######## block 1 ########
**config.mk**
```make
export PLATFORM = sky130hd
export DESIGN_NAME = stream_tx
export DESIGN_NICKNAME = d
export VERILOG_FILES = /design/src/rtl/cnn_stream_pkg.sv /design/src/rtl/stream_fifo_mem.sv /design/src/rtl/stream_tx.sv
export SDC_FILE = /design/constraint.sdc
export NUM_CORES = 1
export LEC_CHECK = 0
export ABC_CLOCK_PERIOD_IN_PS = 3200
export CAP_MARGIN = 10
export CORE_AREA = 2 2 126 91
export CTS_BUF_LIST = sky130_fd_sc_hd__clkbuf_16
export DETAILED_ROUTE_END_ITERATION = 10
export DIE_AREA = 0 0 128 93
export PLACE_DENSITY = 0.78
export SYNTH_ARGS = -nofsm -noshare
export SYNTH_HDL_FRONTEND = slang
export SYNTH_SLANG_ARGS = --single-unit
export TNS_END_PERCENT = 50
```
**constraint.sdc**
```tcl
create_clock -name i_clk -period 3.2 [get_ports i_clk]
set_clock_uncertainty 0.1 [all_clocks]
set_input_delay 0.32 -clock i_clk [delete_from_list [all_inputs] [get_ports i_clk]]
set_output_delay 0.32 -clock i_clk [all_outputs]
set_load 0.01 [all_outputs]
```
**src/rtl/cnn_stream_pkg.sv**
```systemverilog
// Defaults shared by the CNN streaming stages (line buffer, data register, stream_tx).
package cnn_stream_pkg;
  localparam int DEFAULT_DATA_WIDTH = 8;
  localparam int DEFAULT_DEPTH      = 16;
  localparam int DEFAULT_LINE_LEN   = 512;

  // Index width that never collapses to zero bits for degenerate sizes.
  function automatic int clog2_min1(input int value);
    return (value > 1) ? $clog2(value) : 1;
  endfunction
endpackage

```
**src/rtl/stream_fifo_mem.sv**
```systemverilog
// DEPTH x DATA_WIDTH register array with one write port, one read port and wrapping pointers.
module stream_fifo_mem
  import cnn_stream_pkg::*;
#(
  parameter int DATA_WIDTH = DEFAULT_DATA_WIDTH,
  parameter int DEPTH      = DEFAULT_DEPTH
) (
  input  logic                  i_clk,
  input  logic                  i_rst,
  input  logic                  i_wr_en,
  input  logic [DATA_WIDTH-1:0] i_wr_data,
  input  logic                  i_rd_en,
  output logic [DATA_WIDTH-1:0] o_rd_data
);
  localparam int PTR_W = clog2_min1(DEPTH);

  logic [DATA_WIDTH-1:0] mem [DEPTH];
  logic [PTR_W-1:0]      wr_ptr;
  logic [PTR_W-1:0]      rd_ptr;

  // DEPTH is a power of two, so the pointers wrap naturally.
  always_ff @(posedge i_clk) begin
    if (i_rst) begin
      wr_ptr <= '0;
      rd_ptr <= '0;
    end else begin
      if (i_wr_en) wr_ptr <= wr_ptr + PTR_W'(1);
      if (i_rd_en) rd_ptr <= rd_ptr + PTR_W'(1);
    end
  end

  always_ff @(posedge i_clk) begin
    if (i_wr_en && !i_rst) mem[wr_ptr] <= i_wr_data;
  end

  assign o_rd_data = mem[rd_ptr];
endmodule

```
**src/rtl/stream_tx.sv**
```systemverilog
// Pixel stream transmit buffer: no-backpressure producer in, valid/ready consumer out,
// with almost-full throttle hint, sticky overflow flag and end-of-line marker.
module stream_tx
  import cnn_stream_pkg::*;
#(
  parameter int DATA_WIDTH   = DEFAULT_DATA_WIDTH,
  parameter int DEPTH        = DEFAULT_DEPTH,
  parameter int LINE_LEN     = DEFAULT_LINE_LEN,
  parameter int AFULL_THRESH = DEPTH - 4
) (
  input  logic                  i_clk,
  input  logic                  i_rst,
  input  logic [DATA_WIDTH-1:0] i_data,
  input  logic                  i_data_valid,
  output logic                  o_almost_full,
  output logic [DATA_WIDTH-1:0] o_data,
  output logic                  o_data_valid,
  input  logic                  i_data_ready,
  output logic                  o_last,
  output logic                  o_overflow
);
  localparam int OCC_W = $clog2(DEPTH + 1);
  localparam int COL_W = clog2_min1(LINE_LEN);
  localparam logic [COL_W-1:0] LAST_COL = COL_W'(LINE_LEN - 1);

  logic [OCC_W-1:0]      occupancy;
  logic [OCC_W-1:0]      occ_next;
  logic [COL_W-1:0]      col;
  logic                  transfer;
  logic                  wr_en;
  logic                  drop;
  logic [DATA_WIDTH-1:0] rd_data;

  // Handshake: a word moves downstream in any cycle where o_data_valid and
  // i_data_ready are both high; o_data/o_last hold until that happens.
  // Upstream has no ready: a word offered while full with no transfer is lost.
  assign o_data_valid = (occupancy != '0);
  assign transfer     = o_data_valid && i_data_ready;
  assign wr_en        = i_data_valid && ((occupancy != OCC_W'(DEPTH)) || transfer);
  assign drop         = i_data_valid && !wr_en;

  always_comb begin
    occ_next = occupancy;
    if (wr_en && !transfer)      occ_next = occupancy + OCC_W'(1);
    else if (transfer && !wr_en) occ_next = occupancy - OCC_W'(1);
  end

  always_ff @(posedge i_clk) begin
    if (i_rst) begin
      occupancy     <= '0;
      col           <= '0;
      o_almost_full <= 1'b0;
      o_overflow    <= 1'b0;
    end else begin
      occupancy     <= occ_next;
      o_almost_full <= (occ_next >= OCC_W'(AFULL_THRESH));
      if (drop) o_overflow <= 1'b1;
      if (transfer) col <= (col == LAST_COL) ? '0 : col + COL_W'(1);
    end
  end

  stream_fifo_mem #(
    .DATA_WIDTH(DATA_WIDTH),
    .DEPTH     (DEPTH)
  ) u_mem (
    .i_clk    (i_clk),
    .i_rst    (i_rst),
    .i_wr_en  (wr_en),
    .i_wr_data(i_data),
    .i_rd_en  (transfer),
    .o_rd_data(rd_data)
  );

  // Empty slots are never exposed, so o_data reads as zero whenever nothing is held.
  assign o_data = o_data_valid ? rd_data : '0;
  assign o_last = o_data_valid && (col == LAST_COL);
endmodule

```
**Block 1: wiring by layer**

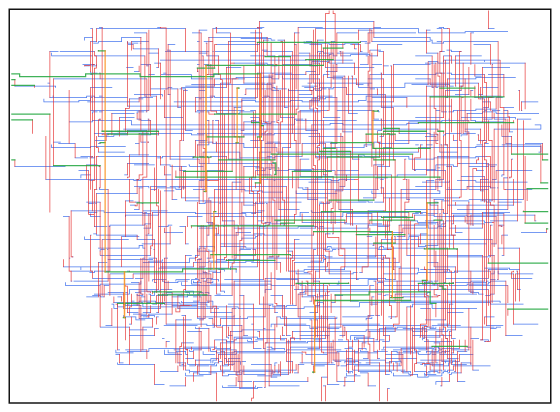
red -> M2  # wire length 6590 um
green -> M3  # wire length 876 um
orange -> M4  # wire length 204 um
blue -> M1  # wire length 5850 um
GRT Util Overall: 24.8%
wire per inst: 24.8 um
routed wire length: 13.5 mm
Vias: 3361

**Block 1: routing congestion**

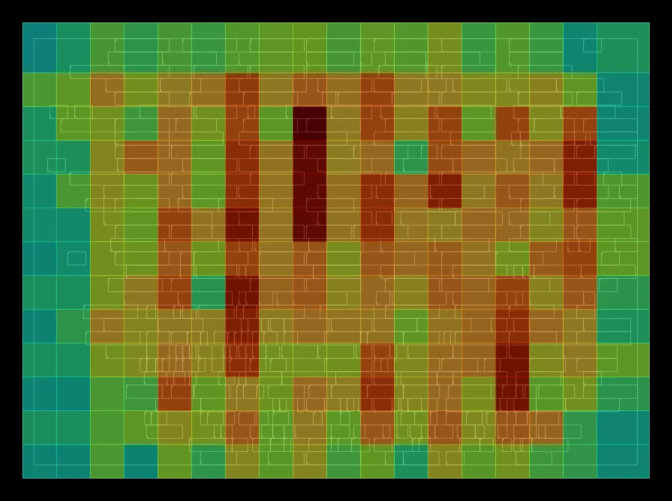
met1 Usage GRT: 34.7%
Top Usage Layer GRT: met2
met2 usage: 39.1%
met3 Usage GRT: 5.43%
Final Util: 69.3%

==> ci_impl_report.md <==
## Implementation flow summary

| Metric | Value |
|---|---|
| IO buf count | 23 |
| Slowest Stage Delay on Critical Path | 590 ps |
| Pint | 3720 uW |
| Clock network share of area | 7.76% |
| CP endpoint kind | output pin |
| Flops | 156 |
| Post-CTS Hold Buffers | 0 |
| Status | finished clean |
| Yosys stat chip area | 0.00632 sq mm |
| Fill count | 663 |
| Seq pwr share | 46.7% |
| Setup Viol. Count Final | 0 |
| Met3 Routed Length | 876 um |
| Clk sink count | 156 |
| Worst slew margin | 51.4% |
| Seq pwr | 2270 uW |
| Ports | 24 |
| Non-clock buffers | 45 |
| Die Area | 0.0119 sq mm |
| Flop2flop setup slack | 560 ps |
| Late-Pin Clk Latency | 420 ps |
| Main synth FF type | edfxtp_1 |
[cell families (layout without fill, tap and decap cells)]
group	Yosys count	in the layout
DFF	156	156
and+or+nand+nor	84	84
muxes	43	43
buffers and inverters	22	85
xor gates and xnor gates	16	16
AOI/OAI and AO/OA	15	15
adders and majority gates	9	9
other	0	1
[per-stage QoR]
stage               hold slack, ps  total power [uW]  area, sq um  setup WS [ps]  cells
floorplan                      319              2710         6320            926    345
global placement               348              2890         6810            475    510
detailed placement             359              2910         6810            443    510
finish                         367              4870         7440           26.3    545
CTS                            373              4880         7430           1.18    544
global route                   405              5010         7430          -20.9    544

######## block 2 ########
--- src/rtl/sat_round_pipe_pkg.sv ---
// ---------------------------------------------------------------------------
// sat_round_pipe_pkg
//   Shared defaults and helpers for the sat_round_pipe block.
//   - Default widths: ISZ (input sample), OSZ (output sample), NCH
//     (channels), SHW (shift control), CNTW (saturation counter).
//   - sat_limit(): signed OSZ-bit max or min value.
//   - ch_lsb():    lsb index of a channel slice in a packed multi-channel bus.
// ---------------------------------------------------------------------------
package sat_round_pipe_pkg;

    localparam int ISZ_DEF  = 17;
    localparam int OSZ_DEF  = 12;
    localparam int NCH_DEF  = 2;
    localparam int SHW_DEF  = 3;
    localparam int CNTW_DEF = 16;

    // want_max = 1: 2^(osz-1)-1, want_max = 0: -2^(osz-1)
    function automatic int sat_limit(input int osz, input bit want_max);
        if (want_max) begin
            return (1 << (osz - 1)) - 1;
        end
        return -(1 << (osz - 1));
    endfunction

    // Channel ch of a bus made of w-bit slices starts at bit ch*w
    function automatic int ch_lsb(input int ch, input int w);
        return ch * w;
    endfunction

endpackage

--- src/rtl/sat_round_lane.sv ---
// ---------------------------------------------------------------------------
// sat_round_lane
//   One channel of the round/shift + saturate datapath.
//   Stage 1: optional round-half-up, arithmetic right shift at ISZ+1 bits,
//            then register the low OSZ bits plus over/under-range flags.
//   Stage 2: select clamp value or pass-through, register result + sat bit.
// Ports:
//   clk, rstn      clock, asynchronous active-low reset
//   ld1, ld2       load enables for stage 1 / stage 2 registers
//   x              signed ISZ-bit input sample
//   shift          right-shift amount for this beat
//   round_en       round-half-up enable for this beat
//   y              signed OSZ-bit output sample
//   sat            1 when y was clamped
// ---------------------------------------------------------------------------
module sat_round_lane
    import sat_round_pipe_pkg::*;
#(
    parameter int ISZ = ISZ_DEF,
    parameter int OSZ = OSZ_DEF,
    parameter int SHW = SHW_DEF
) (
    input  logic           clk,
    input  logic           rstn,
    input  logic           ld1,
    input  logic           ld2,
    input  logic [ISZ-1:0] x,
    input  logic [SHW-1:0] shift,
    input  logic           round_en,
    output logic [OSZ-1:0] y,
    output logic           sat
);

    localparam logic signed [ISZ:0] HI  = (ISZ + 1)'(sat_limit(OSZ, 1'b1));
    localparam logic signed [ISZ:0] LO  = (ISZ + 1)'(sat_limit(OSZ, 1'b0));
    localparam logic signed [ISZ:0] ONE = (ISZ + 1)'(1);

    logic signed [ISZ:0] xe;
    logic signed [ISZ:0] rc;
    logic signed [ISZ:0] t;

    logic [OSZ-1:0] low1;
    logic           hi1;
    logic           lo1;

    // One extra bit of headroom keeps x + 2^(shift-1) from wrapping.
    always_comb begin
        xe = {x[ISZ-1], x};
        rc = '0;
        if (round_en && (shift != '0)) begin
            rc = ONE << (shift - SHW'(1));
        end
        t = (xe + rc) >>> shift;
    end

    always_ff @(posedge clk or negedge rstn) begin
        if (!rstn) begin
            low1 <= '0;
            hi1  <= 1'b0;
            lo1  <= 1'b0;
        end else if (ld1) begin
            low1 <= t[OSZ-1:0];
            hi1  <= (t > HI);
            lo1  <= (t < LO);
        end
    end

    always_ff @(posedge clk or negedge rstn) begin
        if (!rstn) begin
            y   <= '0;
            sat <= 1'b0;
        end else if (ld2) begin
            if (hi1) begin
                y   <= HI[OSZ-1:0];
                sat <= 1'b1;
            end else if (lo1) begin
                y   <= LO[OSZ-1:0];
                sat <= 1'b1;
            end else begin
                y   <= low1;
                sat <= 1'b0;
            end
        end
    end

endmodule

--- src/rtl/sat_round_pipe.sv ---
// ---------------------------------------------------------------------------
// sat_round_pipe
//   Multi-channel two-stage round/shift + saturate pipeline with valid/ready
//   flow control, sticky per-channel saturation flags and saturation counters.
// Ports:
//   clk, rstn             clock, asynchronous active-low reset
//   s_valid/s_ready       input handshake
//   s_data                NCH x ISZ signed samples, channel c at [c*ISZ +: ISZ]
//   shift, round_en       per-beat shift/round settings, captured on accept
//   m_valid/m_ready       output handshake
//   m_data                NCH x OSZ signed samples, channel c at [c*OSZ +: OSZ]
//   sat_flag              sticky "saturated since last clear", per channel
//   sat_count             per-channel saturation event count (CNTW each)
//   stat_clr              single-cycle clear of sat_flag and sat_count
// Build option:
//   SAT_ROUND_PIPE_STATS_EN  defined: saturation counters are built;
//                            undefined: sat_count is constant 0.
// ---------------------------------------------------------------------------
module sat_round_pipe
    import sat_round_pipe_pkg::*;
#(
    parameter int ISZ  = ISZ_DEF,
    parameter int OSZ  = OSZ_DEF,
    parameter int NCH  = NCH_DEF,
    parameter int SHW  = SHW_DEF,
    parameter int CNTW = CNTW_DEF
) (
    input  logic                clk,
    input  logic                rstn,
    input  logic                s_valid,
    output logic                s_ready,
    input  logic [NCH*ISZ-1:0]  s_data,
    input  logic [SHW-1:0]      shift,
    input  logic                round_en,
    output logic                m_valid,
    input  logic                m_ready,
    output logic [NCH*OSZ-1:0]  m_data,
    output logic [NCH-1:0]      sat_flag,
    output logic [NCH*CNTW-1:0] sat_count,
    input  logic                stat_clr
);

    // Handshake: a beat moves on a side when valid & ready are both high in
    // the same cycle. Each stage accepts when it is empty or its content
    // leaves in the same cycle, so ready propagates combinationally from
    // m_ready back to s_ready and a stalled pipe holds exactly two beats.
    logic           v1;
    logic           v2;
    logic           ready2;
    logic           ld1;
    logic           ld2;
    logic           fire;
    logic [NCH-1:0] sat2;

    assign ready2  = ~v2 | m_ready;
    assign s_ready = ~v1 | ready2;
    assign ld1     = s_valid & s_ready;
    assign ld2     = v1 & ready2;
    assign m_valid = v2;
    assign fire    = v2 & m_ready;

    always_ff @(posedge clk or negedge rstn) begin
        if (!rstn) begin
            v1 <= 1'b0;
            v2 <= 1'b0;
        end else begin
            if (s_ready) begin
                v1 <= s_valid;
            end
            if (ready2) begin
                v2 <= v1;
            end
        end
    end

    for (genvar c = 0; c < NCH; c++) begin : g_lane
        sat_round_lane #(
            .ISZ (ISZ),
            .OSZ (OSZ),
            .SHW (SHW)
        ) u_lane (
            .clk      (clk),
            .rstn     (rstn),
            .ld1      (ld1),
            .ld2      (ld2),
            .x        (s_data[ch_lsb(c, ISZ) +: ISZ]),
            .shift    (shift),
            .round_en (round_en),
            .y        (m_data[ch_lsb(c, OSZ) +: OSZ]),
            .sat      (sat2[c])
        );
    end

    // stat_clr wins over a coincident saturation event.
    always_ff @(posedge clk or negedge rstn) begin
        if (!rstn) begin
            sat_flag <= '0;
        end else if (stat_clr) begin
            sat_flag <= '0;
        end else if (fire) begin
            sat_flag <= sat_flag | sat2;
        end
    end

`ifdef SAT_ROUND_PIPE_STATS_EN
    for (genvar c = 0; c < NCH; c++) begin : g_cnt
        logic [CNTW-1:0] cnt;

        // Counter sticks at all-ones instead of wrapping.
        always_ff @(posedge clk or negedge rstn) begin
            if (!rstn) begin
                cnt <= '0;
            end else if (stat_clr) begin
                cnt <= '0;
            end else if (fire && sat2[c] && (cnt != '1)) begin
                cnt <= cnt + CNTW'(1);
            end
        end

        assign sat_count[ch_lsb(c, CNTW) +: CNTW] = cnt;
    end
`else
    assign sat_count = '0;
`endif

endmodule
--- config.mk ---
export PLATFORM = sky130hd
export DESIGN_NAME = sat_round_pipe
export DESIGN_NICKNAME = d
export VERILOG_FILES = /design/src/rtl/sat_round_pipe_pkg.sv /design/src/rtl/sat_round_lane.sv /design/src/rtl/sat_round_pipe.sv
export SDC_FILE = /design/constraint.sdc
export NUM_CORES = 1
export LEC_CHECK = 0
export CAP_MARGIN = 20
export CORE_ASPECT_RATIO = 0.8
export CORE_MARGIN = 2
export CORE_UTILIZATION = 55
export CTS_BUF_LIST = sky130_fd_sc_hd__clkbuf_8
export CTS_CLUSTER_DIAMETER = 50
export CTS_CLUSTER_SIZE = 8
export DETAILED_ROUTE_END_ITERATION = 8
export MAX_ROUTING_LAYER = met4
export PLACE_DENSITY = 0.84
export SYNTH_ARGS = -nofsm -noshare
export SYNTH_HDL_FRONTEND = slang
export SYNTH_HIERARCHICAL = 1
export SYNTH_SLANG_ARGS = --single-unit
--- constraint.sdc ---
create_clock -name clk -period 4 [get_ports clk]
set_input_delay 0.6 -clock clk [delete_from_list [all_inputs] [get_ports clk]]
set_output_delay 0.6 -clock clk [all_outputs]
set_load 0.005 [all_outputs]
**Block 2: supply network**

Bar = 20 um. Pins as bars on the die edge. Tap cells in gray.
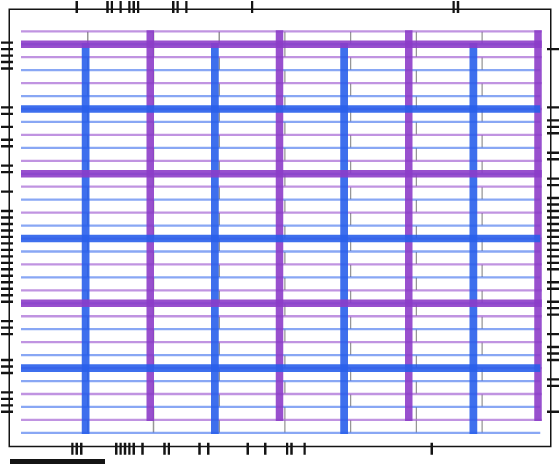
purple -> VDD
blue -> VSS
tap cells = 115
rows = 31
met1 rails = 32

**Block 2: cells colored by class**

Bar = 20 um.
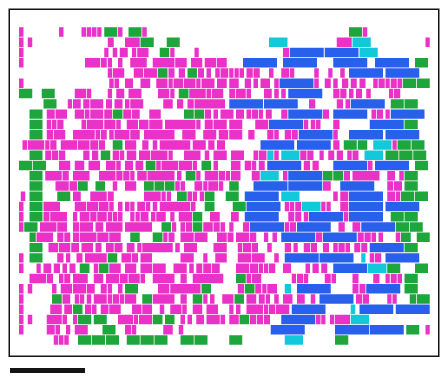
magenta -> remaining logic cells  # cells 568, share of their area 57%
blue -> registers  # cells 58, share of their area 23%
green -> remaining buffers and delay cells  # cells 114, share of their area 16%
cyan -> clock drivers and dummy loads  # cells 16, share of their area 3.0%
fin area: 0.00633 sq mm
Final Util: 68.9%
flop share of the area: 22.9%
site row count: 31

**Block 2: clock distribution**

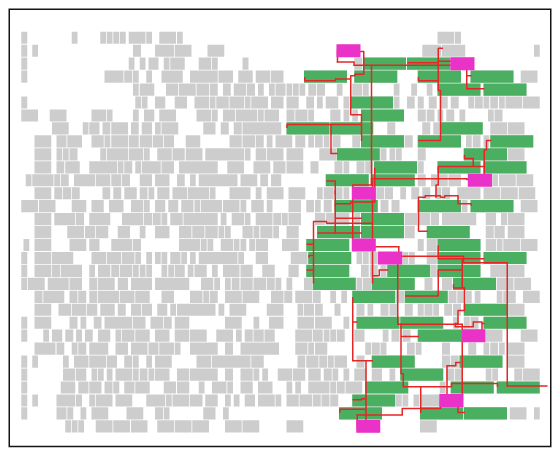
green -> flip-flops  # count 58
magenta -> clock-net drivers  # count 9
red -> clock wires  # length 669 um
routed clock nets = 10

==> ci_impl_report.md <==
## Implementation flow summary

| Metric | Value |
|---|---|
| Count of tool warnings | 26 |
| Worst-case clock buffer depth | 2 |
| Highest routed layer | met4 |
| Ports | 103 |
| Net Sw Frac | 33.6% |
| Status | finished clean |
| H-Tree Depth | 3 |
| PostCTS Resize Cnt | 0 |
| Setup Viol. Count Final | 0 |
| Yosys top cell by area | dfrtp_1 |
| Post-CTS Hold Buffers | 0 |
| Seq pwr | 788 uW |
| Fill count | 758 |
| Core area | 0.00919 sq mm |
| Worst r2r dst | g_lane[0].u_lane/y[11]$_DFFE_PN0P_ |
| Post-CTS Setup Inserts | 0 |
| Registers, synthesis | 58 |
| Slew Viols, Final | 0 |
| DRC viols | 0 |
| CP cell instances | clkdlybuf4s50_1 > nand2_1 > nor2_1 > ha_1 > inv_1 > fa_1 > nand2b_1 > a21oi_1 > o21ai_1 > buf_4 > o311ai_0 > o22ai_1 > buf_4 > mux4_2 > a21oi_1 |
| CTS tree | built |
| Hold crit path type | primary input to asynchronous set/reset pin |
[area by class of cell]
class                   count  area share, %
flip-flops and latches     58           22.9
well taps                 115           2.27
clock inverters             4          0.277
repair buffers            114           16.1
inverters                  24           1.42
multi-input cells         544           54.4
clock buffers              12           2.61
[through the flow]
stage / setup slack [ps] / area (sq um) / utilization, % / total power [uW]
floorplan: 144 / 5380 / - / 1220
global placement: -40.0 / 6140 / 66.8 / 1490
detailed placement: -271 / 6140 / 66.8 / 1520
CTS: 83.6 / 6320 / 68.8 / 2010
global route: 3.89 / 6330 / 68.9 / 2130
finish: 170 / 6330 / 68.9 / 2010

######## block 3 ########
**Block 3: supply network**

Bar = 50 um. Pins as bars on the die edge. Tap cells in gray.
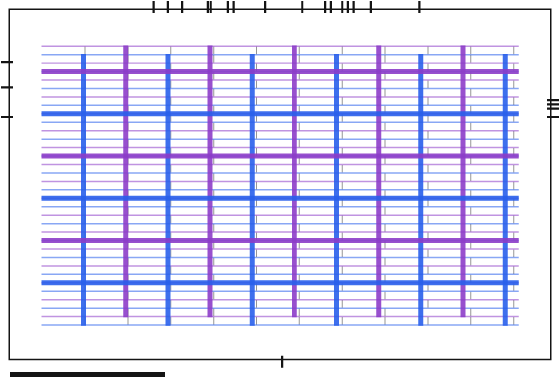
**Block 3: cells colored by class**

Bar = 50 um.
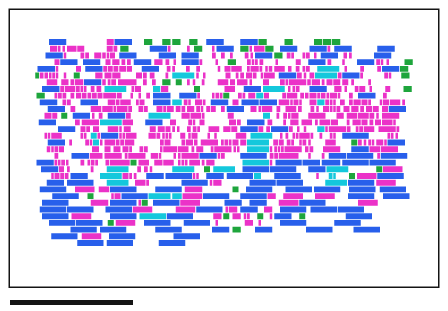
## config.mk

```make
export PLATFORM = sky130hd
export DESIGN_NAME = temp_sampler
export DESIGN_NICKNAME = d
export VERILOG_FILES = /design/src/rtl/temp_pkg.sv /design/src/rtl/temp_avg.sv /design/src/rtl/temp_sampler.sv
export SDC_FILE = /design/constraint.sdc
export NUM_CORES = 1
export LEC_CHECK = 0
export CAP_MARGIN = 20
export CORE_ASPECT_RATIO = 0.6
export CORE_MARGIN = 10
export CORE_UTILIZATION = 50
export DETAILED_ROUTE_END_ITERATION = 8
export HOLD_SLACK_MARGIN = 0.15
export PLACE_DENSITY_LB_ADDON = 0.2
export SKIP_CTS_REPAIR_TIMING = 1
export SLEW_MARGIN = 25
export SYNTH_ARGS = -nofsm -noshare
export SYNTH_HDL_FRONTEND = slang
export SYNTH_HIERARCHICAL = 1
export SYNTH_SLANG_ARGS = --single-unit
```

## constraint.sdc

```tcl
create_clock -name clk -period 4.27 [get_ports clk]
set_input_delay 0.6405 -clock clk [delete_from_list [all_inputs] [get_ports clk]]
set_output_delay 0.6405 -clock clk [all_outputs]
set_load 0.02 [all_outputs]
```

## src/rtl/temp_pkg.sv

```systemverilog
// temp_pkg: shared sampler state encoding, channel ids and greenhouse temperature defaults
package temp_pkg;
  typedef enum logic [1:0] {GAP, SETUP, SHIFT, DONE} state_t;
  localparam logic CH_INSIDE = 1'b0;
  localparam logic CH_OUTSIDE = 1'b1;
  localparam int DEF_CLK_DIV = 4;
  localparam int DEF_AVG_LOG2 = 2;
  localparam int DEF_SAMPLE_GAP = 1000;
  localparam int TEMP_W = 8;
endpackage

```

## src/rtl/temp_avg.sv

```systemverilog
// temp_avg: power-of-two moving average with ring buffer, primed by the first sample
module temp_avg import temp_pkg::*; #(
  parameter int AVG_LOG2 = DEF_AVG_LOG2
) (
  input  logic clk,
  input  logic rst,
  input  logic in_valid,
  input  logic [TEMP_W-1:0] in_data,
  output logic [TEMP_W-1:0] avg
);
  localparam int N = 1 << AVG_LOG2;
  localparam int W = TEMP_W + AVG_LOG2;
  localparam int PW = AVG_LOG2 > 0 ? AVG_LOG2 : 1;
  logic [TEMP_W-1:0] mem [N];
  logic [PW-1:0] ptr;
  logic [W-1:0] sum, next_sum;
  logic primed;
  always_comb begin
    next_sum = primed ? sum + W'(in_data) - W'(mem[ptr]) : W'(in_data) << AVG_LOG2;
    // bypass so the owner can register the freshly updated average in the update cycle
    avg = TEMP_W'((in_valid ? next_sum : sum) >> AVG_LOG2);
  end
  always_ff @(posedge clk) begin
    if (rst) begin
      primed <= 1'b0;
      sum <= '0;
      ptr <= '0;
    end else if (in_valid) begin
      sum <= next_sum;
      primed <= 1'b1;
      if (primed) begin
        mem[ptr] <= in_data;
        ptr <= (ptr == PW'(N - 1)) ? '0 : ptr + 1'b1;
      end else begin
        for (int i = 0; i < N; i++) mem[i] <= in_data;
      end
    end
  end
endmodule

```

## src/rtl/temp_sampler.sv

```systemverilog
// temp_sampler: 3-wire ADC sequencer converting inside/outside sensors with per-channel averaging
module temp_sampler import temp_pkg::*; #(
  parameter int CLK_DIV = DEF_CLK_DIV,
  parameter int AVG_LOG2 = DEF_AVG_LOG2,
  parameter int SAMPLE_GAP = DEF_SAMPLE_GAP
) (
  input  logic clk,
  input  logic rst,
  input  logic adc_sdo,
  output logic adc_cs_n,
  output logic adc_sclk,
  output logic adc_ch,
  output logic [TEMP_W-1:0] greenhouse_temp,
  output logic [TEMP_W-1:0] outside_temp,
  output logic temp_g_greenhouse_temp,
  output logic sample_valid
);
  localparam int CMAX = CLK_DIV > SAMPLE_GAP ? CLK_DIV : SAMPLE_GAP;
  localparam int CW = $clog2(CMAX + 1);
  state_t state;
  logic [CW-1:0] cnt;
  logic [3:0] half;
  logic [TEMP_W-1:0] shreg, avg_in, avg_out;
  temp_avg #(.AVG_LOG2(AVG_LOG2)) u_avg_in (
    .clk(clk), .rst(rst), .in_valid(state == DONE && adc_ch == CH_INSIDE),
    .in_data(shreg), .avg(avg_in)
  );
  temp_avg #(.AVG_LOG2(AVG_LOG2)) u_avg_out (
    .clk(clk), .rst(rst), .in_valid(state == DONE && adc_ch == CH_OUTSIDE),
    .in_data(shreg), .avg(avg_out)
  );
  always_ff @(posedge clk) begin
    if (rst) begin
      // GAP with an expired count so SETUP starts on the first edge after release
      state <= GAP;
      cnt <= '0;
      half <= '0;
      shreg <= '0;
      adc_cs_n <= 1'b1;
      adc_sclk <= 1'b0;
      adc_ch <= CH_INSIDE;
      greenhouse_temp <= '0;
      outside_temp <= '0;
      temp_g_greenhouse_temp <= 1'b0;
      sample_valid <= 1'b0;
    end else begin
      sample_valid <= 1'b0;
      case (state)
        GAP: begin
          cnt <= cnt - 1'b1;
          if (cnt == '0) begin
            state <= SETUP;
            adc_cs_n <= 1'b0;
            cnt <= CW'(CLK_DIV - 1);
          end
        end
        SETUP: begin
          cnt <= cnt - 1'b1;
          if (cnt == '0) begin
            state <= SHIFT;
            adc_sclk <= 1'b1;
            half <= '0;
            cnt <= CW'(CLK_DIV - 1);
          end
        end
        SHIFT: begin
          cnt <= cnt - 1'b1;
          if (cnt == '0) begin
            cnt <= CW'(CLK_DIV - 1);
            half <= half + 1'b1;
            adc_sclk <= ~adc_sclk & (half != 4'd15);
            if (adc_sclk) shreg <= {shreg[TEMP_W-2:0], adc_sdo};
            if (half == 4'd15) begin
              state <= DONE;
              adc_cs_n <= 1'b1;
            end
          end
        end
        DONE: begin
          if (adc_ch == CH_INSIDE) begin
            adc_ch <= CH_OUTSIDE;
            state <= SETUP;
            adc_cs_n <= 1'b0;
            cnt <= CW'(CLK_DIV - 1);
          end else begin
            adc_ch <= CH_INSIDE;
            state <= GAP;
            cnt <= CW'(SAMPLE_GAP - 1);
            greenhouse_temp <= avg_in;
            outside_temp <= avg_out;
            temp_g_greenhouse_temp <= avg_out > avg_in;
            sample_valid <= 1'b1;
          end
        end
      endcase
    end
  end
endmodule

```

==> ci_impl_report.md <==
## Implementation flow summary

| Metric | Value |
|---|---|
| Most frequent cells in the layout | inv_1, dfxtp_1, edfxtp_1 |
| Delay-heaviest family, CP | AND-OR/OR-AND gates |
| Net Sw Frac | 27.3% |
| Final Hold Viols | 0 |
| Combinational power | 489 uW |
| Largest regs | u_avg_in/mem x32, u_avg_out/mem x32 |
| Dominant cell area share | 27.1% |
| Hold Path Sink | u_avg_in/sum[1]$_SDFFE_PP0P_ |
| Vias in the first global route | 5197 |
| Largest net degree at the start of global routing | 60 |
| H-Tree Depth | 4 |
| RSZ-0062 raised after global routing | no |
| Min-Delay Startpoint | u_avg_in/sum[1]$_SDFFE_PP0P_ |
| Synth Seq Share | 48.2% |
| CP Class | register to register |
| GR Overflow Total | 0 |
| Ports | 24 |
| Clock network share of area | 7.38% |
| Async set-reset flop share out of synthesis | 0% |
| Logic area | 0.00331 sq mm |
| Highest routed layer | met4 |
| CP Buf/Inv Count | 3 |
| Status | finished clean |
About 'supply network' of block 3:
purple -> VDD
blue -> VSS
met1 rails = 34
signal pins = 24
met4 straps = 11
rows = 33
tap cells = 192
maximum vdd drop: 299 uV
core area: 0.0138 sq mm
Die X: 174 um
die height: 112 um

About 'cells colored by class' of block 3:
green -> remaining buffers and delay cells  # cells 40, share of their area 4.4%
blue -> registers  # cells 139, share of their area 43%
magenta -> remaining logic cells  # cells 518, share of their area 45%
cyan -> clock drivers and dummy loads  # cells 32, share of their area 7.6%
fin area: 0.00825 sq mm
flop share of the area: 41.5%
Final Util: 59.9%
site row count: 33

-- per-stage QoR --
step / area [sq um] / utilization [%] / TNS, ps / hold WS (ps) / setup slack [ps]
2_1_floorplan: 7100 / - / 0 / 423 / 403
6_report: 8250 / 59.9 / 0 / 453 / 211
3_3_place_gp: 7600 / 55.1 / 0 / 436 / 188
5_1_grt: 8250 / 59.9 / 0 / 477 / 10.1
3_5_place_dp: 7600 / 55.1 / -31.2 / 444 / -31.2
4_1_cts: 8210 / 59.5 / -54.1 / 453 / -54.1

######## block 4 ########
**Block 4: supply network**

Bar = 20 um. Pins as bars on the die edge. Tap cells in gray.
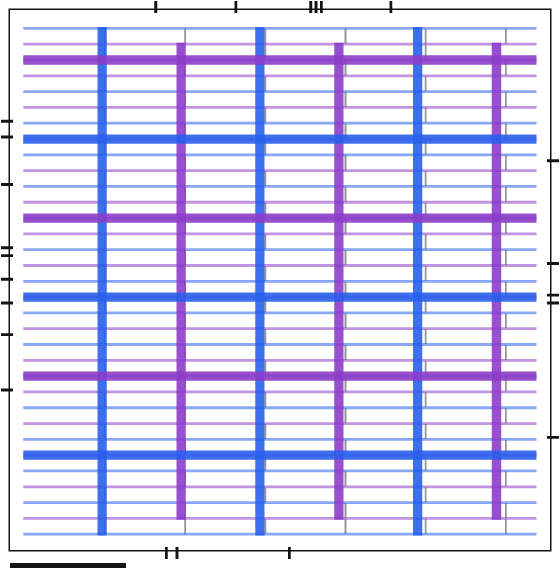
**Block 4: cells colored by class**

Bar = 20 um.
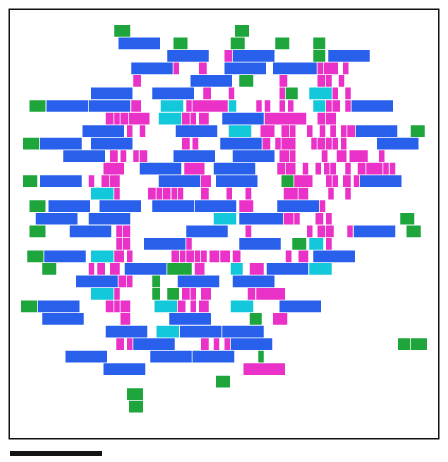
<file path="src/rtl/tsw_time_ctrl.sv">
// tsw_time_ctrl
// Front-end control stage for the digital clock. Synchronises and debounces
// the eight TSW switches, runs the RUN/SET mode FSM, generates the
// one-second tick and the minute/hour/seconds-clear strobes used by the
// downstream counter chain.
//
// Ports:
//   pCLK      in   1  clock, all logic on posedge
//   nRST      in   1  asynchronous active-low reset
//   TSW       in   8  raw switches, active-high, asynchronous to pCLK
//   sec_tick  out  1  one-cycle pulse every TICK_DIV cycles while in RUN
//   inc_min   out  1  one-cycle minute-increment strobe (SET only)
//   inc_hour  out  1  one-cycle hour-increment strobe (SET only)
//   sec_clr   out  1  one-cycle seconds-clear strobe (SET only)
//   set_mode  out  1  1 = SET state
//   sw_db     out  8  debounced switch levels
//
// Optional feature: define TSW_AUTOREPEAT_EN to enable auto-repeat of the
// minute/hour keys while held in SET. Without it every press yields exactly
// one strobe.
module tsw_time_ctrl #(
  parameter int TICK_DIV   = 1024,
  parameter int DEB_SH     = 4,
  parameter int REPEAT_DLY = 32,
  parameter int REPEAT_PER = 8
) (
  input  logic       pCLK,
  input  logic       nRST,
  input  logic [7:0] TSW,
  output logic       sec_tick,
  output logic       inc_min,
  output logic       inc_hour,
  output logic       sec_clr,
  output logic       set_mode,
  output logic [7:0] sw_db
);

  localparam int PW = (TICK_DIV > 1) ? $clog2(TICK_DIV) : 1;

  typedef enum logic {
    ST_RUN = 1'b0,
    ST_SET = 1'b1
  } state_t;

  state_t            r_state;
  state_t            w_state_nxt;
  logic [7:0]        r_sync1;
  logic [7:0]        r_sync2;
  logic [DEB_SH-1:0] r_deb_cnt;
  logic              w_samp;
  logic [7:0][2:0]   r_hist;
  logic [7:0][2:0]   w_hist_nxt;
  logic [7:0]        r_sw_db;
  logic [7:0]        w_db_nxt;
  logic [3:0]        r_sw_db_d;
  logic [3:0]        w_rise;
  logic [PW-1:0]     r_presc;
  logic [PW-1:0]     w_presc_nxt;
  logic              r_sec_tick;
  logic              r_inc_min;
  logic              r_inc_hour;
  logic              r_sec_clr;
  logic              w_tick_nxt;
  logic              w_min_nxt;
  logic              w_hour_nxt;
  logic              w_clr_nxt;
  logic              w_rpt_min;
  logic              w_rpt_hour;

  // Sample strobe fires once per 2^DEB_SH cycles, when the counter wraps.
  assign w_samp = &r_deb_cnt;

  // A bit only changes once three consecutive samples (including the one
  // being taken this cycle) agree; the compare against the current level is
  // implicit because an agreeing value equal to sw_db leaves it unchanged.
  always_comb begin
    w_hist_nxt = r_hist;
    w_db_nxt   = r_sw_db;
    for (int i = 0; i < 8; i++) begin
      w_hist_nxt[i] = {r_hist[i][1:0], r_sync2[i]};
      if (w_samp && (w_hist_nxt[i] == 3'b111)) w_db_nxt[i] = 1'b1;
      if (w_samp && (w_hist_nxt[i] == 3'b000)) w_db_nxt[i] = 1'b0;
    end
  end

  assign w_rise = r_sw_db[3:0] & ~r_sw_db_d;

`ifdef TSW_AUTOREPEAT_EN
  logic [7:0] r_rpt_cnt;
  logic [7:0] w_rpt_inc;
  logic       w_rpt_hold;
  logic       w_rpt_fire;

  // Exactly one of the two increment keys held in a stable SET state; a
  // toggle this cycle or both keys down restarts the delay.
  assign w_rpt_hold = (r_state == ST_SET) && !w_rise[0] && (r_sw_db[1] ^ r_sw_db[2]);
  assign w_rpt_inc  = r_rpt_cnt + 8'd1;
  assign w_rpt_fire = w_rpt_hold && w_samp && (w_rpt_inc == 8'(REPEAT_DLY));

  // After a repeat the counter is rewound by REPEAT_PER so the next one
  // lands REPEAT_PER samples later at the same compare value.
  always_ff @(posedge pCLK or negedge nRST) begin
    if (!nRST) begin
      r_rpt_cnt <= '0;
    end else if (!w_rpt_hold) begin
      r_rpt_cnt <= '0;
    end else if (w_samp) begin
      r_rpt_cnt <= w_rpt_fire ? 8'(REPEAT_DLY - REPEAT_PER) : w_rpt_inc;
    end
  end

  assign w_rpt_min  = w_rpt_fire & r_sw_db[1];
  assign w_rpt_hour = w_rpt_fire & r_sw_db[2];
`else
  assign w_rpt_min  = 1'b0;
  assign w_rpt_hour = 1'b0;
`endif

  // Strobes are qualified by the state held before this cycle, so a key
  // pressed together with the mode toggle follows the old mode.
  always_comb begin
    w_state_nxt = r_state;
    w_presc_nxt = r_presc;
    w_tick_nxt  = 1'b0;
    w_min_nxt   = 1'b0;
    w_hour_nxt  = 1'b0;
    w_clr_nxt   = 1'b0;
    if (w_rise[0]) w_state_nxt = (r_state == ST_RUN) ? ST_SET : ST_RUN;
    case (r_state)
      ST_RUN: begin
        if (r_presc == PW'(TICK_DIV - 1)) begin
          w_tick_nxt  = 1'b1;
          w_presc_nxt = '0;
        end else begin
          w_presc_nxt = r_presc + 1'b1;
        end
      end
      ST_SET: begin
        w_min_nxt  = w_rise[1] | w_rpt_min;
        w_hour_nxt = w_rise[2] | w_rpt_hour;
        w_clr_nxt  = w_rise[3];
        if (w_rise[3]) w_presc_nxt = '0;
      end
      default: ;
    endcase
  end

  always_ff @(posedge pCLK or negedge nRST) begin
    if (!nRST) begin
      r_state    <= ST_RUN;
      r_sync1    <= '0;
      r_sync2    <= '0;
      r_deb_cnt  <= '0;
      r_hist     <= '0;
      r_sw_db    <= '0;
      r_sw_db_d  <= '0;
      r_presc    <= '0;
      r_sec_tick <= 1'b0;
      r_inc_min  <= 1'b0;
      r_inc_hour <= 1'b0;
      r_sec_clr  <= 1'b0;
    end else begin
      r_state    <= w_state_nxt;
      r_sync1    <= TSW;
      r_sync2    <= r_sync1;
      r_deb_cnt  <= r_deb_cnt + 1'b1;
      if (w_samp) r_hist <= w_hist_nxt;
      r_sw_db    <= w_db_nxt;
      r_sw_db_d  <= r_sw_db[3:0];
      r_presc    <= w_presc_nxt;
      r_sec_tick <= w_tick_nxt;
      r_inc_min  <= w_min_nxt;
      r_inc_hour <= w_hour_nxt;
      r_sec_clr  <= w_clr_nxt;
    end
  end

  assign sec_tick = r_sec_tick;
  assign inc_min  = r_inc_min;
  assign inc_hour = r_inc_hour;
  assign sec_clr  = r_sec_clr;
  assign set_mode = (r_state == ST_SET);
  assign sw_db    = r_sw_db;

endmodule

</file>
<file path="config.mk">
export PLATFORM = sky130hd
export DESIGN_NAME = tsw_time_ctrl
export DESIGN_NICKNAME = d
export VERILOG_FILES = /design/src/rtl/tsw_time_ctrl.sv
export SDC_FILE = /design/constraint.sdc
export NUM_CORES = 1
export LEC_CHECK = 0
export ABC_AREA = 1
export CORE_MARGIN = 2
export CORE_UTILIZATION = 30
export CTS_CLUSTER_DIAMETER = 30
export DETAILED_ROUTE_END_ITERATION = 12
export GPL_TIMING_DRIVEN = 0
export PLACE_DENSITY = 0.57
export RECOVER_POWER = 50
export SLEW_MARGIN = 10
export SYNTH_ARGS = -nofsm -noshare
export SYNTH_HDL_FRONTEND = slang
export SYNTH_SLANG_ARGS = --single-unit
</file>
<file path="constraint.sdc">
create_clock -name pCLK -period 1.4 [get_ports pCLK]
set_clock_uncertainty 0.05 [all_clocks]
set_input_delay 0.14 -clock pCLK [delete_from_list [all_inputs] [get_ports pCLK]]
set_output_delay 0.14 -clock pCLK [all_outputs]
set_load 0.02 [all_outputs]
</file>
==> ci_impl_report.md <==
## Implementation flow summary

| Metric | Value |
|---|---|
| CP Class | register to register |
| Met3 Routed Length | 205 um |
| Pwr dens | 1160 mW/mm^2 |
| Wire per inst | 11.5 um |
| Routed wire length | 4.25 mm |
| Yosys top cell by area | dfrtp_1 |
| Highest routed layer | met4 |
| Max Cap Violations | 0 |
| GR Overflow Total | 0 |
| CTS buffer count | 9 |
| Status | finished clean |
| Ports | 23 |
| Dpl cells | 348 |
| Worst slew margin | 47.4% |
| Late-Pin Clk Latency | 330 ps |
| Most common cell in the netlist | dfrtp_1 |
## Picture notes: 'supply network' of block 4
purple -> VDD
blue -> VSS
met5 straps = 6
signal pins = 23
met4 straps = 6
core area: 0.00769 sq mm
die height: 92.9 um
maximum vdd drop: 463 uV
Die X: 92.9 um

## Picture notes: 'cells colored by class' of block 4
magenta -> remaining logic cells  # cells 157, share of their area 29%
green -> remaining buffers and delay cells  # cells 33, share of their area 9.8%
cyan -> clock drivers and dummy loads  # cells 16, share of their area 6.7%
blue -> registers  # cells 63, share of their area 54%
site row count: 32
Final Util: 39.5%
fin area: 0.00303 sq mm

power breakdown:
group / leakage (uW) / internal [uW] / switching (uW)
Clock: 0.0000946 / 787 / 690
Combinational: 0.000553 / 47.6 / 82.9
Sequential: 0.000779 / 1880 / 43.8
Total: 0.00143 / 2720 / 817
flip-flops by register name, summed over array words and instances, names as in the netlist:
register	count
r_sync2	8
sw_db	8
r_deb_cnt	4
sec_clr	1
inc_hour	1
sec_tick	1
set_mode	1
r_sw_db_d	4
r_hist	16
r_sync1	8
inc_min	1
r_presc	10

######## block 5 ########
**Block 5: supply network**

Bar = 10 um. Pins as bars on the die edge. Tap cells in gray.
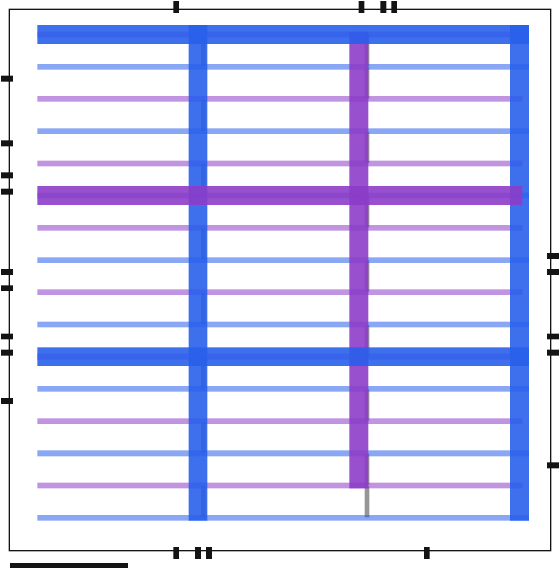
## config.mk

```make
export PLATFORM = sky130hd
export DESIGN_NAME = floor_tracker
export DESIGN_NICKNAME = d
export VERILOG_FILES = /design/src/rtl/elevator_pkg.sv /design/src/rtl/travel_timer.sv /design/src/rtl/floor_tracker.sv
export SDC_FILE = /design/constraint.sdc
export NUM_CORES = 1
export LEC_CHECK = 0
export CAP_MARGIN = 15
export CORE_MARGIN = 2
export CORE_UTILIZATION = 45
export CTS_CLUSTER_DIAMETER = 200
export CTS_CLUSTER_SIZE = 28
export DETAILED_ROUTE_END_ITERATION = 12
export DONT_BUFFER_PORTS = 1
export PLACE_DENSITY_LB_ADDON = 0.15
export SKIP_CTS_REPAIR_TIMING = 1
export SKIP_LAST_GASP = 1
export SLEW_MARGIN = 20
export SYNTH_ARGS = -nofsm -noshare
export SYNTH_HDL_FRONTEND = slang
export SYNTH_HIERARCHICAL = 1
export SYNTH_SLANG_ARGS = --single-unit
```

## constraint.sdc

```tcl
create_clock -name clk -period 4.3 [get_ports clk]
set_clock_uncertainty 0.1 [all_clocks]
set_input_delay 0.86 -clock clk [delete_from_list [all_inputs] [get_ports clk]]
set_output_delay 0.86 -clock clk [all_outputs]
set_load 0.1 [all_outputs]
```

## src/rtl/elevator_pkg.sv

```systemverilog
// Shared elevator state encodings for the controller FSM and the floor tracker.
// Latency: n/a (types only).
// Backpressure: n/a.
package elevator_pkg;

  typedef enum logic [1:0] {
    ST_IDLE      = 2'b00,
    ST_MOVE_UP   = 2'b01,
    ST_MOVE_DOWN = 2'b10,
    ST_DOOR_OPEN = 2'b11
  } elev_state_e;

endpackage

```

## src/rtl/travel_timer.sv

```systemverilog
// Floor-to-floor travel timer: counts enabled ticks and flags the terminal tick.
// Latency: done is asserted combinationally on the TRAVEL_TIME-th enabled tick; count wraps to 0 on the next edge.
// Backpressure: none; tick_en gates advancement, clear always wins.
module travel_timer #(
  parameter int TRAVEL_TIME = 50,
  parameter int TIMER_W     = $clog2(TRAVEL_TIME + 1)
) (
  input  logic               clk,
  input  logic               reset,
  input  logic               run,
  input  logic               tick_en,
  input  logic               clear,
  output logic [TIMER_W-1:0] count,
  output logic               done
);

  localparam logic [TIMER_W-1:0] LAST = TIMER_W'(TRAVEL_TIME - 1);

  logic [TIMER_W-1:0] count_q;
  logic [TIMER_W-1:0] count_d;

  // Terminal tick: the enabled tick that completes one floor of travel.
  assign done  = run & tick_en & ~clear & (count_q == LAST);
  assign count = count_q;

  // Next count: clear dominates, otherwise advance on enabled ticks and wrap at the terminal tick.
  always_comb begin
    count_d = count_q;
    if (clear) begin
      count_d = '0;
    end else if (run && tick_en) begin
      count_d = done ? '0 : count_q + TIMER_W'(1);
    end
  end

  // Count register, discarded immediately on reset.
  always_ff @(posedge clk or negedge reset) begin
    if (!reset) begin
      count_q <= '0;
    end else begin
      count_q <= count_d;
    end
  end

endmodule

```

## src/rtl/floor_tracker.sv

```systemverilog
// Tracks the car's current floor from the controller's movement state and a travel timer.
// Latency: floor steps TRAVEL_TIME enabled ticks after motion starts; arrived/limit_err are registered (1 clk).
// Backpressure: none; current_state is sampled every clock and load_en takes priority over movement.
module floor_tracker
  import elevator_pkg::*;
#(
  parameter  int NUM_FLOORS  = 8,
  parameter  int TRAVEL_TIME = 50,
  localparam int FLOOR_W     = (NUM_FLOORS > 2) ? $clog2(NUM_FLOORS) : 1,
  localparam int TIMER_W     = $clog2(TRAVEL_TIME + 1)
) (
  input  logic               clk,
  input  logic               reset,
  input  logic [1:0]         current_state,
  input  logic               tick_en,
  input  logic               load_en,
  input  logic [FLOOR_W-1:0] load_floor,
  output logic [FLOOR_W-1:0] curr_floor,
  output logic               arrived,
  output logic               at_bottom,
  output logic               at_top,
  output logic [TIMER_W-1:0] progress,
  output logic               limit_err
);

  localparam logic [FLOOR_W-1:0] TOP_FLOOR = FLOOR_W'(NUM_FLOORS - 1);
  localparam logic [FLOOR_W:0]   FLOOR_CNT = (FLOOR_W + 1)'(NUM_FLOORS);

  elev_state_e        state;
  elev_state_e        prev_state_q;
  logic [FLOOR_W-1:0] floor_q, floor_d;
  logic               arrived_q, limit_q, limit_d;
  logic               move_en, prev_move, dir_change, blocked, load_ok;
  logic               timer_clear, step;

  assign state      = elev_state_e'(current_state);
  assign move_en    = (state == ST_MOVE_UP) || (state == ST_MOVE_DOWN);
  assign prev_move  = (prev_state_q == ST_MOVE_UP) || (prev_state_q == ST_MOVE_DOWN);
  // Reversal without passing through a non-moving state restarts the floor timer.
  assign dir_change = move_en && prev_move && (state != prev_state_q);
  assign blocked    = ((state == ST_MOVE_UP) && (floor_q == TOP_FLOOR)) ||
                      ((state == ST_MOVE_DOWN) && (floor_q == '0));
  assign load_ok    = {1'b0, load_floor} < FLOOR_CNT;
  assign timer_clear = load_en | ~move_en | dir_change | blocked;

  travel_timer #(
    .TRAVEL_TIME(TRAVEL_TIME),
    .TIMER_W    (TIMER_W)
  ) u_timer (
    .clk    (clk),
    .reset  (reset),
    .run    (move_en),
    .tick_en(tick_en),
    .clear  (timer_clear),
    .count  (progress),
    .done   (step)
  );

  // Next floor and error flag: a legal load wins, otherwise step one floor on the timer's terminal tick.
  always_comb begin
    floor_d = floor_q;
    limit_d = blocked;
    if (load_en) begin
      limit_d = ~load_ok;
      if (load_ok) begin
        floor_d = load_floor;
      end
    end else if (step) begin
      floor_d = (state == ST_MOVE_UP) ? floor_q + FLOOR_W'(1) : floor_q - FLOOR_W'(1);
    end
  end

  // Floor, status flags and the previous state used for reversal detection.
  always_ff @(posedge clk or negedge reset) begin
    if (!reset) begin
      floor_q      <= '0;
      arrived_q    <= 1'b0;
      limit_q      <= 1'b0;
      prev_state_q <= ST_IDLE;
    end else begin
      floor_q      <= floor_d;
      arrived_q    <= step & ~load_en;
      limit_q      <= limit_d;
      prev_state_q <= state;
    end
  end

  assign curr_floor = floor_q;
  assign arrived    = arrived_q;
  assign limit_err  = limit_q;
  assign at_bottom  = (floor_q == '0);
  assign at_top     = (floor_q == TOP_FLOOR);

endmodule

```

==> ci_impl_report.md <==
## Implementation flow summary

| Metric | Value |
|---|---|
| Routed wire length | 1.58 mm |
| CTS buffer count | 3 |
| Share of cells above drive strength 1 | 10.8% |
| Worst-case clock buffer depth | 2 |
| Final Hold Viols | 0 |
| Status | finished clean |
| Setup Viol. Count Final | 0 |
| Dpl cells | 96 |
| Wire per inst | 15.8 um |
| Clock network share of area | 3.15% |
| Critical Path RT | 4350 ps |
| Global-route wire length before repair | 2.68 mm |
| Logic inverters | 7 |
| Fa+ha+maj area frac | 9.00% |
| Dominant cell area share | 41.8% |
| Largest net degree at the start of global routing | 14 |
| CTS root buf | clkbuf_4 |
| Syn_nets | 93 |
| Yosys stat chip area | 778 sq um |
| Flops | 13 |
| Die X | 45.6 um |
| Crit Reg-Reg Startpoint | curr_floor[0]$_DFFE_PN0P_ |
| Synth Seq Share | 41.8% |
| Count of tool warnings | 28 |
| Leak pwr | 0.000340 uW |
| Power consumption | 277 uW |
| Seq pwr share | 58.8% |
Notes on 'supply network' of block 5 above:
purple -> VDD
blue -> VSS
met5 straps = 3
signal pins = 22
met4 straps = 3
met1 rails = 16
rows = 15

==> metal layers <==
layer,up-vias,GRT usage (%),share of wire [%]
met2,15,26.2,47
met1,279,24.7,47
met5,-,0,0
li1,290,-,-
met3,2,5.16,5.7
met4,0,8.82,0.83
==> critical path, cell delays in order (launching register included) <==
cell	delay [ps]
dfrtp_1	1070
nor3_4	70
buf_4	280
a22oi_2	260
nand4_1	330
nor3b_1	630
inv_1	130
a22oi_1	180
nand2_1	70

######## block 6 ########
--- config.mk ---
export PLATFORM = sky130hd
export DESIGN_NAME = mod_sequencer
export DESIGN_NICKNAME = d
export VERILOG_FILES = /design/src/rtl/alu_pkg.sv /design/src/rtl/mod_step.sv /design/src/rtl/mod_sequencer.sv
export SDC_FILE = /design/constraint.sdc
export NUM_CORES = 1
export LEC_CHECK = 0
export CAP_MARGIN = 20
export CORE_MARGIN = 2
export CORE_UTILIZATION = 57
export DETAILED_ROUTE_END_ITERATION = 10
export GPL_TIMING_DRIVEN = 0
export PLACE_DENSITY = 0.82
export SLEW_MARGIN = 10
export SYNTH_ARGS = -nofsm -noshare
export SYNTH_HDL_FRONTEND = slang
export SYNTH_HIERARCHICAL = 1
export SYNTH_SLANG_ARGS = --single-unit
--- constraint.sdc ---
create_clock -name clk -period 3.7 [get_ports clk]
set_clock_uncertainty 0.2 [all_clocks]
set_input_delay 0.74 -clock clk [delete_from_list [all_inputs] [get_ports clk]]
set_output_delay 0.74 -clock clk [all_outputs]
set_load 0.03 [all_outputs]
--- src/rtl/alu_pkg.sv ---
// Shared ALU definitions: mod-sequencer state encoding, opcode constant and default datapath width.
package alu_pkg;

    localparam int DEFAULT_WIDTH = 32;
    localparam logic [2:0] ALU_OP_MOD = 3'b111;

    typedef enum logic [1:0] {
        IDLE  = 2'd0,
        CHECK = 2'd1,
        RUN   = 2'd2,
        DONE  = 2'd3
    } mod_state_e;

    // Increment that sticks at all-ones instead of wrapping.
    function automatic logic [15:0] sat_inc16(input logic [15:0] v);
        return (v == 16'hFFFF) ? v : v + 16'd1;
    endfunction

endpackage

--- src/rtl/mod_step.sv ---
// One restoring remainder step: shift in the next dividend bit, trial-subtract the divisor, keep on no borrow.
module mod_step
    import alu_pkg::*;
#(
    parameter int WIDTH = DEFAULT_WIDTH
) (
    input  logic [WIDTH-1:0] rem,
    input  logic             dvd_bit,
    input  logic [WIDTH-1:0] dsr,
    output logic [WIDTH-1:0] rem_next
);

    logic [WIDTH:0]   t;
    logic [WIDTH+1:0] diff;
    logic             borrow;

    // t keeps the remainder MSB so a divisor above 2^(WIDTH-1) still compares correctly.
    assign t        = {rem, dvd_bit};
    assign diff     = {1'b0, t} - {2'b00, dsr};
    assign borrow   = diff[WIDTH+1];
    assign rem_next = WIDTH'(borrow ? t : diff[WIDTH:0]);

endmodule

--- src/rtl/mod_sequencer.sv ---
// Multi-cycle unsigned a mod b for the ALU mod slot; one remainder bit per cycle.
// Optional `cycles` output (latency of the last operation) is enabled by MOD_SEQ_CYCLE_CNT_EN.
module mod_sequencer
    import alu_pkg::*;
#(
    parameter int WIDTH = DEFAULT_WIDTH
) (
    input  logic             clk,
    input  logic             rst_n,
    input  logic             start,
    input  logic [WIDTH-1:0] a,
    input  logic [WIDTH-1:0] b,
    output logic             busy,
    output logic             done,
    output logic [WIDTH-1:0] result,
    output logic             div_zero
`ifdef MOD_SEQ_CYCLE_CNT_EN
    ,
    output logic [15:0]      cycles
`endif
);

    localparam int ITER_W = $clog2(WIDTH + 1);

    mod_state_e       state_q;
    logic [WIDTH-1:0] dvd_q;
    logic [WIDTH-1:0] dsr_q;
    logic [WIDTH-1:0] rem_q;
    logic [ITER_W-1:0] iter_q;
    logic [WIDTH-1:0] rem_next;
    logic             last_iter;

    mod_step #(.WIDTH(WIDTH)) u_step (
        .rem      (rem_q),
        .dvd_bit  (dvd_q[WIDTH-1]),
        .dsr      (dsr_q),
        .rem_next (rem_next)
    );

    assign last_iter = (iter_q == ITER_W'(WIDTH - 1));

    // NOTE: every register here uses <= so all of them see pre-edge values of each other.
    always_ff @(posedge clk) begin
        if (!rst_n) begin
            state_q  <= IDLE;
            dvd_q    <= '0;
            dsr_q    <= '0;
            rem_q    <= '0;
            iter_q   <= '0;
            busy     <= 1'b0;
            done     <= 1'b0;
            result   <= '0;
            div_zero <= 1'b0;
        end else begin
            done <= 1'b0;
            case (state_q)
                IDLE: begin
                    if (start) begin
                        dvd_q   <= a;
                        dsr_q   <= b;
                        busy    <= 1'b1;
                        state_q <= CHECK;
                    end
                end
                CHECK: begin
                    if (dsr_q == '0) begin
                        result   <= dvd_q;
                        div_zero <= 1'b1;
                        done     <= 1'b1;
                        state_q  <= DONE;
                    end else begin
                        rem_q    <= '0;
                        iter_q   <= '0;
                        div_zero <= 1'b0;
                        state_q  <= RUN;
                    end
                end
                RUN: begin
                    dvd_q  <= dvd_q << 1;
                    rem_q  <= rem_next;
                    iter_q <= iter_q + 1'b1;
                    if (last_iter) begin
                        result  <= rem_next;
                        done    <= 1'b1;
                        state_q <= DONE;
                    end
                end
                DONE: begin
                    busy    <= 1'b0;
                    state_q <= IDLE;
                end
                default: state_q <= IDLE;
            endcase
        end
    end

`ifdef MOD_SEQ_CYCLE_CNT_EN
    // cnt_q holds the index of the current cycle relative to the accepting edge.
    logic [15:0] cnt_q;

    always_ff @(posedge clk) begin
        if (!rst_n) begin
            cnt_q  <= '0;
            cycles <= '0;
        end else begin
            case (state_q)
                IDLE:  if (start) cnt_q <= 16'd1;
                CHECK: begin
                    if (dsr_q == '0) cycles <= sat_inc16(cnt_q);
                    else             cnt_q  <= sat_inc16(cnt_q);
                end
                RUN: begin
                    cnt_q <= sat_inc16(cnt_q);
                    if (last_iter) cycles <= sat_inc16(cnt_q);
                end
                default: ;
            endcase
        end
    end
`endif

endmodule

**Block 6: supply network**

Bar = 20 um. Pins as bars on the die edge. Tap cells in gray.
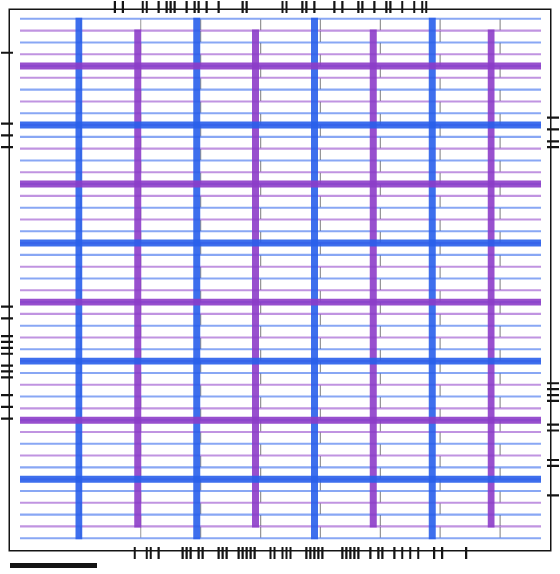
blue -> VSS
purple -> VDD
met4 straps = 8
tap cells = 184
signal pins = 102
met5 straps = 8

**Block 6: wiring by layer**

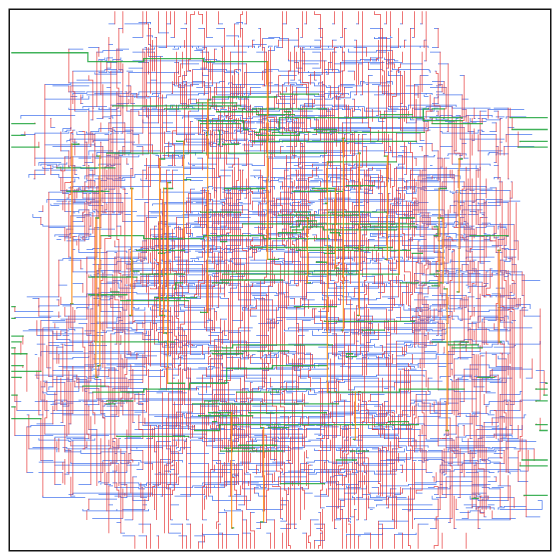
red -> M2  # wire length 11500 um
orange -> M4  # wire length 768 um
green -> M3  # wire length 1550 um
blue -> M1  # wire length 10100 um
wire per inst: 18.9 um
Vias: 7838
routed wire length: 23.9 mm
GRT Util Overall: 29.8%

**Block 6: clock distribution**

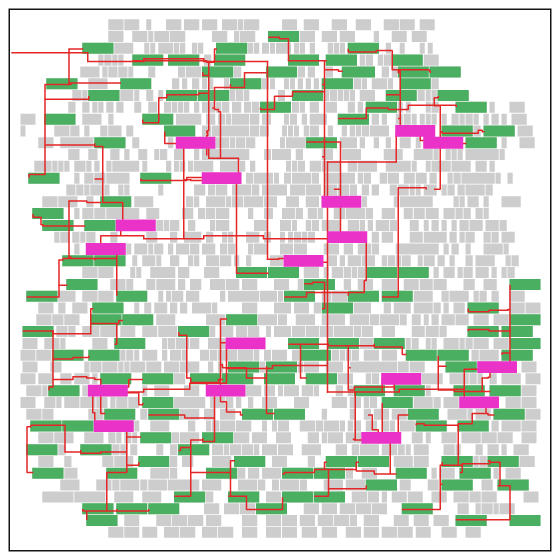
green -> flip-flops  # count 139
magenta -> clock-net drivers  # count 17
red -> clock wires  # length 1810 um
routed clock nets = 18

==> ci_impl_report.md <==
## Implementation flow summary

| Metric | Value |
|---|---|
| Late-Pin Clk Latency | 420 ps |
| Highest routed layer | met4 |
| Most common cell in the netlist | dfxtp_1 |
| DP Wirelength | 17.8 mm |
| Count of tool warnings | 29 |
| CTS root buf | clkbuf_16 |
| Hold Path Sink | rem_q[31]$_SDFFE_PN0P_ |
| Antenna Violating Nets Remaining | 0 |
| Die height | 124 um |
| Iter 0 DRT Violations | 645 |
| Post-synth EDFFs | 0 |
| Slew Viols, Final | 0 |
| Largest net degree at the start of global routing | 17 |
| Antenna cell count | 0 |
| Post-synth cell types | 72 |
| Setup Viol. Count Final | 0 |
| Worst r2r dst | result[10]$_SDFFE_PN0P_ |
| Critical Path RT | 3840 ps |
| Vias/cell | 6.18 |
| Crit Reg-Reg Startpoint | dsr_q[15]$_SDFFE_PN0P_ |
| Status | finished clean |
| Slowest Stage Delay on Critical Path | 440 ps |
| Ports | 102 |
==> kinds of logic (layout without fill, tap and decap cells) <==
| group | after synthesis | in the layout | share of synthesized area [%] |
|---|---|---|---|
| AND-OR/OR-AND | 306 | 306 | 27.8 |
| AND/OR/NAND/NOR | 268 | 268 | 15.2 |
| flip-flops | 139 | 139 | 33.7 |
| buffers and inverters | 114 | 246 | 7.19 |
| multiplexers | 63 | 63 | 7.63 |
| adder cells (fa/ha/maj) | 38 | 38 | 5.84 |
| XOR/XNOR | 25 | 25 | 2.65 |
==> power by group <==
part	internal (uW)	switching, uW
clock network	984	663
logic	1880	2950
registers	1900	341

######## block 7 ########
### config.mk
export PLATFORM = sky130hd
export DESIGN_NAME = mem_lsu
export DESIGN_NICKNAME = d
export VERILOG_FILES = /design/src/rtl/mem_lsu_pkg.sv /design/src/rtl/mem_lsu_fmt.sv /design/src/rtl/mem_lsu.sv
export SDC_FILE = /design/constraint.sdc
export NUM_CORES = 1
export LEC_CHECK = 0
export CORE_MARGIN = 2
export CORE_UTILIZATION = 35
export DETAILED_ROUTE_END_ITERATION = 16
export HOLD_SLACK_MARGIN = 0.08
export PLACE_DENSITY_LB_ADDON = 0.15
export SYNTH_ARGS = -nofsm -noshare
export SYNTH_HDL_FRONTEND = slang
export SYNTH_SLANG_ARGS = --single-unit
export TNS_END_PERCENT = 1
### constraint.sdc
create_clock -name clk_i -period 3.5 [get_ports clk_i]
set_clock_uncertainty 0.1 [all_clocks]
set_input_delay 1.05 -clock clk_i [delete_from_list [all_inputs] [get_ports clk_i]]
set_output_delay 1.05 -clock clk_i [all_outputs]
set_load 0.02 [all_outputs]
### src/rtl/mem_lsu_pkg.sv
`default_nettype none
// ============================================================================
// mem_lsu_pkg: access-op encoding, FSM states and decode helpers for mem_lsu.
// Rev 1.0
// ============================================================================
package mem_lsu_pkg;

  localparam logic [3:0] MEM_NOP = 4'd0;
  localparam logic [3:0] MEM_LB  = 4'd1;
  localparam logic [3:0] MEM_LH  = 4'd2;
  localparam logic [3:0] MEM_LW  = 4'd3;
  localparam logic [3:0] MEM_LBU = 4'd4;
  localparam logic [3:0] MEM_LHU = 4'd5;
  localparam logic [3:0] MEM_SB  = 4'd6;
  localparam logic [3:0] MEM_SH  = 4'd7;
  localparam logic [3:0] MEM_SW  = 4'd8;

  typedef enum logic [1:0] {
    ST_IDLE = 2'd0,
    ST_REQ  = 2'd1,
    ST_WAIT = 2'd2,
    ST_DONE = 2'd3
  } state_e;

  function automatic logic is_load(input logic [3:0] op);
    return (op == MEM_LB) || (op == MEM_LH) || (op == MEM_LW) ||
           (op == MEM_LBU) || (op == MEM_LHU);
  endfunction

  function automatic logic is_store(input logic [3:0] op);
    return (op == MEM_SB) || (op == MEM_SH) || (op == MEM_SW);
  endfunction

  function automatic logic is_misaligned(input logic [3:0] op, input logic [1:0] lo);
    case (op)
      MEM_LH, MEM_LHU, MEM_SH: return lo[0];
      MEM_LW, MEM_SW:          return |lo;
      default:                 return 1'b0;
    endcase
  endfunction

endpackage
`default_nettype wire

### src/rtl/mem_lsu_fmt.sv
`default_nettype none
// ============================================================================
// mem_lsu_fmt: selects the addressed byte/half of read data and extends it.
// Rev 1.0
// ============================================================================
module mem_lsu_fmt
  import mem_lsu_pkg::*;
(
  input  logic [31:0] rdata,
  input  logic [3:0]  op,
  input  logic [1:0]  lo,
  output logic [31:0] result
);

  logic [7:0]  byte_sel;
  logic [15:0] half_sel;

  always_comb begin
    byte_sel = rdata[{lo, 3'b000} +: 8];
    half_sel = lo[1] ? rdata[31:16] : rdata[15:0];
    case (op)
      MEM_LB:  result = {{24{byte_sel[7]}}, byte_sel};
      MEM_LBU: result = {24'h0, byte_sel};
      MEM_LH:  result = {{16{half_sel[15]}}, half_sel};
      MEM_LHU: result = {16'h0, half_sel};
      default: result = rdata;
    endcase
  end

endmodule
`default_nettype wire

### src/rtl/mem_lsu.sv
`default_nettype none
// ============================================================================
// mem_lsu: memory-stage load/store unit driving a req/gnt/rvalid data bus.
// Rev 1.0
// ============================================================================
module mem_lsu
  import mem_lsu_pkg::*;
#(
  parameter int ADDR_WIDTH  = 32,
  parameter int DATA_WIDTH  = 32,
  parameter int RADDR_WIDTH = 5
) (
  input  logic                   clk_i,
  input  logic                   rst_ni,
  input  logic [RADDR_WIDTH-1:0] reg_waddr_i,
  input  logic                   reg_we_i,
  input  logic [DATA_WIDTH-1:0]  reg_wdata_i,
  input  logic                   mem_we_i,
  input  logic [ADDR_WIDTH-1:0]  mem_addr_i,
  input  logic [DATA_WIDTH-1:0]  mem_data_i,
  input  logic [3:0]             mem_op_i,
  output logic                   stall_o,
  output logic                   misalign_o,
  output logic [RADDR_WIDTH-1:0] reg_waddr_o,
  output logic                   reg_we_o,
  output logic [DATA_WIDTH-1:0]  reg_wdata_o,
  output logic                   dbus_req_o,
  output logic                   dbus_we_o,
  output logic [ADDR_WIDTH-1:0]  dbus_addr_o,
  output logic [3:0]             dbus_be_o,
  output logic [DATA_WIDTH-1:0]  dbus_wdata_o,
  input  logic                   dbus_gnt_i,
  input  logic                   dbus_rvalid_i,
  input  logic [DATA_WIDTH-1:0]  dbus_rdata_i
);

  state_e                 state;
  state_e                 state_nxt;
  logic [3:0]             op_q;
  logic [1:0]             lo_q;
  logic [RADDR_WIDTH-1:0] waddr_q;
  logic                   we_q;
  logic                   access;
  logic                   misaligned;
  logic                   start;
  logic [3:0]             be_nxt;
  logic [DATA_WIDTH-1:0]  wdata_nxt;
  logic [DATA_WIDTH-1:0]  load_data;

  // The op field is authoritative; the redundant store flag is not consulted.
  logic unused_mem_we;
  assign unused_mem_we = mem_we_i;

  assign access     = is_load(mem_op_i) | is_store(mem_op_i);
  assign misaligned = access & is_misaligned(mem_op_i, mem_addr_i[1:0]);
  assign start      = access & ~misaligned;

  always_ff @(posedge clk_i or negedge rst_ni) begin
    if (!rst_ni) state <= ST_IDLE;
    else         state <= state_nxt;
  end

  always_comb begin
    state_nxt = state;
    case (state)
      ST_IDLE: if (start) state_nxt = ST_REQ;
      ST_REQ:  if (dbus_gnt_i) state_nxt = dbus_we_o ? ST_DONE : ST_WAIT;
      ST_WAIT: if (dbus_rvalid_i) state_nxt = ST_DONE;
      ST_DONE: state_nxt = ST_IDLE;
      default: state_nxt = ST_IDLE;
    endcase
  end

  always_comb begin
    stall_o = 1'b0;
    case (state)
      ST_IDLE:         stall_o = start;
      ST_REQ, ST_WAIT: stall_o = 1'b1;
      default:         stall_o = 1'b0;
    endcase
  end

  // Loads get lane enables too, so the bus sees the access width.
  always_comb begin
    be_nxt    = 4'b0000;
    wdata_nxt = '0;
    case (mem_op_i)
      MEM_LB, MEM_LBU: be_nxt = 4'b0001 << mem_addr_i[1:0];
      MEM_LH, MEM_LHU: be_nxt = mem_addr_i[1] ? 4'b1100 : 4'b0011;
      MEM_LW:          be_nxt = 4'b1111;
      MEM_SB: begin
        be_nxt    = 4'b0001 << mem_addr_i[1:0];
        wdata_nxt = {4{mem_data_i[7:0]}};
      end
      MEM_SH: begin
        be_nxt    = mem_addr_i[1] ? 4'b1100 : 4'b0011;
        wdata_nxt = {2{mem_data_i[15:0]}};
      end
      MEM_SW: begin
        be_nxt    = 4'b1111;
        wdata_nxt = mem_data_i;
      end
      default: ;
    endcase
  end

  mem_lsu_fmt u_fmt (
    .rdata  (dbus_rdata_i),
    .op     (op_q),
    .lo     (lo_q),
    .result (load_data)
  );

  always_ff @(posedge clk_i or negedge rst_ni) begin
    if (!rst_ni) begin
      reg_waddr_o  <= '0;
      reg_we_o     <= 1'b0;
      reg_wdata_o  <= '0;
      misalign_o   <= 1'b0;
      dbus_req_o   <= 1'b0;
      dbus_we_o    <= 1'b0;
      dbus_addr_o  <= '0;
      dbus_be_o    <= '0;
      dbus_wdata_o <= '0;
      op_q         <= MEM_NOP;
      lo_q         <= 2'b00;
      waddr_q      <= '0;
      we_q         <= 1'b0;
    end else begin
      misalign_o <= 1'b0;
      case (state)
        ST_IDLE: begin
          if (start) begin
            dbus_req_o   <= 1'b1;
            dbus_we_o    <= is_store(mem_op_i);
            dbus_addr_o  <= {mem_addr_i[ADDR_WIDTH-1:2], 2'b00};
            dbus_be_o    <= be_nxt;
            dbus_wdata_o <= wdata_nxt;
            op_q         <= mem_op_i;
            lo_q         <= mem_addr_i[1:0];
            waddr_q      <= reg_waddr_i;
            we_q         <= reg_we_i;
            reg_we_o     <= 1'b0;
          end else if (misaligned) begin
            misalign_o <= 1'b1;
            reg_we_o   <= 1'b0;
          end else begin
            reg_waddr_o <= reg_waddr_i;
            reg_we_o    <= reg_we_i;
            reg_wdata_o <= reg_wdata_i;
          end
        end
        ST_REQ: begin
          if (dbus_gnt_i) begin
            dbus_req_o <= 1'b0;
            if (dbus_we_o) begin
              reg_waddr_o <= waddr_q;
              reg_we_o    <= reg_we_i;
              reg_wdata_o <= reg_wdata_i;
            end
          end
        end
        ST_WAIT: begin
          if (dbus_rvalid_i) begin
            reg_waddr_o <= waddr_q;
            reg_we_o    <= we_q;
            reg_wdata_o <= load_data;
          end
        end
        ST_DONE: reg_we_o <= 1'b0;
        default: ;
      endcase
    end
  end

endmodule
`default_nettype wire

**Block 7: supply network**

Bar = 50 um. Pins as bars on the die edge. Tap cells in gray.
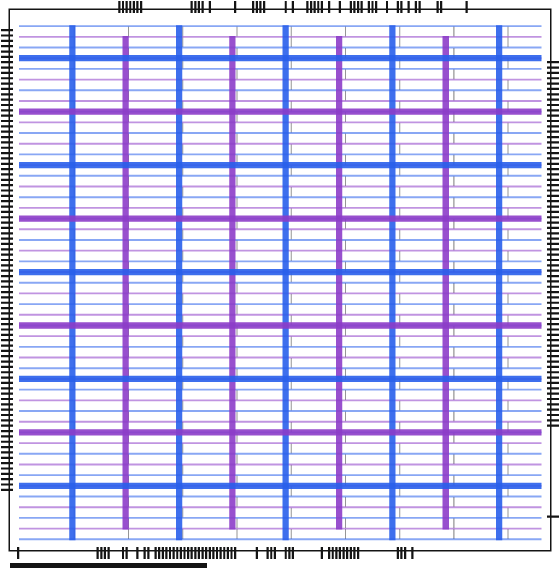
purple -> VDD
blue -> VSS
rows = 48
signal pins = 253

**Block 7: cells colored by class**

Bar = 50 um.
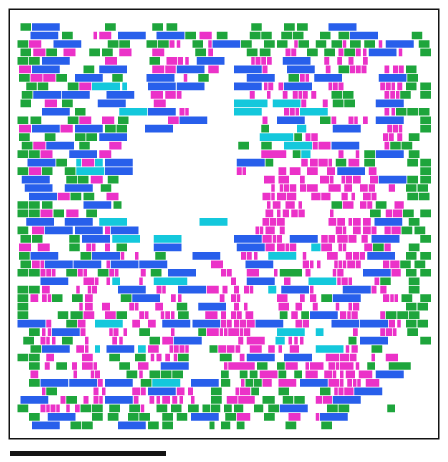
magenta -> remaining logic cells  # cells 474, share of their area 32%
cyan -> clock drivers and dummy loads  # cells 32, share of their area 6.4%
blue -> registers  # cells 121, share of their area 32%
green -> remaining buffers and delay cells  # cells 276, share of their area 29%
core area: 0.0174 sq mm
Final Util: 55.5%
site row count: 48
flop share of the area: 31.4%

==> ci_impl_report.md <==
## Implementation flow summary

| Metric | Value |
|---|---|
| Crit path max fanout | 8 |
| Hold crit path type | register to register |
| Largest net degree at the start of global routing | 76 |
| Count of tool warnings | 32 |
| Initial antenna violation count | 0 |
| Storage cell area | 0.00303 sq mm |
| Compound Share, Synth | 21.0% |
| Cells after Synth | 643 |
| Status | finished clean |
| Reg clk slew, reported paths | 50 ps |
| Flops | 121 |
| H-Tree Depth | 4 |
| Layout area overhead | 54.7% |
| Post-synth EDFFs | 0 |
| Routed wire length | 20.1 mm |
| Cycle use final | 98.9% |
| DRC viols | 0 |
| Cell area leaders | dfrtp_1, mux2_2, o21ai_0 |
| Fmax | 0.289 GHz |
| Fa+ha+maj area frac | 1.17% |
| Vias | 5924 |
| CLK BUF | 17 |
| Tapcell count | 225 |
| Worst slew margin | 45.8% |
| Most common cell in the netlist | dfrtp_1 |
| Die Area | 0.0189 sq mm |
| Die height | 137 um |
## routing by layer
metal  global-route usage, %  share of wire, %  routed length (um)
met1                    25.9                40                8100
met3                    8.50               9.9                1990
met5                       0                 0                   0
met2                    36.4                48                9700
met4                    6.41               1.6                 325
## worst max-delay path, cell delays in order
cell and delay, ps:
dlygate4sd2_1 300, buf_4 190, a221o_1 370, o21ai_4 170
a21oi_4 70, buf_6 160

######## block 8 ########
**Block 8: routing congestion**

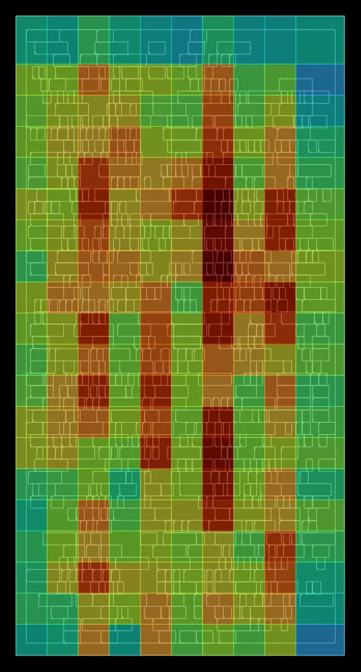
**Block 8: wiring by layer**

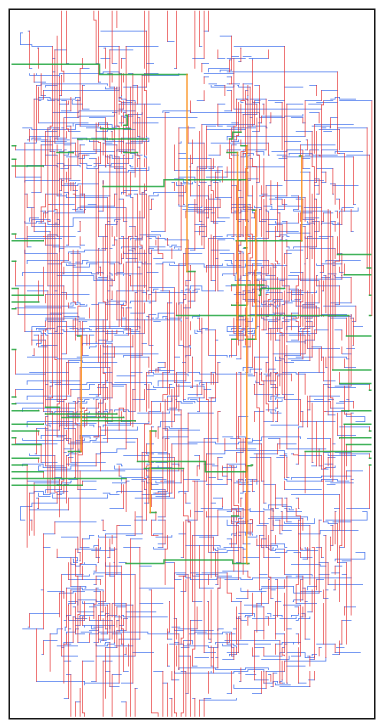
**Block 8: clock distribution**

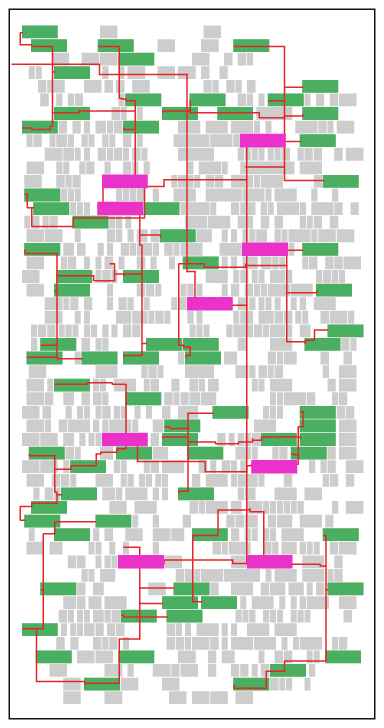
`src/rtl/shots_pkg.sv`:
```
// rtl/shots_pkg.sv - shared grid geometry, coordinate widths and hit-detector FSM encoding
package shots_pkg;

  // Default alien grid geometry
  localparam int GRID_ROWS    = 3;
  localparam int GRID_COLS    = 8;
  localparam int GRID_ALIEN_W = 8;
  localparam int GRID_ALIEN_H = 6;
  localparam int GRID_X_PITCH = 14;
  localparam int GRID_Y_PITCH = 10;
  localparam int GRID_IDX_W   = 5;

  // Bullet / grid coordinate widths shared with the shot datapath
  localparam int BX_W = 8;
  localparam int BY_W = 7;

  typedef enum logic [1:0] {
    ST_IDLE   = 2'd0,
    ST_SCAN   = 2'd1,
    ST_REPORT = 2'd2
  } hit_state_t;

endpackage

```
`src/rtl/alien_box_compare.sv`:
```
// rtl/alien_box_compare.sv - combinational test of a bullet against one alien hit box
//
// Ports:
//   origin_x/origin_y : latched grid origin (top-left of alien 0)
//   row/col           : grid position of the alien under test
//   bx/by             : latched bullet coordinates
//   in_box            : bullet lies inside the alien box
//
// All arithmetic is 9 bits wide so boxes pushed past the screen edge keep
// their true position instead of wrapping onto small coordinates.
module alien_box_compare
  import shots_pkg::*;
#(
  parameter int X_PITCH = GRID_X_PITCH,
  parameter int Y_PITCH = GRID_Y_PITCH,
  parameter int ALIEN_W = GRID_ALIEN_W,
  parameter int ALIEN_H = GRID_ALIEN_H,
  parameter int ROW_W   = 2,
  parameter int COL_W   = 3
) (
  input  logic [BX_W-1:0]  origin_x,
  input  logic [BY_W-1:0]  origin_y,
  input  logic [ROW_W-1:0] row,
  input  logic [COL_W-1:0] col,
  input  logic [BX_W-1:0]  bx,
  input  logic [BY_W-1:0]  by,
  output logic             in_box
);

  logic [8:0] ax;
  logic [8:0] ay;
  logic [8:0] bx9;
  logic [8:0] by9;

  assign ax  = 9'(origin_x) + 9'(col) * 9'(X_PITCH);
  assign ay  = 9'(origin_y) + 9'(row) * 9'(Y_PITCH);
  assign bx9 = 9'(bx);
  assign by9 = 9'(by);

  assign in_box = (bx9 >= ax) && (bx9 < ax + 9'(ALIEN_W)) &&
                  (by9 >= ay) && (by9 < ay + 9'(ALIEN_H));

endmodule

```
`src/rtl/alien_hit_detector.sv`:
```
// rtl/alien_hit_detector.sv - scans the alien grid for a bullet hit and owns the alive mask
//
// Ports:
//   clk, reset         : clock, synchronous active-low reset
//   checkReq           : start a scan with bulletX/bulletY/gridX/gridY (ignored while busy)
//   newWave            : restore all aliens; aborts a scan in progress
//   busy               : scan or report in progress
//   doneValid          : one-cycle result strobe
//   collidedWithAlien  : result flag (with doneValid)
//   hitIndex           : killed alien index (with doneValid && collidedWithAlien)
//   aliveMask          : bit row*COLS+col set while that alien lives
//   allDead            : aliveMask is empty
//   killCount          : saturating kill total
module alien_hit_detector
  import shots_pkg::*;
#(
  parameter int ROWS    = GRID_ROWS,
  parameter int COLS    = GRID_COLS,
  parameter int ALIEN_W = GRID_ALIEN_W,
  parameter int ALIEN_H = GRID_ALIEN_H,
  parameter int X_PITCH = GRID_X_PITCH,
  parameter int Y_PITCH = GRID_Y_PITCH,
  parameter int IDX_W   = GRID_IDX_W
) (
  input  logic                 clk,
  input  logic                 reset,
  input  logic                 checkReq,
  input  logic [BX_W-1:0]      bulletX,
  input  logic [BY_W-1:0]      bulletY,
  input  logic [BX_W-1:0]      gridX,
  input  logic [BY_W-1:0]      gridY,
  input  logic                 newWave,
  output logic                 busy,
  output logic                 doneValid,
  output logic                 collidedWithAlien,
  output logic [IDX_W-1:0]     hitIndex,
  output logic [ROWS*COLS-1:0] aliveMask,
  output logic                 allDead,
  output logic [7:0]           killCount
);

  localparam int N     = ROWS * COLS;
  localparam int ROW_W = (ROWS > 1) ? $clog2(ROWS) : 1;
  localparam int COL_W = (COLS > 1) ? $clog2(COLS) : 1;

  hit_state_t       state_q, state_d;
  logic [IDX_W-1:0] idx_q;
  logic [ROW_W-1:0] row_q;
  logic [COL_W-1:0] col_q;
  logic [BX_W-1:0]  bx_q, gx_q;
  logic [BY_W-1:0]  by_q, gy_q;
  logic             hit_q;

  logic in_box;
  logic alien_hit;
  logic idx_last;
  logic accept;
  logic advance;
  logic kill;

  alien_box_compare #(
    .X_PITCH (X_PITCH),
    .Y_PITCH (Y_PITCH),
    .ALIEN_W (ALIEN_W),
    .ALIEN_H (ALIEN_H),
    .ROW_W   (ROW_W),
    .COL_W   (COL_W)
  ) u_box (
    .origin_x (gx_q),
    .origin_y (gy_q),
    .row      (row_q),
    .col      (col_q),
    .bx       (bx_q),
    .by       (by_q),
    .in_box   (in_box)
  );

  assign alien_hit = in_box && aliveMask[idx_q];
  assign idx_last  = (idx_q == IDX_W'(N - 1));

  always_comb begin
    state_d           = state_q;
    accept            = 1'b0;
    advance           = 1'b0;
    busy              = 1'b0;
    doneValid         = 1'b0;
    collidedWithAlien = 1'b0;
    case (state_q)
      ST_IDLE: begin
        // newWave takes priority; a simultaneous request is dropped
        if (!newWave && checkReq) begin
          accept  = 1'b1;
          state_d = ST_SCAN;
        end
      end
      ST_SCAN: begin
        busy = 1'b1;
        if (newWave)                    state_d = ST_IDLE;
        else if (alien_hit || idx_last) state_d = ST_REPORT;
        else                            advance = 1'b1;
      end
      ST_REPORT: begin
        busy    = 1'b1;
        state_d = ST_IDLE;
        // an abort in the report cycle suppresses the result and the kill
        if (!newWave) begin
          doneValid         = 1'b1;
          collidedWithAlien = hit_q;
        end
      end
      default: state_d = ST_IDLE;
    endcase
  end

  assign kill     = doneValid && hit_q;
  assign hitIndex = idx_q;
  assign allDead  = (aliveMask == '0);

  always_ff @(posedge clk) begin
    if (!reset) begin
      state_q   <= ST_IDLE;
      idx_q     <= '0;
      row_q     <= '0;
      col_q     <= '0;
      bx_q      <= '0;
      by_q      <= '0;
      gx_q      <= '0;
      gy_q      <= '0;
      hit_q     <= 1'b0;
      aliveMask <= {N{1'b1}};
      killCount <= 8'd0;
    end else begin
      state_q <= state_d;
      if (accept) begin
        bx_q  <= bulletX;
        by_q  <= bulletY;
        gx_q  <= gridX;
        gy_q  <= gridY;
        idx_q <= '0;
        row_q <= '0;
        col_q <= '0;
      end else if (advance) begin
        idx_q <= idx_q + 1'b1;
        // row/col track idx so the box position needs no division
        if (col_q == COL_W'(COLS - 1)) begin
          col_q <= '0;
          row_q <= row_q + 1'b1;
        end else begin
          col_q <= col_q + 1'b1;
        end
      end
      // the last SCAN cycle leaves its verdict here for REPORT
      if (state_q == ST_SCAN) hit_q <= alien_hit;
      if (newWave)   aliveMask        <= {N{1'b1}};
      else if (kill) aliveMask[idx_q] <= 1'b0;
      if (kill && killCount != 8'hFF) killCount <= killCount + 8'd1;
    end
  end

endmodule

```
`config.mk`:
```
export PLATFORM = sky130hd
export DESIGN_NAME = alien_hit_detector
export DESIGN_NICKNAME = d
export VERILOG_FILES = /design/src/rtl/shots_pkg.sv /design/src/rtl/alien_box_compare.sv /design/src/rtl/alien_hit_detector.sv
export SDC_FILE = /design/constraint.sdc
export NUM_CORES = 1
export LEC_CHECK = 0
export ABC_AREA = 1
export ABC_CLOCK_PERIOD_IN_PS = 7100
export CORE_ASPECT_RATIO = 2
export CORE_MARGIN = 2
export CORE_UTILIZATION = 50
export CTS_BUF_LIST = sky130_fd_sc_hd__clkbuf_16
export DETAILED_ROUTE_END_ITERATION = 12
export PLACE_DENSITY_LB_ADDON = 0.1
export SKIP_LAST_GASP = 1
export SYNTH_ARGS = -nofsm -noshare
export SYNTH_HDL_FRONTEND = slang
export SYNTH_HIERARCHICAL = 1
export SYNTH_SLANG_ARGS = --single-unit
export TNS_END_PERCENT = 30
```
`constraint.sdc`:
```
create_clock -name clk -period 7.1 [get_ports clk]
set_input_delay 0.71 -clock clk [delete_from_list [all_inputs] [get_ports clk]]
set_output_delay 0.71 -clock clk [all_outputs]
set_load 0.02 [all_outputs]
```
==> ci_impl_report.md <==
## Implementation flow summary

| Metric | Value |
|---|---|
| Max Cap Violations | 0 |
| CTS root buf | clkbuf_16 |
| Layout area overhead | 23.2% |
| Worst Setup SP | col_q[1]$_SDFFE_PP0P_ |
| Global-route wire length before repair | 19.8 mm |
| Seq pwr share | 34.5% |
| Status | finished clean |
| Initial antenna violation count | 0 |
| CP Capture Point | hitIndex[4]$_SDFFE_PP0P_ |
| P_sw | 544 uW |
| XOR Share, Synth | 2.77% |
| Die X | 72.9 um |
| Post-synth EDFFs | 0 |
| Main logic family after synthesis | simple AND/OR/NAND/NOR gates |
| Slowest Stage Delay on Critical Path | 480 ps |
| Top Consumer | combinational logic |
| Worst r2r dst | hitIndex[4]$_SDFFE_PP0P_ |
| Count of tool warnings | 36 |
| Pint | 942 uW |
| Drt pass-1 iters | 4 |
| Net Sw Frac | 36.6% |
| CTS tree | built |
About 'routing congestion' of block 8:
met2 usage: 48.4%
met1 Usage GRT: 23.4%
wire per inst: 14.0 um
Top Usage Layer GRT: met2

About 'wiring by layer' of block 8:
orange -> M4  # wire length 243 um
green -> M3  # wire length 452 um
red -> M2  # wire length 6840 um
blue -> M1  # wire length 4450 um
GRT Util Overall: 24.2%
Vias: 4501
routed wire length: 12.0 mm

About 'clock distribution' of block 8:
red -> clock wires  # length 1060 um
magenta -> clock-net drivers  # count 9
green -> flip-flops  # count 75
routed clock nets = 10

-- per-layer routing --
layer	up-vias	wire (um)
met3	19	452
met1	2081	4450
met5	-	0
met4	0	242
met2	91	6840
li1	2310	-
-- cell type report --
type / count / share of cell area, %
well taps: 104 / 2.23
inverters: 120 / 7.71
clock buffers: 9 / 3.85
flip-flops and latches: 75 / 25.7
multi-input cells: 465 / 46.3
repair buffers: 77 / 13.1
clock inverters: 7 / 1.18
-- through the flow --
stage                     util (%)  power [uW]
after CTS                     62.7        1490
after global placement        59.5        1010
final                         62.7        1490
after detailed placement      59.5        1040
after floorplan                  -         895
after global routing          62.7        1590

######## block 9 ########
### src/rtl/pipe_ctrl_pkg.sv
// Shared types and constants for the pipeline sequencing controller.
package pipe_ctrl_pkg;

  typedef enum logic [1:0] {
    RUN      = 2'd0,
    MEM_WAIT = 2'd1,
    ERR      = 2'd2
  } pctrl_state_t;

  localparam logic [4:0] REG_ZERO = 5'd0;

endpackage

### src/rtl/pipe_ctrl_if.sv
// Data-memory access handshake between the M stage, the controller and data memory.
interface pipe_ctrl_if;

  logic memreadM;
  logic memwriteM;
  logic dmem_ready;
  logic dmem_req;

  modport master (
    input  memreadM,
    input  memwriteM,
    input  dmem_ready,
    output dmem_req
  );

  modport slave (
    output memreadM,
    output memwriteM,
    output dmem_ready,
    input  dmem_req
  );

endinterface

### src/rtl/pipe_ctrl_hazard_detect.sv
// Combinational load-use and taken-branch hazard decode from current-cycle inputs.
module hazard_detect
  import pipe_ctrl_pkg::*;
(
  input  logic       memreadE,
  input  logic [4:0] rdE,
  input  logic [4:0] rs1D,
  input  logic [4:0] rs2D,
  input  logic       pcsrcE,
  output logic       lu,
  output logic       br_flush
);

  always_comb begin
    // x0 is hardwired to zero, so a load targeting it never creates a dependency
    lu       = memreadE && (rdE != REG_ZERO) && ((rdE == rs1D) || (rdE == rs2D));
    br_flush = pcsrcE;
  end

endmodule

### src/rtl/pipe_ctrl.sv
// Pipeline stall/flush sequencing with a memory-wait FSM and timeout watchdog.
// Optional perf counters are built when PIPE_CTRL_PERF_EN is defined.
module pipe_ctrl
  import pipe_ctrl_pkg::*;
#(
  parameter int unsigned TIMEOUT = 64,
  parameter int unsigned CNT_W   = 8,
  parameter int unsigned PERF_W  = 32
) (
  input  logic             clk,
  input  logic             rst,
  input  logic             memreadE,
  input  logic [4:0]       rdE,
  input  logic [4:0]       rs1D,
  input  logic [4:0]       rs2D,
  input  logic             pcsrcE,
  pipe_ctrl_if.master      mem,
  output logic             stallF,
  output logic             stallD,
  output logic             stallE,
  output logic             stallM,
  output logic             flushD,
  output logic             flushE,
  output logic             flushW,
  output logic             err,
  output logic [1:0]       state_o
`ifdef PIPE_CTRL_PERF_EN
  ,
  output logic [PERF_W-1:0] perf_memstall,
  output logic [PERF_W-1:0] perf_lu
`endif
);

  localparam logic [CNT_W-1:0] TO_LAST = CNT_W'(TIMEOUT - 1);

  pctrl_state_t     state_q, state_d;
  logic [CNT_W-1:0] count_q, count_d;
  logic             err_q, err_d;
  logic             memacc, memstall, lu, br_flush;

  hazard_detect u_hazard (
    .memreadE (memreadE),
    .rdE      (rdE),
    .rs1D     (rs1D),
    .rs2D     (rs2D),
    .pcsrcE   (pcsrcE),
    .lu       (lu),
    .br_flush (br_flush)
  );

  always_ff @(posedge clk) begin
    if (!rst) begin
      state_q <= RUN;
      count_q <= '0;
      err_q   <= 1'b0;
    end else begin
      state_q <= state_d;
      count_q <= count_d;
      err_q   <= err_d;
    end
  end

  always_comb begin
    memacc  = mem.memreadM | mem.memwriteM;
    state_d = state_q;
    count_d = count_q;
    err_d   = err_q;
    unique case (state_q)
      RUN: begin
        if (memacc && !mem.dmem_ready) begin
          state_d = MEM_WAIT;
          count_d = CNT_W'(1);
        end
      end
      MEM_WAIT: begin
        if (mem.dmem_ready) begin
          state_d = RUN;
          count_d = '0;
        end else if (count_q == TO_LAST) begin
          state_d = ERR;
          err_d   = 1'b1;
        end else begin
          count_d = count_q + 1'b1;
        end
      end
      ERR:     ;
      default: state_d = RUN;
    endcase
  end

  always_comb begin
    mem.dmem_req = ((state_q == RUN) && memacc) || (state_q == MEM_WAIT);
    memstall     = (mem.dmem_req && !mem.dmem_ready) || (state_q == ERR);
    stallF = 1'b0;
    stallD = 1'b0;
    stallE = 1'b0;
    stallM = 1'b0;
    flushD = 1'b0;
    flushE = 1'b0;
    flushW = 1'b0;
    // A frozen E stage keeps pcsrcE valid, so the branch flush is simply deferred
    if (memstall) begin
      stallF = 1'b1;
      stallD = 1'b1;
      stallE = 1'b1;
      stallM = 1'b1;
      flushW = 1'b1;
    end else if (br_flush) begin
      flushD = 1'b1;
      flushE = 1'b1;
    end else if (lu) begin
      stallF = 1'b1;
      stallD = 1'b1;
      flushE = 1'b1;
    end
    err     = err_q;
    state_o = state_q;
  end

`ifdef PIPE_CTRL_PERF_EN
  logic [PERF_W-1:0] perf_ms_q, perf_lu_q;
  logic              lu_eff;

  always_comb lu_eff = lu && !memstall && !br_flush;

  always_ff @(posedge clk) begin
    if (!rst) begin
      perf_ms_q <= '0;
      perf_lu_q <= '0;
    end else begin
      if (memstall && (perf_ms_q != '1)) perf_ms_q <= perf_ms_q + 1'b1;
      if (lu_eff && (perf_lu_q != '1))   perf_lu_q <= perf_lu_q + 1'b1;
    end
  end

  always_comb begin
    perf_memstall = perf_ms_q;
    perf_lu       = perf_lu_q;
  end
`endif

endmodule

### src/flat_wrapper.sv
// flat-port wrapper written by rule: the top's interface ports become plain ports
module pipe_ctrl_flat import pipe_ctrl_pkg::*;
#(
  parameter int unsigned TIMEOUT = 64,
  parameter int unsigned CNT_W   = 8,
  parameter int unsigned PERF_W  = 32
)
  (clk, rst, memreadE, rdE, rs1D, rs2D, pcsrcE, stallF, stallD, stallE, stallM, flushD, flushE, flushW, err, state_o, mem_memreadM, mem_memwriteM, mem_dmem_ready, mem_dmem_req);
  pipe_ctrl_if mem_i ();
  input  logic clk;
  input  logic rst;
  input  logic memreadE;
  input  logic [4:0] rdE;
  input  logic [4:0] rs1D;
  input  logic [4:0] rs2D;
  input  logic pcsrcE;
  output logic stallF;
  output logic stallD;
  output logic stallE;
  output logic stallM;
  output logic flushD;
  output logic flushE;
  output logic flushW;
  output logic err;
  output logic [1:0] state_o;
  input wire logic [$bits(mem_i.memreadM)-1:0] mem_memreadM;
  input wire logic [$bits(mem_i.memwriteM)-1:0] mem_memwriteM;
  input wire logic [$bits(mem_i.dmem_ready)-1:0] mem_dmem_ready;
  output wire logic [$bits(mem_i.dmem_req)-1:0] mem_dmem_req;
  assign mem_i.memreadM = mem_memreadM;
  assign mem_i.memwriteM = mem_memwriteM;
  assign mem_i.dmem_ready = mem_dmem_ready;
  assign mem_dmem_req = mem_i.dmem_req;
  pipe_ctrl #(.TIMEOUT(TIMEOUT), .CNT_W(CNT_W), .PERF_W(PERF_W)) u_core (.clk(clk), .rst(rst), .memreadE(memreadE), .rdE(rdE), .rs1D(rs1D), .rs2D(rs2D), .pcsrcE(pcsrcE), .mem(mem_i), .stallF(stallF), .stallD(stallD), .stallE(stallE), .stallM(stallM), .flushD(flushD), .flushE(flushE), .flushW(flushW), .err(err), .state_o(state_o));
endmodule
### config.mk
export PLATFORM = sky130hd
export DESIGN_NAME = pipe_ctrl_flat
export DESIGN_NICKNAME = d
export VERILOG_FILES = /design/src/rtl/pipe_ctrl_pkg.sv /design/src/rtl/pipe_ctrl_if.sv /design/src/rtl/pipe_ctrl_hazard_detect.sv /design/src/rtl/pipe_ctrl.sv /design/src/flat_wrapper.sv
export SDC_FILE = /design/constraint.sdc
export NUM_CORES = 1
export LEC_CHECK = 0
export CAP_MARGIN = 20
export CORE_AREA = 5 5 70 59
export CTS_CLUSTER_DIAMETER = 200
export DETAILED_ROUTE_END_ITERATION = 10
export DIE_AREA = 0 0 75 64
export PLACE_DENSITY = 0.56
export SYNTH_ARGS = -nofsm -noshare
export SYNTH_HDL_FRONTEND = slang
export SYNTH_SLANG_ARGS = --single-unit
### constraint.sdc
create_clock -name clk -period 6.2 [get_ports clk]
set_input_delay 1.86 -clock clk [delete_from_list [all_inputs] [get_ports clk]]
set_output_delay 1.86 -clock clk [all_outputs]
set_load 0.02 [all_outputs]
**Block 9: supply network**

Bar = 20 um. Pins as bars on the die edge. Tap cells in gray.
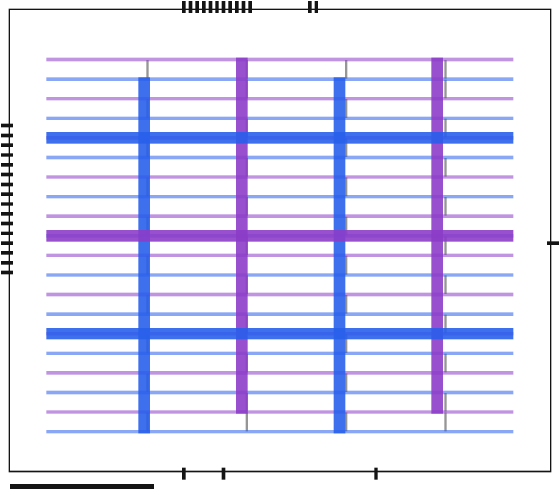
purple -> VDD
blue -> VSS
met1 rails = 20
met4 straps = 4
tap cells = 42
met5 straps = 3

**Block 9: cells colored by class**

Bar = 20 um.
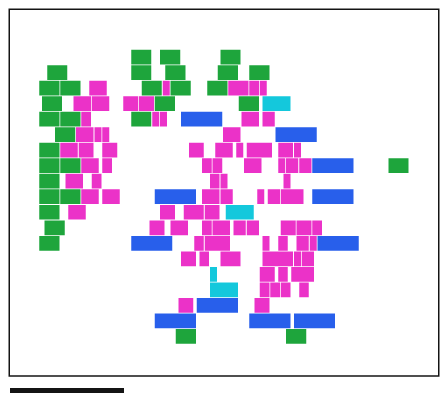
magenta -> remaining logic cells  # cells 81, share of their area 49%
green -> remaining buffers and delay cells  # cells 32, share of their area 28%
cyan -> clock drivers and dummy loads  # cells 4, share of their area 4.0%
blue -> registers  # cells 11, share of their area 19%

**Block 9: clock distribution**

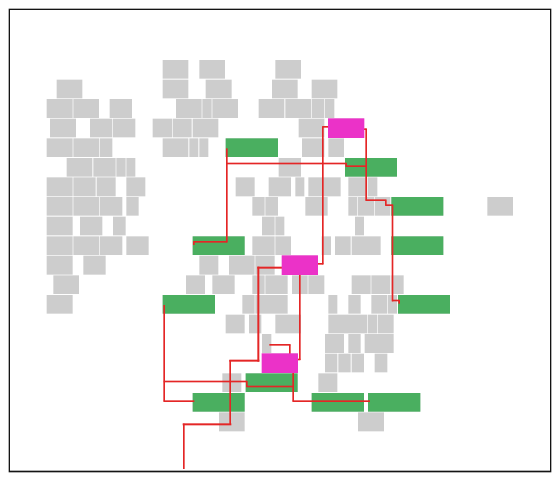
magenta -> clock-net drivers  # count 3
red -> clock wires  # length 208 um
green -> flip-flops  # count 11
routed clock nets = 4

==> ci_impl_report.md <==
## Implementation flow summary

| Metric | Value |
|---|---|
| Comb power frac | 27.1% |
| Met3 Routed Length | 103 um |
| Dominant cell area share | 27.2% |
| Fin area | 0.00119 sq mm |
| Yosys stat chip area | 810 sq um |
| Antenna Violating Nets Remaining | 0 |
| DRC viols | 0 |
| Async set-reset flop share out of synthesis | 0% |
| Post-synth EDFFs | 0 |
| Highest routed layer | met4 |
| Seq pwr | 75.1 uW |
| Status | finished clean |
| Registers, synthesis | 11 |
| Die Area | 0.00480 sq mm |
| Setup ws final | 544 ps |
| Hold depth | 1 |
| Clk sink count | 11 |
| P_sw | 54.1 uW |
| Fill count | 329 |
| CP Class | primary input to output pin |
| Hold slack | 466 ps |
| Worst r2r dst | u_core.count_q[4]$_SDFFE_PN0P_ |
| Die height | 64 um |
| Wire per inst | 11.7 um |
[cell families after synthesis]
| kind of cell | share of synthesized area (%) |
|---|---|
| AND-OR/OR-AND | 29.2 |
| AND/OR/NAND/NOR | 23.8 |
| buffers and inverters | 7.42 |
| adder cells (fa/ha/maj) | 1.55 |
| flip-flops | 27.2 |
| XOR/XNOR | 10.8 |
[cell type report]
cell class / instances / area share, %
multi-input combinational: 75 / 44.5
timing repair buffer: 32 / 26.9
sequential: 11 / 18.5
tap: 42 / 4.42
clock buffer: 4 / 3.79
inverter: 6 / 1.89

######## block 10 ########
**Block 10: supply network**

Bar = 20 um. Pins as bars on the die edge. Tap cells in gray.
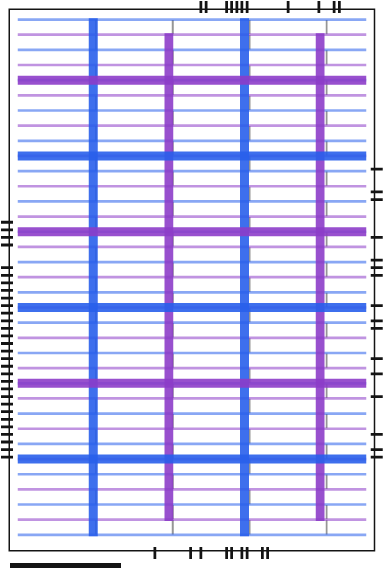
**Block 10: cells colored by class**

Bar = 20 um.
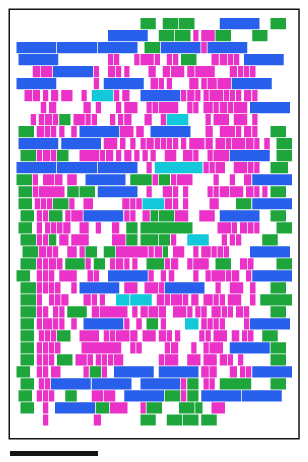
### config.mk
export PLATFORM = sky130hd
export DESIGN_NAME = pipe_hazard_ctrl
export DESIGN_NICKNAME = d
export VERILOG_FILES = /design/src/rtl/pipe_hazard_ctrl.sv
export SDC_FILE = /design/constraint.sdc
export NUM_CORES = 1
export LEC_CHECK = 0
export ABC_AREA = 1
export CAP_MARGIN = 25
export CORE_ASPECT_RATIO = 1.5
export CORE_UTILIZATION = 52
export CTS_CLUSTER_DIAMETER = 50
export DETAILED_ROUTE_END_ITERATION = 10
export GPL_TIMING_DRIVEN = 0
export PLACE_DENSITY = 0.91
export SLEW_MARGIN = 20
export SYNTH_ARGS = -nofsm -noshare
export SYNTH_HDL_FRONTEND = slang
export SYNTH_SLANG_ARGS = --single-unit
### constraint.sdc
create_clock -name clk -period 2 [get_ports clk]
set_input_delay 0.3 -clock clk [delete_from_list [all_inputs] [get_ports clk]]
set_output_delay 0.3 -clock clk [all_outputs]
set_load 0.005 [all_outputs]
### src/rtl/pipe_hazard_ctrl.sv
// Central stall/flush controller for a 5-stage MIPS32 pipeline: memory wait/timeout,
// taken branches, load-use and HI/LO-versus-mul/div hazards, plus a stall-cycle counter.
module pipe_hazard_ctrl #(
  parameter int MD_CYCLES   = 32,
  parameter int MEM_TIMEOUT = 255,
  parameter int CNT_W       = 32
) (
  input  logic             clk,
  input  logic             rst,
  input  logic [4:0]       id_rs,
  input  logic [4:0]       id_rt,
  input  logic             id_rs_used,
  input  logic             id_rt_used,
  input  logic             id_md_use,
  input  logic             ex_load,
  input  logic [4:0]       ex_waddr,
  input  logic             ex_md_start,
  input  logic             ex_branch_taken,
  input  logic             mem_req,
  input  logic             mem_ack,
  output logic             pc_en,
  output logic             if_id_en,
  output logic             if_id_flush,
  output logic             id_ex_en,
  output logic             id_ex_flush,
  output logic             ex_mem_en,
  output logic             mem_wb_bubble,
  output logic             md_busy,
  output logic             mem_err,
  output logic [CNT_W-1:0] stall_cycles
);

  localparam int MDW = $clog2(MD_CYCLES);
  localparam int TOW = $clog2(MEM_TIMEOUT + 1);
  localparam logic [MDW-1:0] MD_LOAD = MDW'(MD_CYCLES - 1);
  localparam logic [TOW-1:0] TO_MAX  = TOW'(MEM_TIMEOUT);

  typedef enum logic [0:0] {
    ST_RUN  = 1'b0,
    ST_MEMW = 1'b1
  } mem_state_e;

  mem_state_e       state_q, state_d;
  logic [TOW-1:0]   to_cnt_q, to_cnt_d;
  logic [MDW-1:0]   md_cnt_q, md_cnt_d;
  logic             mem_err_q, mem_err_d;
  logic [CNT_W-1:0] stall_q, stall_d;

  logic freeze_s;
  logic load_use_s;
  logic md_busy_s;
  logic md_haz_s;

  logic pc_en_s;
  logic if_id_en_s;
  logic if_id_flush_s;
  logic id_ex_en_s;
  logic id_ex_flush_s;
  logic ex_mem_en_s;
  logic mem_wb_bubble_s;

  // The cycle after a timeout abort treats the access as complete, so freeze is masked.
  assign freeze_s   = mem_req & ~mem_ack & ~mem_err_q;
  assign load_use_s = ex_load & (ex_waddr != 5'd0) &
                      ((id_rs_used & (id_rs == ex_waddr)) |
                       (id_rt_used & (id_rt == ex_waddr)));
  assign md_busy_s  = (md_cnt_q != {MDW{1'b0}});
  assign md_haz_s   = md_busy_s & id_md_use;

  // Memory wait FSM next state with timeout counter and abort pulse.
  always_comb begin
    state_d   = state_q;
    to_cnt_d  = to_cnt_q;
    mem_err_d = 1'b0;
    case (state_q)
      ST_RUN: begin
        if (freeze_s) begin
          state_d  = ST_MEMW;
          to_cnt_d = TOW'(1'b1);
        end else begin
          state_d  = ST_RUN;
          to_cnt_d = {TOW{1'b0}};
        end
      end
      ST_MEMW: begin
        if (!freeze_s) begin
          state_d  = ST_RUN;
          to_cnt_d = {TOW{1'b0}};
        end else if (to_cnt_q == TO_MAX) begin
          state_d   = ST_RUN;
          to_cnt_d  = {TOW{1'b0}};
          mem_err_d = 1'b1;
        end else begin
          state_d  = ST_MEMW;
          to_cnt_d = to_cnt_q + TOW'(1'b1);
        end
      end
      default: begin
        state_d  = ST_RUN;
        to_cnt_d = {TOW{1'b0}};
      end
    endcase
  end

  // Mul/div countdown: the unit keeps running while the pipeline is frozen.
  always_comb begin
    md_cnt_d = md_cnt_q;
    if (ex_md_start && !freeze_s) begin
      md_cnt_d = MD_LOAD;
    end else if (md_busy_s) begin
      md_cnt_d = md_cnt_q - MDW'(1'b1);
    end else begin
      md_cnt_d = md_cnt_q;
    end
  end

  // Pipeline control resolution, priority freeze > branch > load-use > md-use.
  always_comb begin
    pc_en_s         = 1'b1;
    if_id_en_s      = 1'b1;
    if_id_flush_s   = 1'b0;
    id_ex_en_s      = 1'b1;
    id_ex_flush_s   = 1'b0;
    ex_mem_en_s     = 1'b1;
    mem_wb_bubble_s = 1'b0;
    if (!rst) begin
      pc_en_s = 1'b1;
    end else if (freeze_s) begin
      pc_en_s         = 1'b0;
      if_id_en_s      = 1'b0;
      id_ex_en_s      = 1'b0;
      ex_mem_en_s     = 1'b0;
      mem_wb_bubble_s = 1'b1;
    end else if (ex_branch_taken) begin
      if_id_flush_s = 1'b1;
      id_ex_flush_s = 1'b1;
    end else if (load_use_s || md_haz_s) begin
      pc_en_s       = 1'b0;
      if_id_en_s    = 1'b0;
      id_ex_flush_s = 1'b1;
    end else begin
      pc_en_s = 1'b1;
    end
  end

  // Stall counter wraps naturally at 2^CNT_W.
  always_comb begin
    if (!pc_en_s) begin
      stall_d = stall_q + CNT_W'(1'b1);
    end else begin
      stall_d = stall_q;
    end
  end

  // State registers; reset abandons any pending access or mul/div operation.
  always_ff @(posedge clk or negedge rst) begin
    if (!rst) begin
      state_q   <= ST_RUN;
      to_cnt_q  <= {TOW{1'b0}};
      md_cnt_q  <= {MDW{1'b0}};
      mem_err_q <= 1'b0;
      stall_q   <= {CNT_W{1'b0}};
    end else begin
      state_q   <= state_d;
      to_cnt_q  <= to_cnt_d;
      md_cnt_q  <= md_cnt_d;
      mem_err_q <= mem_err_d;
      stall_q   <= stall_d;
    end
  end

  assign pc_en         = pc_en_s;
  assign if_id_en      = if_id_en_s;
  assign if_id_flush   = if_id_flush_s;
  assign id_ex_en      = id_ex_en_s;
  assign id_ex_flush   = id_ex_flush_s;
  assign ex_mem_en     = ex_mem_en_s;
  assign mem_wb_bubble = mem_wb_bubble_s;
  assign md_busy       = rst & md_busy_s;
  assign mem_err       = mem_err_q;
  assign stall_cycles  = stall_q;

endmodule

==> ci_impl_report.md <==
## Implementation flow summary

| Metric | Value |
|---|---|
| Status | finished clean |
| Most common cell in the netlist | nand2_1 |
| Share of cells above drive strength 1 | 13.4% |
| Cycle use final | 97.6% |
| Final Hold Viols | 0 |
| Startpoint types | primary input |
| R2r worst-path depth | 7 |
| Vias in the first global route | 3113 |
| CTS buffer count | 5 |
| Final Util | 72.4% |
| Initial antenna violation count | 0 |
| Fin area | 0.00419 sq mm |
| Net Sw Frac | 29.2% |
| Dominant cell area share | 37.7% |
| DP Worst Slack | -858 ps |
Notes on 'supply network' of block 10 above:
blue -> VSS
purple -> VDD
met1 rails = 35
met5 straps = 6
tap cells = 72
rows = 34
met4 straps = 4
die height: 96.9 um
Die X: 65.3 um
core area: 0.00579 sq mm
maximum vdd drop: 359 uV

Notes on 'cells colored by class' of block 10 above:
blue -> registers  # cells 47, share of their area 29%
green -> remaining buffers and delay cells  # cells 90, share of their area 21%
magenta -> remaining logic cells  # cells 383, share of their area 47%
cyan -> clock drivers and dummy loads  # cells 8, share of their area 2.8%

==> cell type report <==
cell class | instances | area, sq um
buffer | 11 | 90.1
clock buffer | 5 | 68.8
clock inverter | 3 | 47.5
fill | 483 | 1600
inverter | 48 | 180
multi-input combinational | 335 | 1750
sequential | 47 | 1180
tap | 72 | 90.1
timing repair buffer | 79 | 787
==> routing by layer <==
layer | global-route usage (%) | wire, um
met1 | 30.3 | 3200
met2 | 54.4 | 4670
met3 | 4.36 | 328
met4 | 14.2 | 393
met5 | 0 | 0

######## block 11 ########
**Block 11: supply network**

Bar = 50 um. Pins as bars on the die edge. Tap cells in gray.
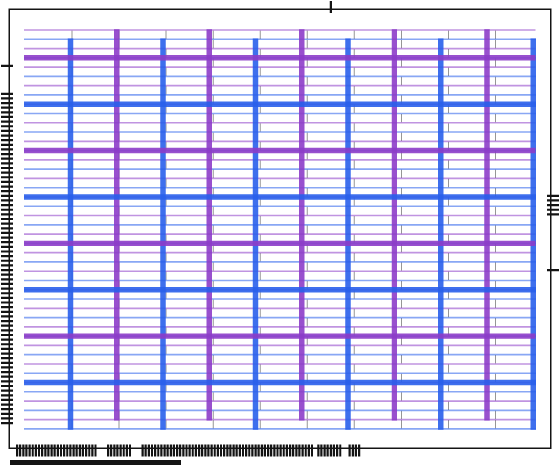
**Block 11: cells colored by class**

Bar = 50 um.
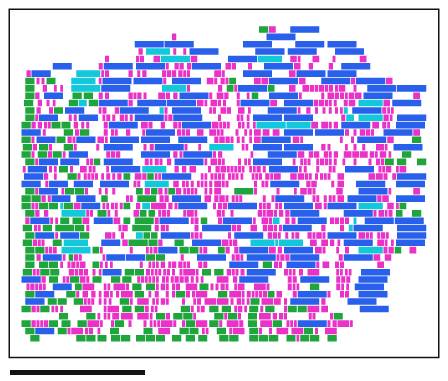
==> config.mk <==
export PLATFORM = sky130hd
export DESIGN_NAME = branch_resolve_bht_flat
export DESIGN_NICKNAME = d
export VERILOG_FILES = /design/src/rtl/branch_resolve_bht_pkg.sv /design/src/rtl/branch_resolve_bht_if.sv /design/src/rtl/branch_resolve_bht_sat_counter2.sv /design/src/rtl/branch_resolve_bht.sv /design/src/flat_wrapper.sv
export SDC_FILE = /design/constraint.sdc
export NUM_CORES = 1
export LEC_CHECK = 0
export ABC_AREA = 1
export CAP_MARGIN = 20
export CORE_ASPECT_RATIO = 0.8
export CORE_MARGIN = 4
export CORE_UTILIZATION = 50
export DETAILED_ROUTE_END_ITERATION = 10
export GPL_TIMING_DRIVEN = 1
export PLACE_DENSITY = 0.78
export SYNTH_ARGS = -nofsm -noshare
export SYNTH_HDL_FRONTEND = slang
export SYNTH_SLANG_ARGS = --single-unit
export TNS_END_PERCENT = 5
==> constraint.sdc <==
create_clock -name clk -period 3.8 [get_ports clk]
set_clock_uncertainty 0.15 [all_clocks]
set_input_delay 0.57 -clock clk [delete_from_list [all_inputs] [get_ports clk]]
set_output_delay 0.57 -clock clk [all_outputs]
set_load 0.01 [all_outputs]
==> src/rtl/branch_resolve_bht_pkg.sv <==
// Shared constants and types for the EX-stage branch resolver and its BHT.
// Optional statistics counters are enabled by defining BRANCH_STATS_EN.
package branch_resolve_bht_pkg;

    localparam logic [6:0] OPC_BRANCH = 7'b1100011;

    localparam logic [2:0] FNC_BEQ  = 3'b000;
    localparam logic [2:0] FNC_BNE  = 3'b001;
    localparam logic [2:0] FNC_BLT  = 3'b100;
    localparam logic [2:0] FNC_BGE  = 3'b101;
    localparam logic [2:0] FNC_BLTU = 3'b110;
    localparam logic [2:0] FNC_BGEU = 3'b111;

    typedef enum logic [1:0] {
        BHT_SNT = 2'b00,
        BHT_WNT = 2'b01,
        BHT_WT  = 2'b10,
        BHT_ST  = 2'b11
    } bht_ctr_e;

    localparam bht_ctr_e BHT_RESET = BHT_WNT;

    function automatic logic ctr_predicts_taken(input bht_ctr_e ctr);
        return (ctr == BHT_WT) || (ctr == BHT_ST);
    endfunction

endpackage

==> src/rtl/branch_resolve_bht_if.sv <==
// Fetch-lookup, EX-issue and resolve-result signals of the branch unit.
interface branch_resolve_bht_if #(
    parameter int XLEN = 32
);
    logic [XLEN-1:0] if_pc;
    logic            if_pred_taken;

    logic            ex_valid;
    logic            ex_stall;
    logic            ex_flush;
    logic [6:0]      ex_opcode;
    logic [2:0]      ex_funct3;
    logic [XLEN-1:0] ex_a;
    logic [XLEN-1:0] ex_b;
    logic [XLEN-1:0] ex_pc;
    logic            ex_pred_taken;

    logic            res_valid;
    logic            res_taken;
    logic            res_mispredict;
    logic            res_illegal;
    logic [XLEN-1:0] res_pc;

    modport master (
        output if_pc, ex_valid, ex_stall, ex_flush, ex_opcode, ex_funct3,
               ex_a, ex_b, ex_pc, ex_pred_taken,
        input  if_pred_taken, res_valid, res_taken, res_mispredict,
               res_illegal, res_pc
    );

    modport slave (
        input  if_pc, ex_valid, ex_stall, ex_flush, ex_opcode, ex_funct3,
               ex_a, ex_b, ex_pc, ex_pred_taken,
        output if_pred_taken, res_valid, res_taken, res_mispredict,
               res_illegal, res_pc
    );
endinterface

==> src/rtl/branch_resolve_bht_sat_counter2.sv <==
// Next-state function of a 2-bit saturating branch counter.
module sat_counter2
    import branch_resolve_bht_pkg::*;
(
    input  bht_ctr_e cur,
    input  logic     taken,
    output bht_ctr_e nxt
);

    always_comb begin
        nxt = cur;
        case (cur)
            BHT_SNT: nxt = taken ? BHT_WNT : BHT_SNT;
            BHT_WNT: nxt = taken ? BHT_WT  : BHT_SNT;
            BHT_WT:  nxt = taken ? BHT_ST  : BHT_WNT;
            BHT_ST:  nxt = taken ? BHT_ST  : BHT_WT;
            default: nxt = BHT_RESET;
        endcase
    end

endmodule

==> src/rtl/branch_resolve_bht.sv <==
// EX-stage branch resolver with one-cycle result register and a 2-bit BHT.
// Define BRANCH_STATS_EN to add branch / mispredict statistics counters.
module branch_resolve_bht
    import branch_resolve_bht_pkg::*;
#(
    parameter int XLEN      = 32,
    parameter int BHT_DEPTH = 64
) (
    input  logic                   clk,
    input  logic                   rst_n,
    branch_resolve_bht_if.slave    bus
`ifdef BRANCH_STATS_EN
    ,
    input  logic                   stat_clr,
    output logic [31:0]            stat_branches,
    output logic [31:0]            stat_mispredicts
`endif
);

    localparam int IDX_W = $clog2(BHT_DEPTH);

    logic            fire;
    logic            taken_c;
    logic            illegal_c;
    logic            mispredict_c;
    logic [IDX_W-1:0] wr_idx;
    logic [IDX_W-1:0] rd_idx;
    logic            wr_en;
    bht_ctr_e        ctr_cur;
    bht_ctr_e        ctr_next;
    logic [BHT_DEPTH-1:0] wr_hit;

    logic            res_valid_q, res_valid_d;
    logic            res_taken_q, res_taken_d;
    logic            res_mispredict_q, res_mispredict_d;
    logic            res_illegal_q, res_illegal_d;
    logic [XLEN-1:0] res_pc_q, res_pc_d;

    bht_ctr_e        bht_q [BHT_DEPTH];
    bht_ctr_e        bht_d [BHT_DEPTH];

    assign fire = bus.ex_valid && !bus.ex_stall && !bus.ex_flush
               && (bus.ex_opcode == OPC_BRANCH);

    always_comb begin
        taken_c   = 1'b0;
        illegal_c = 1'b0;
        case (bus.ex_funct3)
            FNC_BEQ:  taken_c = (bus.ex_a == bus.ex_b);
            FNC_BNE:  taken_c = (bus.ex_a != bus.ex_b);
            FNC_BLT:  taken_c = ($signed(bus.ex_a) <  $signed(bus.ex_b));
            FNC_BGE:  taken_c = ($signed(bus.ex_a) >= $signed(bus.ex_b));
            FNC_BLTU: taken_c = (bus.ex_a <  bus.ex_b);
            FNC_BGEU: taken_c = (bus.ex_a >= bus.ex_b);
            default:  illegal_c = 1'b1;
        endcase
    end

    // Illegal branches resolve not-taken, so they mispredict exactly when predicted taken.
    assign mispredict_c = taken_c ^ bus.ex_pred_taken;

    always_comb begin
        res_valid_d      = fire;
        res_taken_d      = fire && taken_c;
        res_mispredict_d = fire && mispredict_c;
        res_illegal_d    = fire && illegal_c;
        res_pc_d         = fire ? bus.ex_pc : res_pc_q;
    end

    always_ff @(posedge clk) begin
        if (!rst_n) begin
            res_valid_q      <= 1'b0;
            res_taken_q      <= 1'b0;
            res_mispredict_q <= 1'b0;
            res_illegal_q    <= 1'b0;
            res_pc_q         <= '0;
        end else begin
            res_valid_q      <= res_valid_d;
            res_taken_q      <= res_taken_d;
            res_mispredict_q <= res_mispredict_d;
            res_illegal_q    <= res_illegal_d;
            res_pc_q         <= res_pc_d;
        end
    end

    assign wr_idx  = bus.ex_pc[IDX_W+1:2];
    assign rd_idx  = bus.if_pc[IDX_W+1:2];
    assign wr_en   = fire && !illegal_c;
    assign ctr_cur = bht_q[wr_idx];

    sat_counter2 u_sat_counter2 (
        .cur   (ctr_cur),
        .taken (taken_c),
        .nxt   (ctr_next)
    );

    generate
        for (genvar gi = 0; gi < BHT_DEPTH; gi++) begin : g_wr_hit
            assign wr_hit[gi] = wr_en && (wr_idx == IDX_W'(gi));
        end
    endgenerate

    always_comb begin
        for (int i = 0; i < BHT_DEPTH; i++) begin
            bht_d[i] = wr_hit[i] ? ctr_next : bht_q[i];
        end
    end

    always_ff @(posedge clk) begin
        if (!rst_n) begin
            for (int i = 0; i < BHT_DEPTH; i++) begin
                bht_q[i] <= BHT_RESET;
            end
        end else begin
            for (int i = 0; i < BHT_DEPTH; i++) begin
                bht_q[i] <= bht_d[i];
            end
        end
    end

    // Lookup reads the registered table: a same-cycle write is not bypassed.
    assign bus.if_pred_taken  = ctr_predicts_taken(bht_q[rd_idx]);
    assign bus.res_valid      = res_valid_q;
    assign bus.res_taken      = res_taken_q;
    assign bus.res_mispredict = res_mispredict_q;
    assign bus.res_illegal    = res_illegal_q;
    assign bus.res_pc         = res_pc_q;

`ifdef BRANCH_STATS_EN
    logic [31:0] stat_branches_q, stat_branches_d;
    logic [31:0] stat_mispredicts_q, stat_mispredicts_d;

    always_comb begin
        stat_branches_d    = stat_branches_q;
        stat_mispredicts_d = stat_mispredicts_q;
        if (stat_clr) begin
            stat_branches_d    = '0;
            stat_mispredicts_d = '0;
        end else if (fire) begin
            if (stat_branches_q != 32'hFFFF_FFFF) begin
                stat_branches_d = stat_branches_q + 32'd1;
            end
            if (mispredict_c && (stat_mispredicts_q != 32'hFFFF_FFFF)) begin
                stat_mispredicts_d = stat_mispredicts_q + 32'd1;
            end
        end
    end

    always_ff @(posedge clk) begin
        if (!rst_n) begin
            stat_branches_q    <= '0;
            stat_mispredicts_q <= '0;
        end else begin
            stat_branches_q    <= stat_branches_d;
            stat_mispredicts_q <= stat_mispredicts_d;
        end
    end

    assign stat_branches    = stat_branches_q;
    assign stat_mispredicts = stat_mispredicts_q;
`endif

endmodule
==> src/flat_wrapper.sv <==
// flat-port wrapper written by rule: the top's interface ports become plain ports
module branch_resolve_bht_flat import branch_resolve_bht_pkg::*;
#(
    parameter int XLEN      = 32,
    parameter int BHT_DEPTH = 64
)
  (clk, rst_n, bus_if_pc, bus_ex_valid, bus_ex_stall, bus_ex_flush, bus_ex_opcode, bus_ex_funct3, bus_ex_a, bus_ex_b, bus_ex_pc, bus_ex_pred_taken, bus_if_pred_taken, bus_res_valid, bus_res_taken, bus_res_mispredict, bus_res_illegal, bus_res_pc);
  branch_resolve_bht_if #(.XLEN(XLEN)) bus_i ();
  input  logic clk;
  input  logic rst_n;
  input wire logic [$bits(bus_i.if_pc)-1:0] bus_if_pc;
  input wire logic [$bits(bus_i.ex_valid)-1:0] bus_ex_valid;
  input wire logic [$bits(bus_i.ex_stall)-1:0] bus_ex_stall;
  input wire logic [$bits(bus_i.ex_flush)-1:0] bus_ex_flush;
  input wire logic [$bits(bus_i.ex_opcode)-1:0] bus_ex_opcode;
  input wire logic [$bits(bus_i.ex_funct3)-1:0] bus_ex_funct3;
  input wire logic [$bits(bus_i.ex_a)-1:0] bus_ex_a;
  input wire logic [$bits(bus_i.ex_b)-1:0] bus_ex_b;
  input wire logic [$bits(bus_i.ex_pc)-1:0] bus_ex_pc;
  input wire logic [$bits(bus_i.ex_pred_taken)-1:0] bus_ex_pred_taken;
  output wire logic [$bits(bus_i.if_pred_taken)-1:0] bus_if_pred_taken;
  output wire logic [$bits(bus_i.res_valid)-1:0] bus_res_valid;
  output wire logic [$bits(bus_i.res_taken)-1:0] bus_res_taken;
  output wire logic [$bits(bus_i.res_mispredict)-1:0] bus_res_mispredict;
  output wire logic [$bits(bus_i.res_illegal)-1:0] bus_res_illegal;
  output wire logic [$bits(bus_i.res_pc)-1:0] bus_res_pc;
  assign bus_i.if_pc = bus_if_pc;
  assign bus_i.ex_valid = bus_ex_valid;
  assign bus_i.ex_stall = bus_ex_stall;
  assign bus_i.ex_flush = bus_ex_flush;
  assign bus_i.ex_opcode = bus_ex_opcode;
  assign bus_i.ex_funct3 = bus_ex_funct3;
  assign bus_i.ex_a = bus_ex_a;
  assign bus_i.ex_b = bus_ex_b;
  assign bus_i.ex_pc = bus_ex_pc;
  assign bus_i.ex_pred_taken = bus_ex_pred_taken;
  assign bus_if_pred_taken = bus_i.if_pred_taken;
  assign bus_res_valid = bus_i.res_valid;
  assign bus_res_taken = bus_i.res_taken;
  assign bus_res_mispredict = bus_i.res_mispredict;
  assign bus_res_illegal = bus_i.res_illegal;
  assign bus_res_pc = bus_i.res_pc;
  branch_resolve_bht #(.XLEN(XLEN), .BHT_DEPTH(BHT_DEPTH)) u_core (.clk(clk), .rst_n(rst_n), .bus(bus_i));
endmodule
==> ci_impl_report.md <==
## Implementation flow summary

| Metric | Value |
|---|---|
| Registers, synthesis | 164 |
| GR Overflow Total | 0 |
| Instance count on the critical path | 9 |
| DP Wirelength | 18.7 mm |
| R2r worst-path depth | 13 |
| Status | finished clean |
| CP Buf/Inv Count | 3 |
| Antenna Violating Nets Remaining | 0 |
| Post-CTS Setup Inserts | 0 |
| Post-synth EDFFs | 128 |
| Fin nets | 1398 |
| Flop2flop setup slack | 1280 ps |
| Final Util | 65.6% |
| CP Capture Point | bus_if_pred_taken |
| CP Class | primary input to output pin |
About 'supply network' of block 11:
purple -> VDD
blue -> VSS
rows = 43
met1 rails = 44
tap cells = 225
met4 straps = 11
signal pins = 181
core area: 0.0175 sq mm
maximum vdd drop: 309 uV

About 'cells colored by class' of block 11:
green -> remaining buffers and delay cells  # cells 186, share of their area 16%
cyan -> clock drivers and dummy loads  # cells 32, share of their area 5.5%
blue -> registers  # cells 164, share of their area 41%
magenta -> remaining logic cells  # cells 853, share of their area 37%
fin area: 0.0115 sq mm
site row count: 43

[registers in the layout (all words and copies together), names as in the netlist]
signal	flops
u_core.bht_q	128
u_core.bus.res_pc	32
u_core.bus.res_illegal	1
u_core.bus.res_mispredict	1
u_core.bus.res_taken	1
u_core.bus.res_valid	1
[metal layers]
| layer | vias up | share of wire [%] | track usage (%) |
|---|---|---|---|
| met5 | - | 0 | 0 |
| met4 | 0 | 1.4 | 7.17 |
| met3 | 45 | 13 | 7.96 |
| met2 | 532 | 46 | 41.7 |
| met1 | 3846 | 39 | 35.1 |
| li1 | 3974 | - | - |


==> layout pictures side by side <==
Cells colored by class.
image #1
Bar = 20 um.
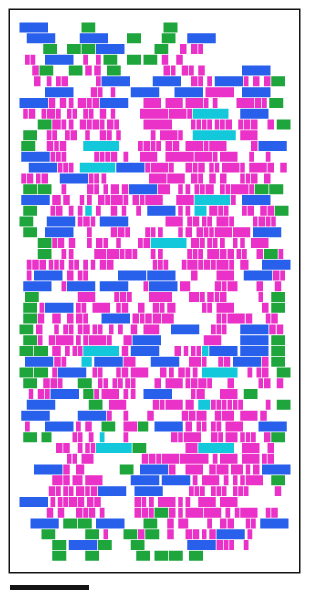
image #2
Bar = 20 um.
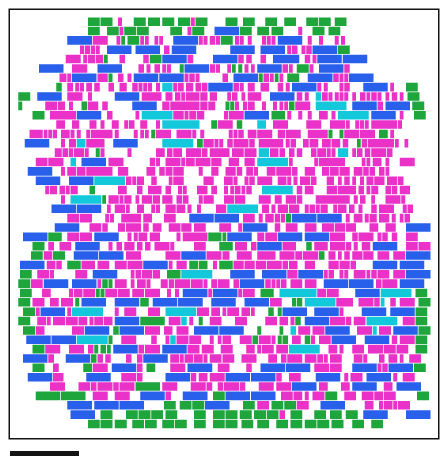
image #3
Bar = 10 um.
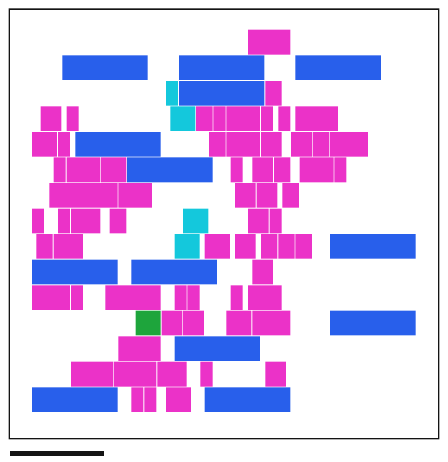
image #4
Bar = 50 um.
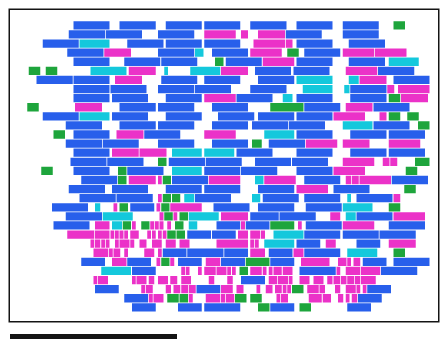
For block 5, see image #3.
For block 1, see image #4.
For block 6, see image #2.
For block 8, see image #1.
- most cells: image #2


==> screenshots <==
Routing congestion.
(a)
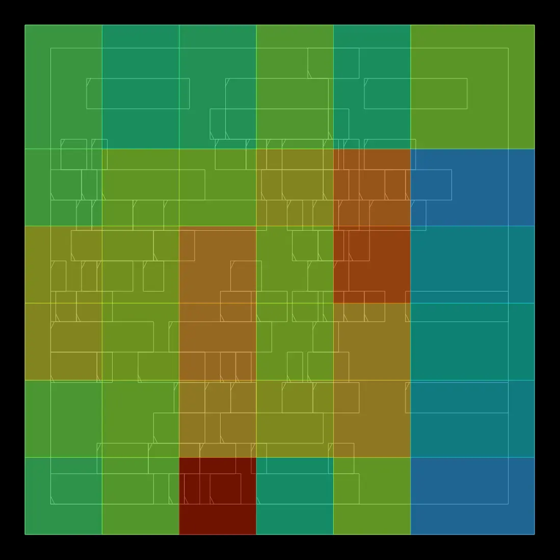
(b)
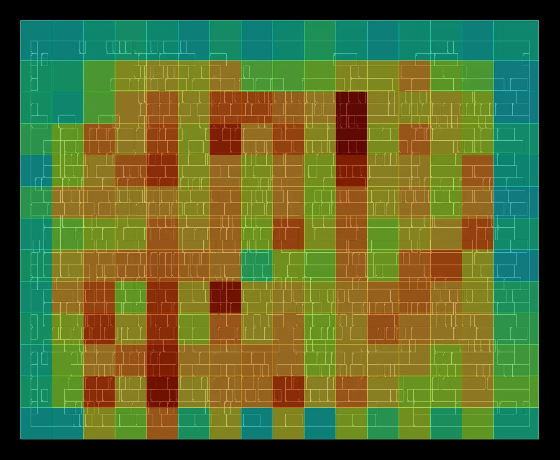
(c)
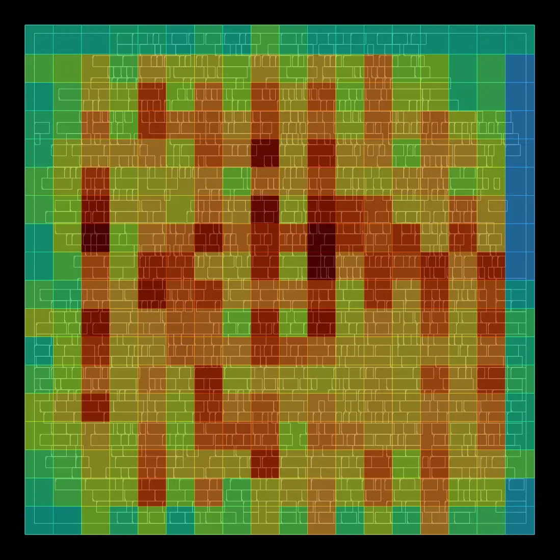
(d)
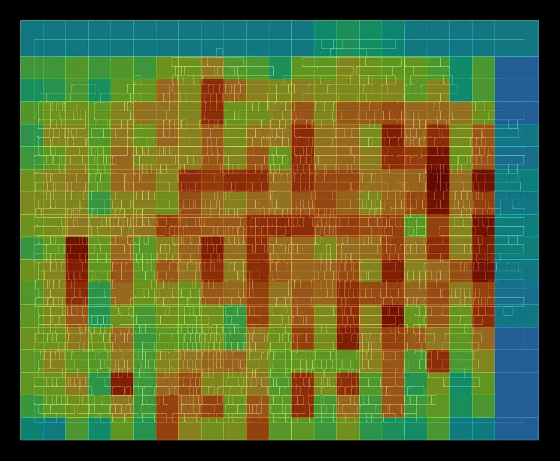
(e)
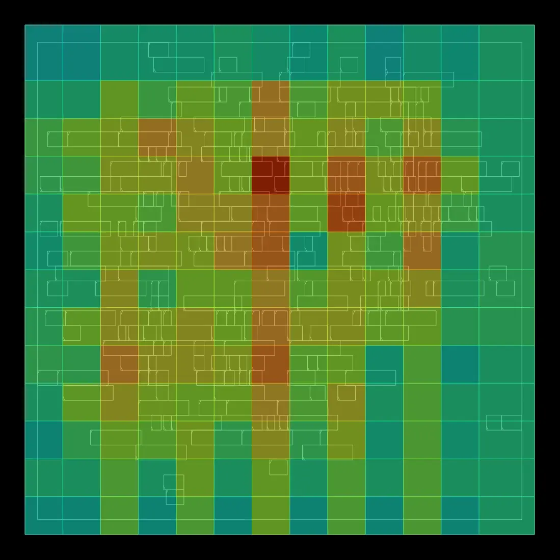
(f)
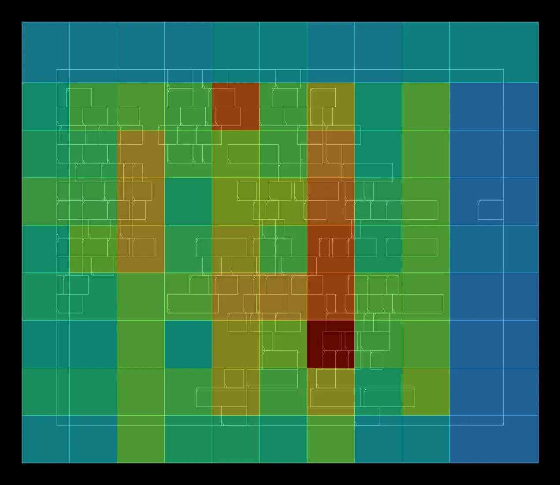
- (c) = block 6
- (d) = block 11
- (b) = block 2
- (e) = block 4
- (a) = block 5
- (f) = block 9
The one with the lowest track usage is (f).

Power figures rest on the tool's default switching activity, not on a simulated workload.
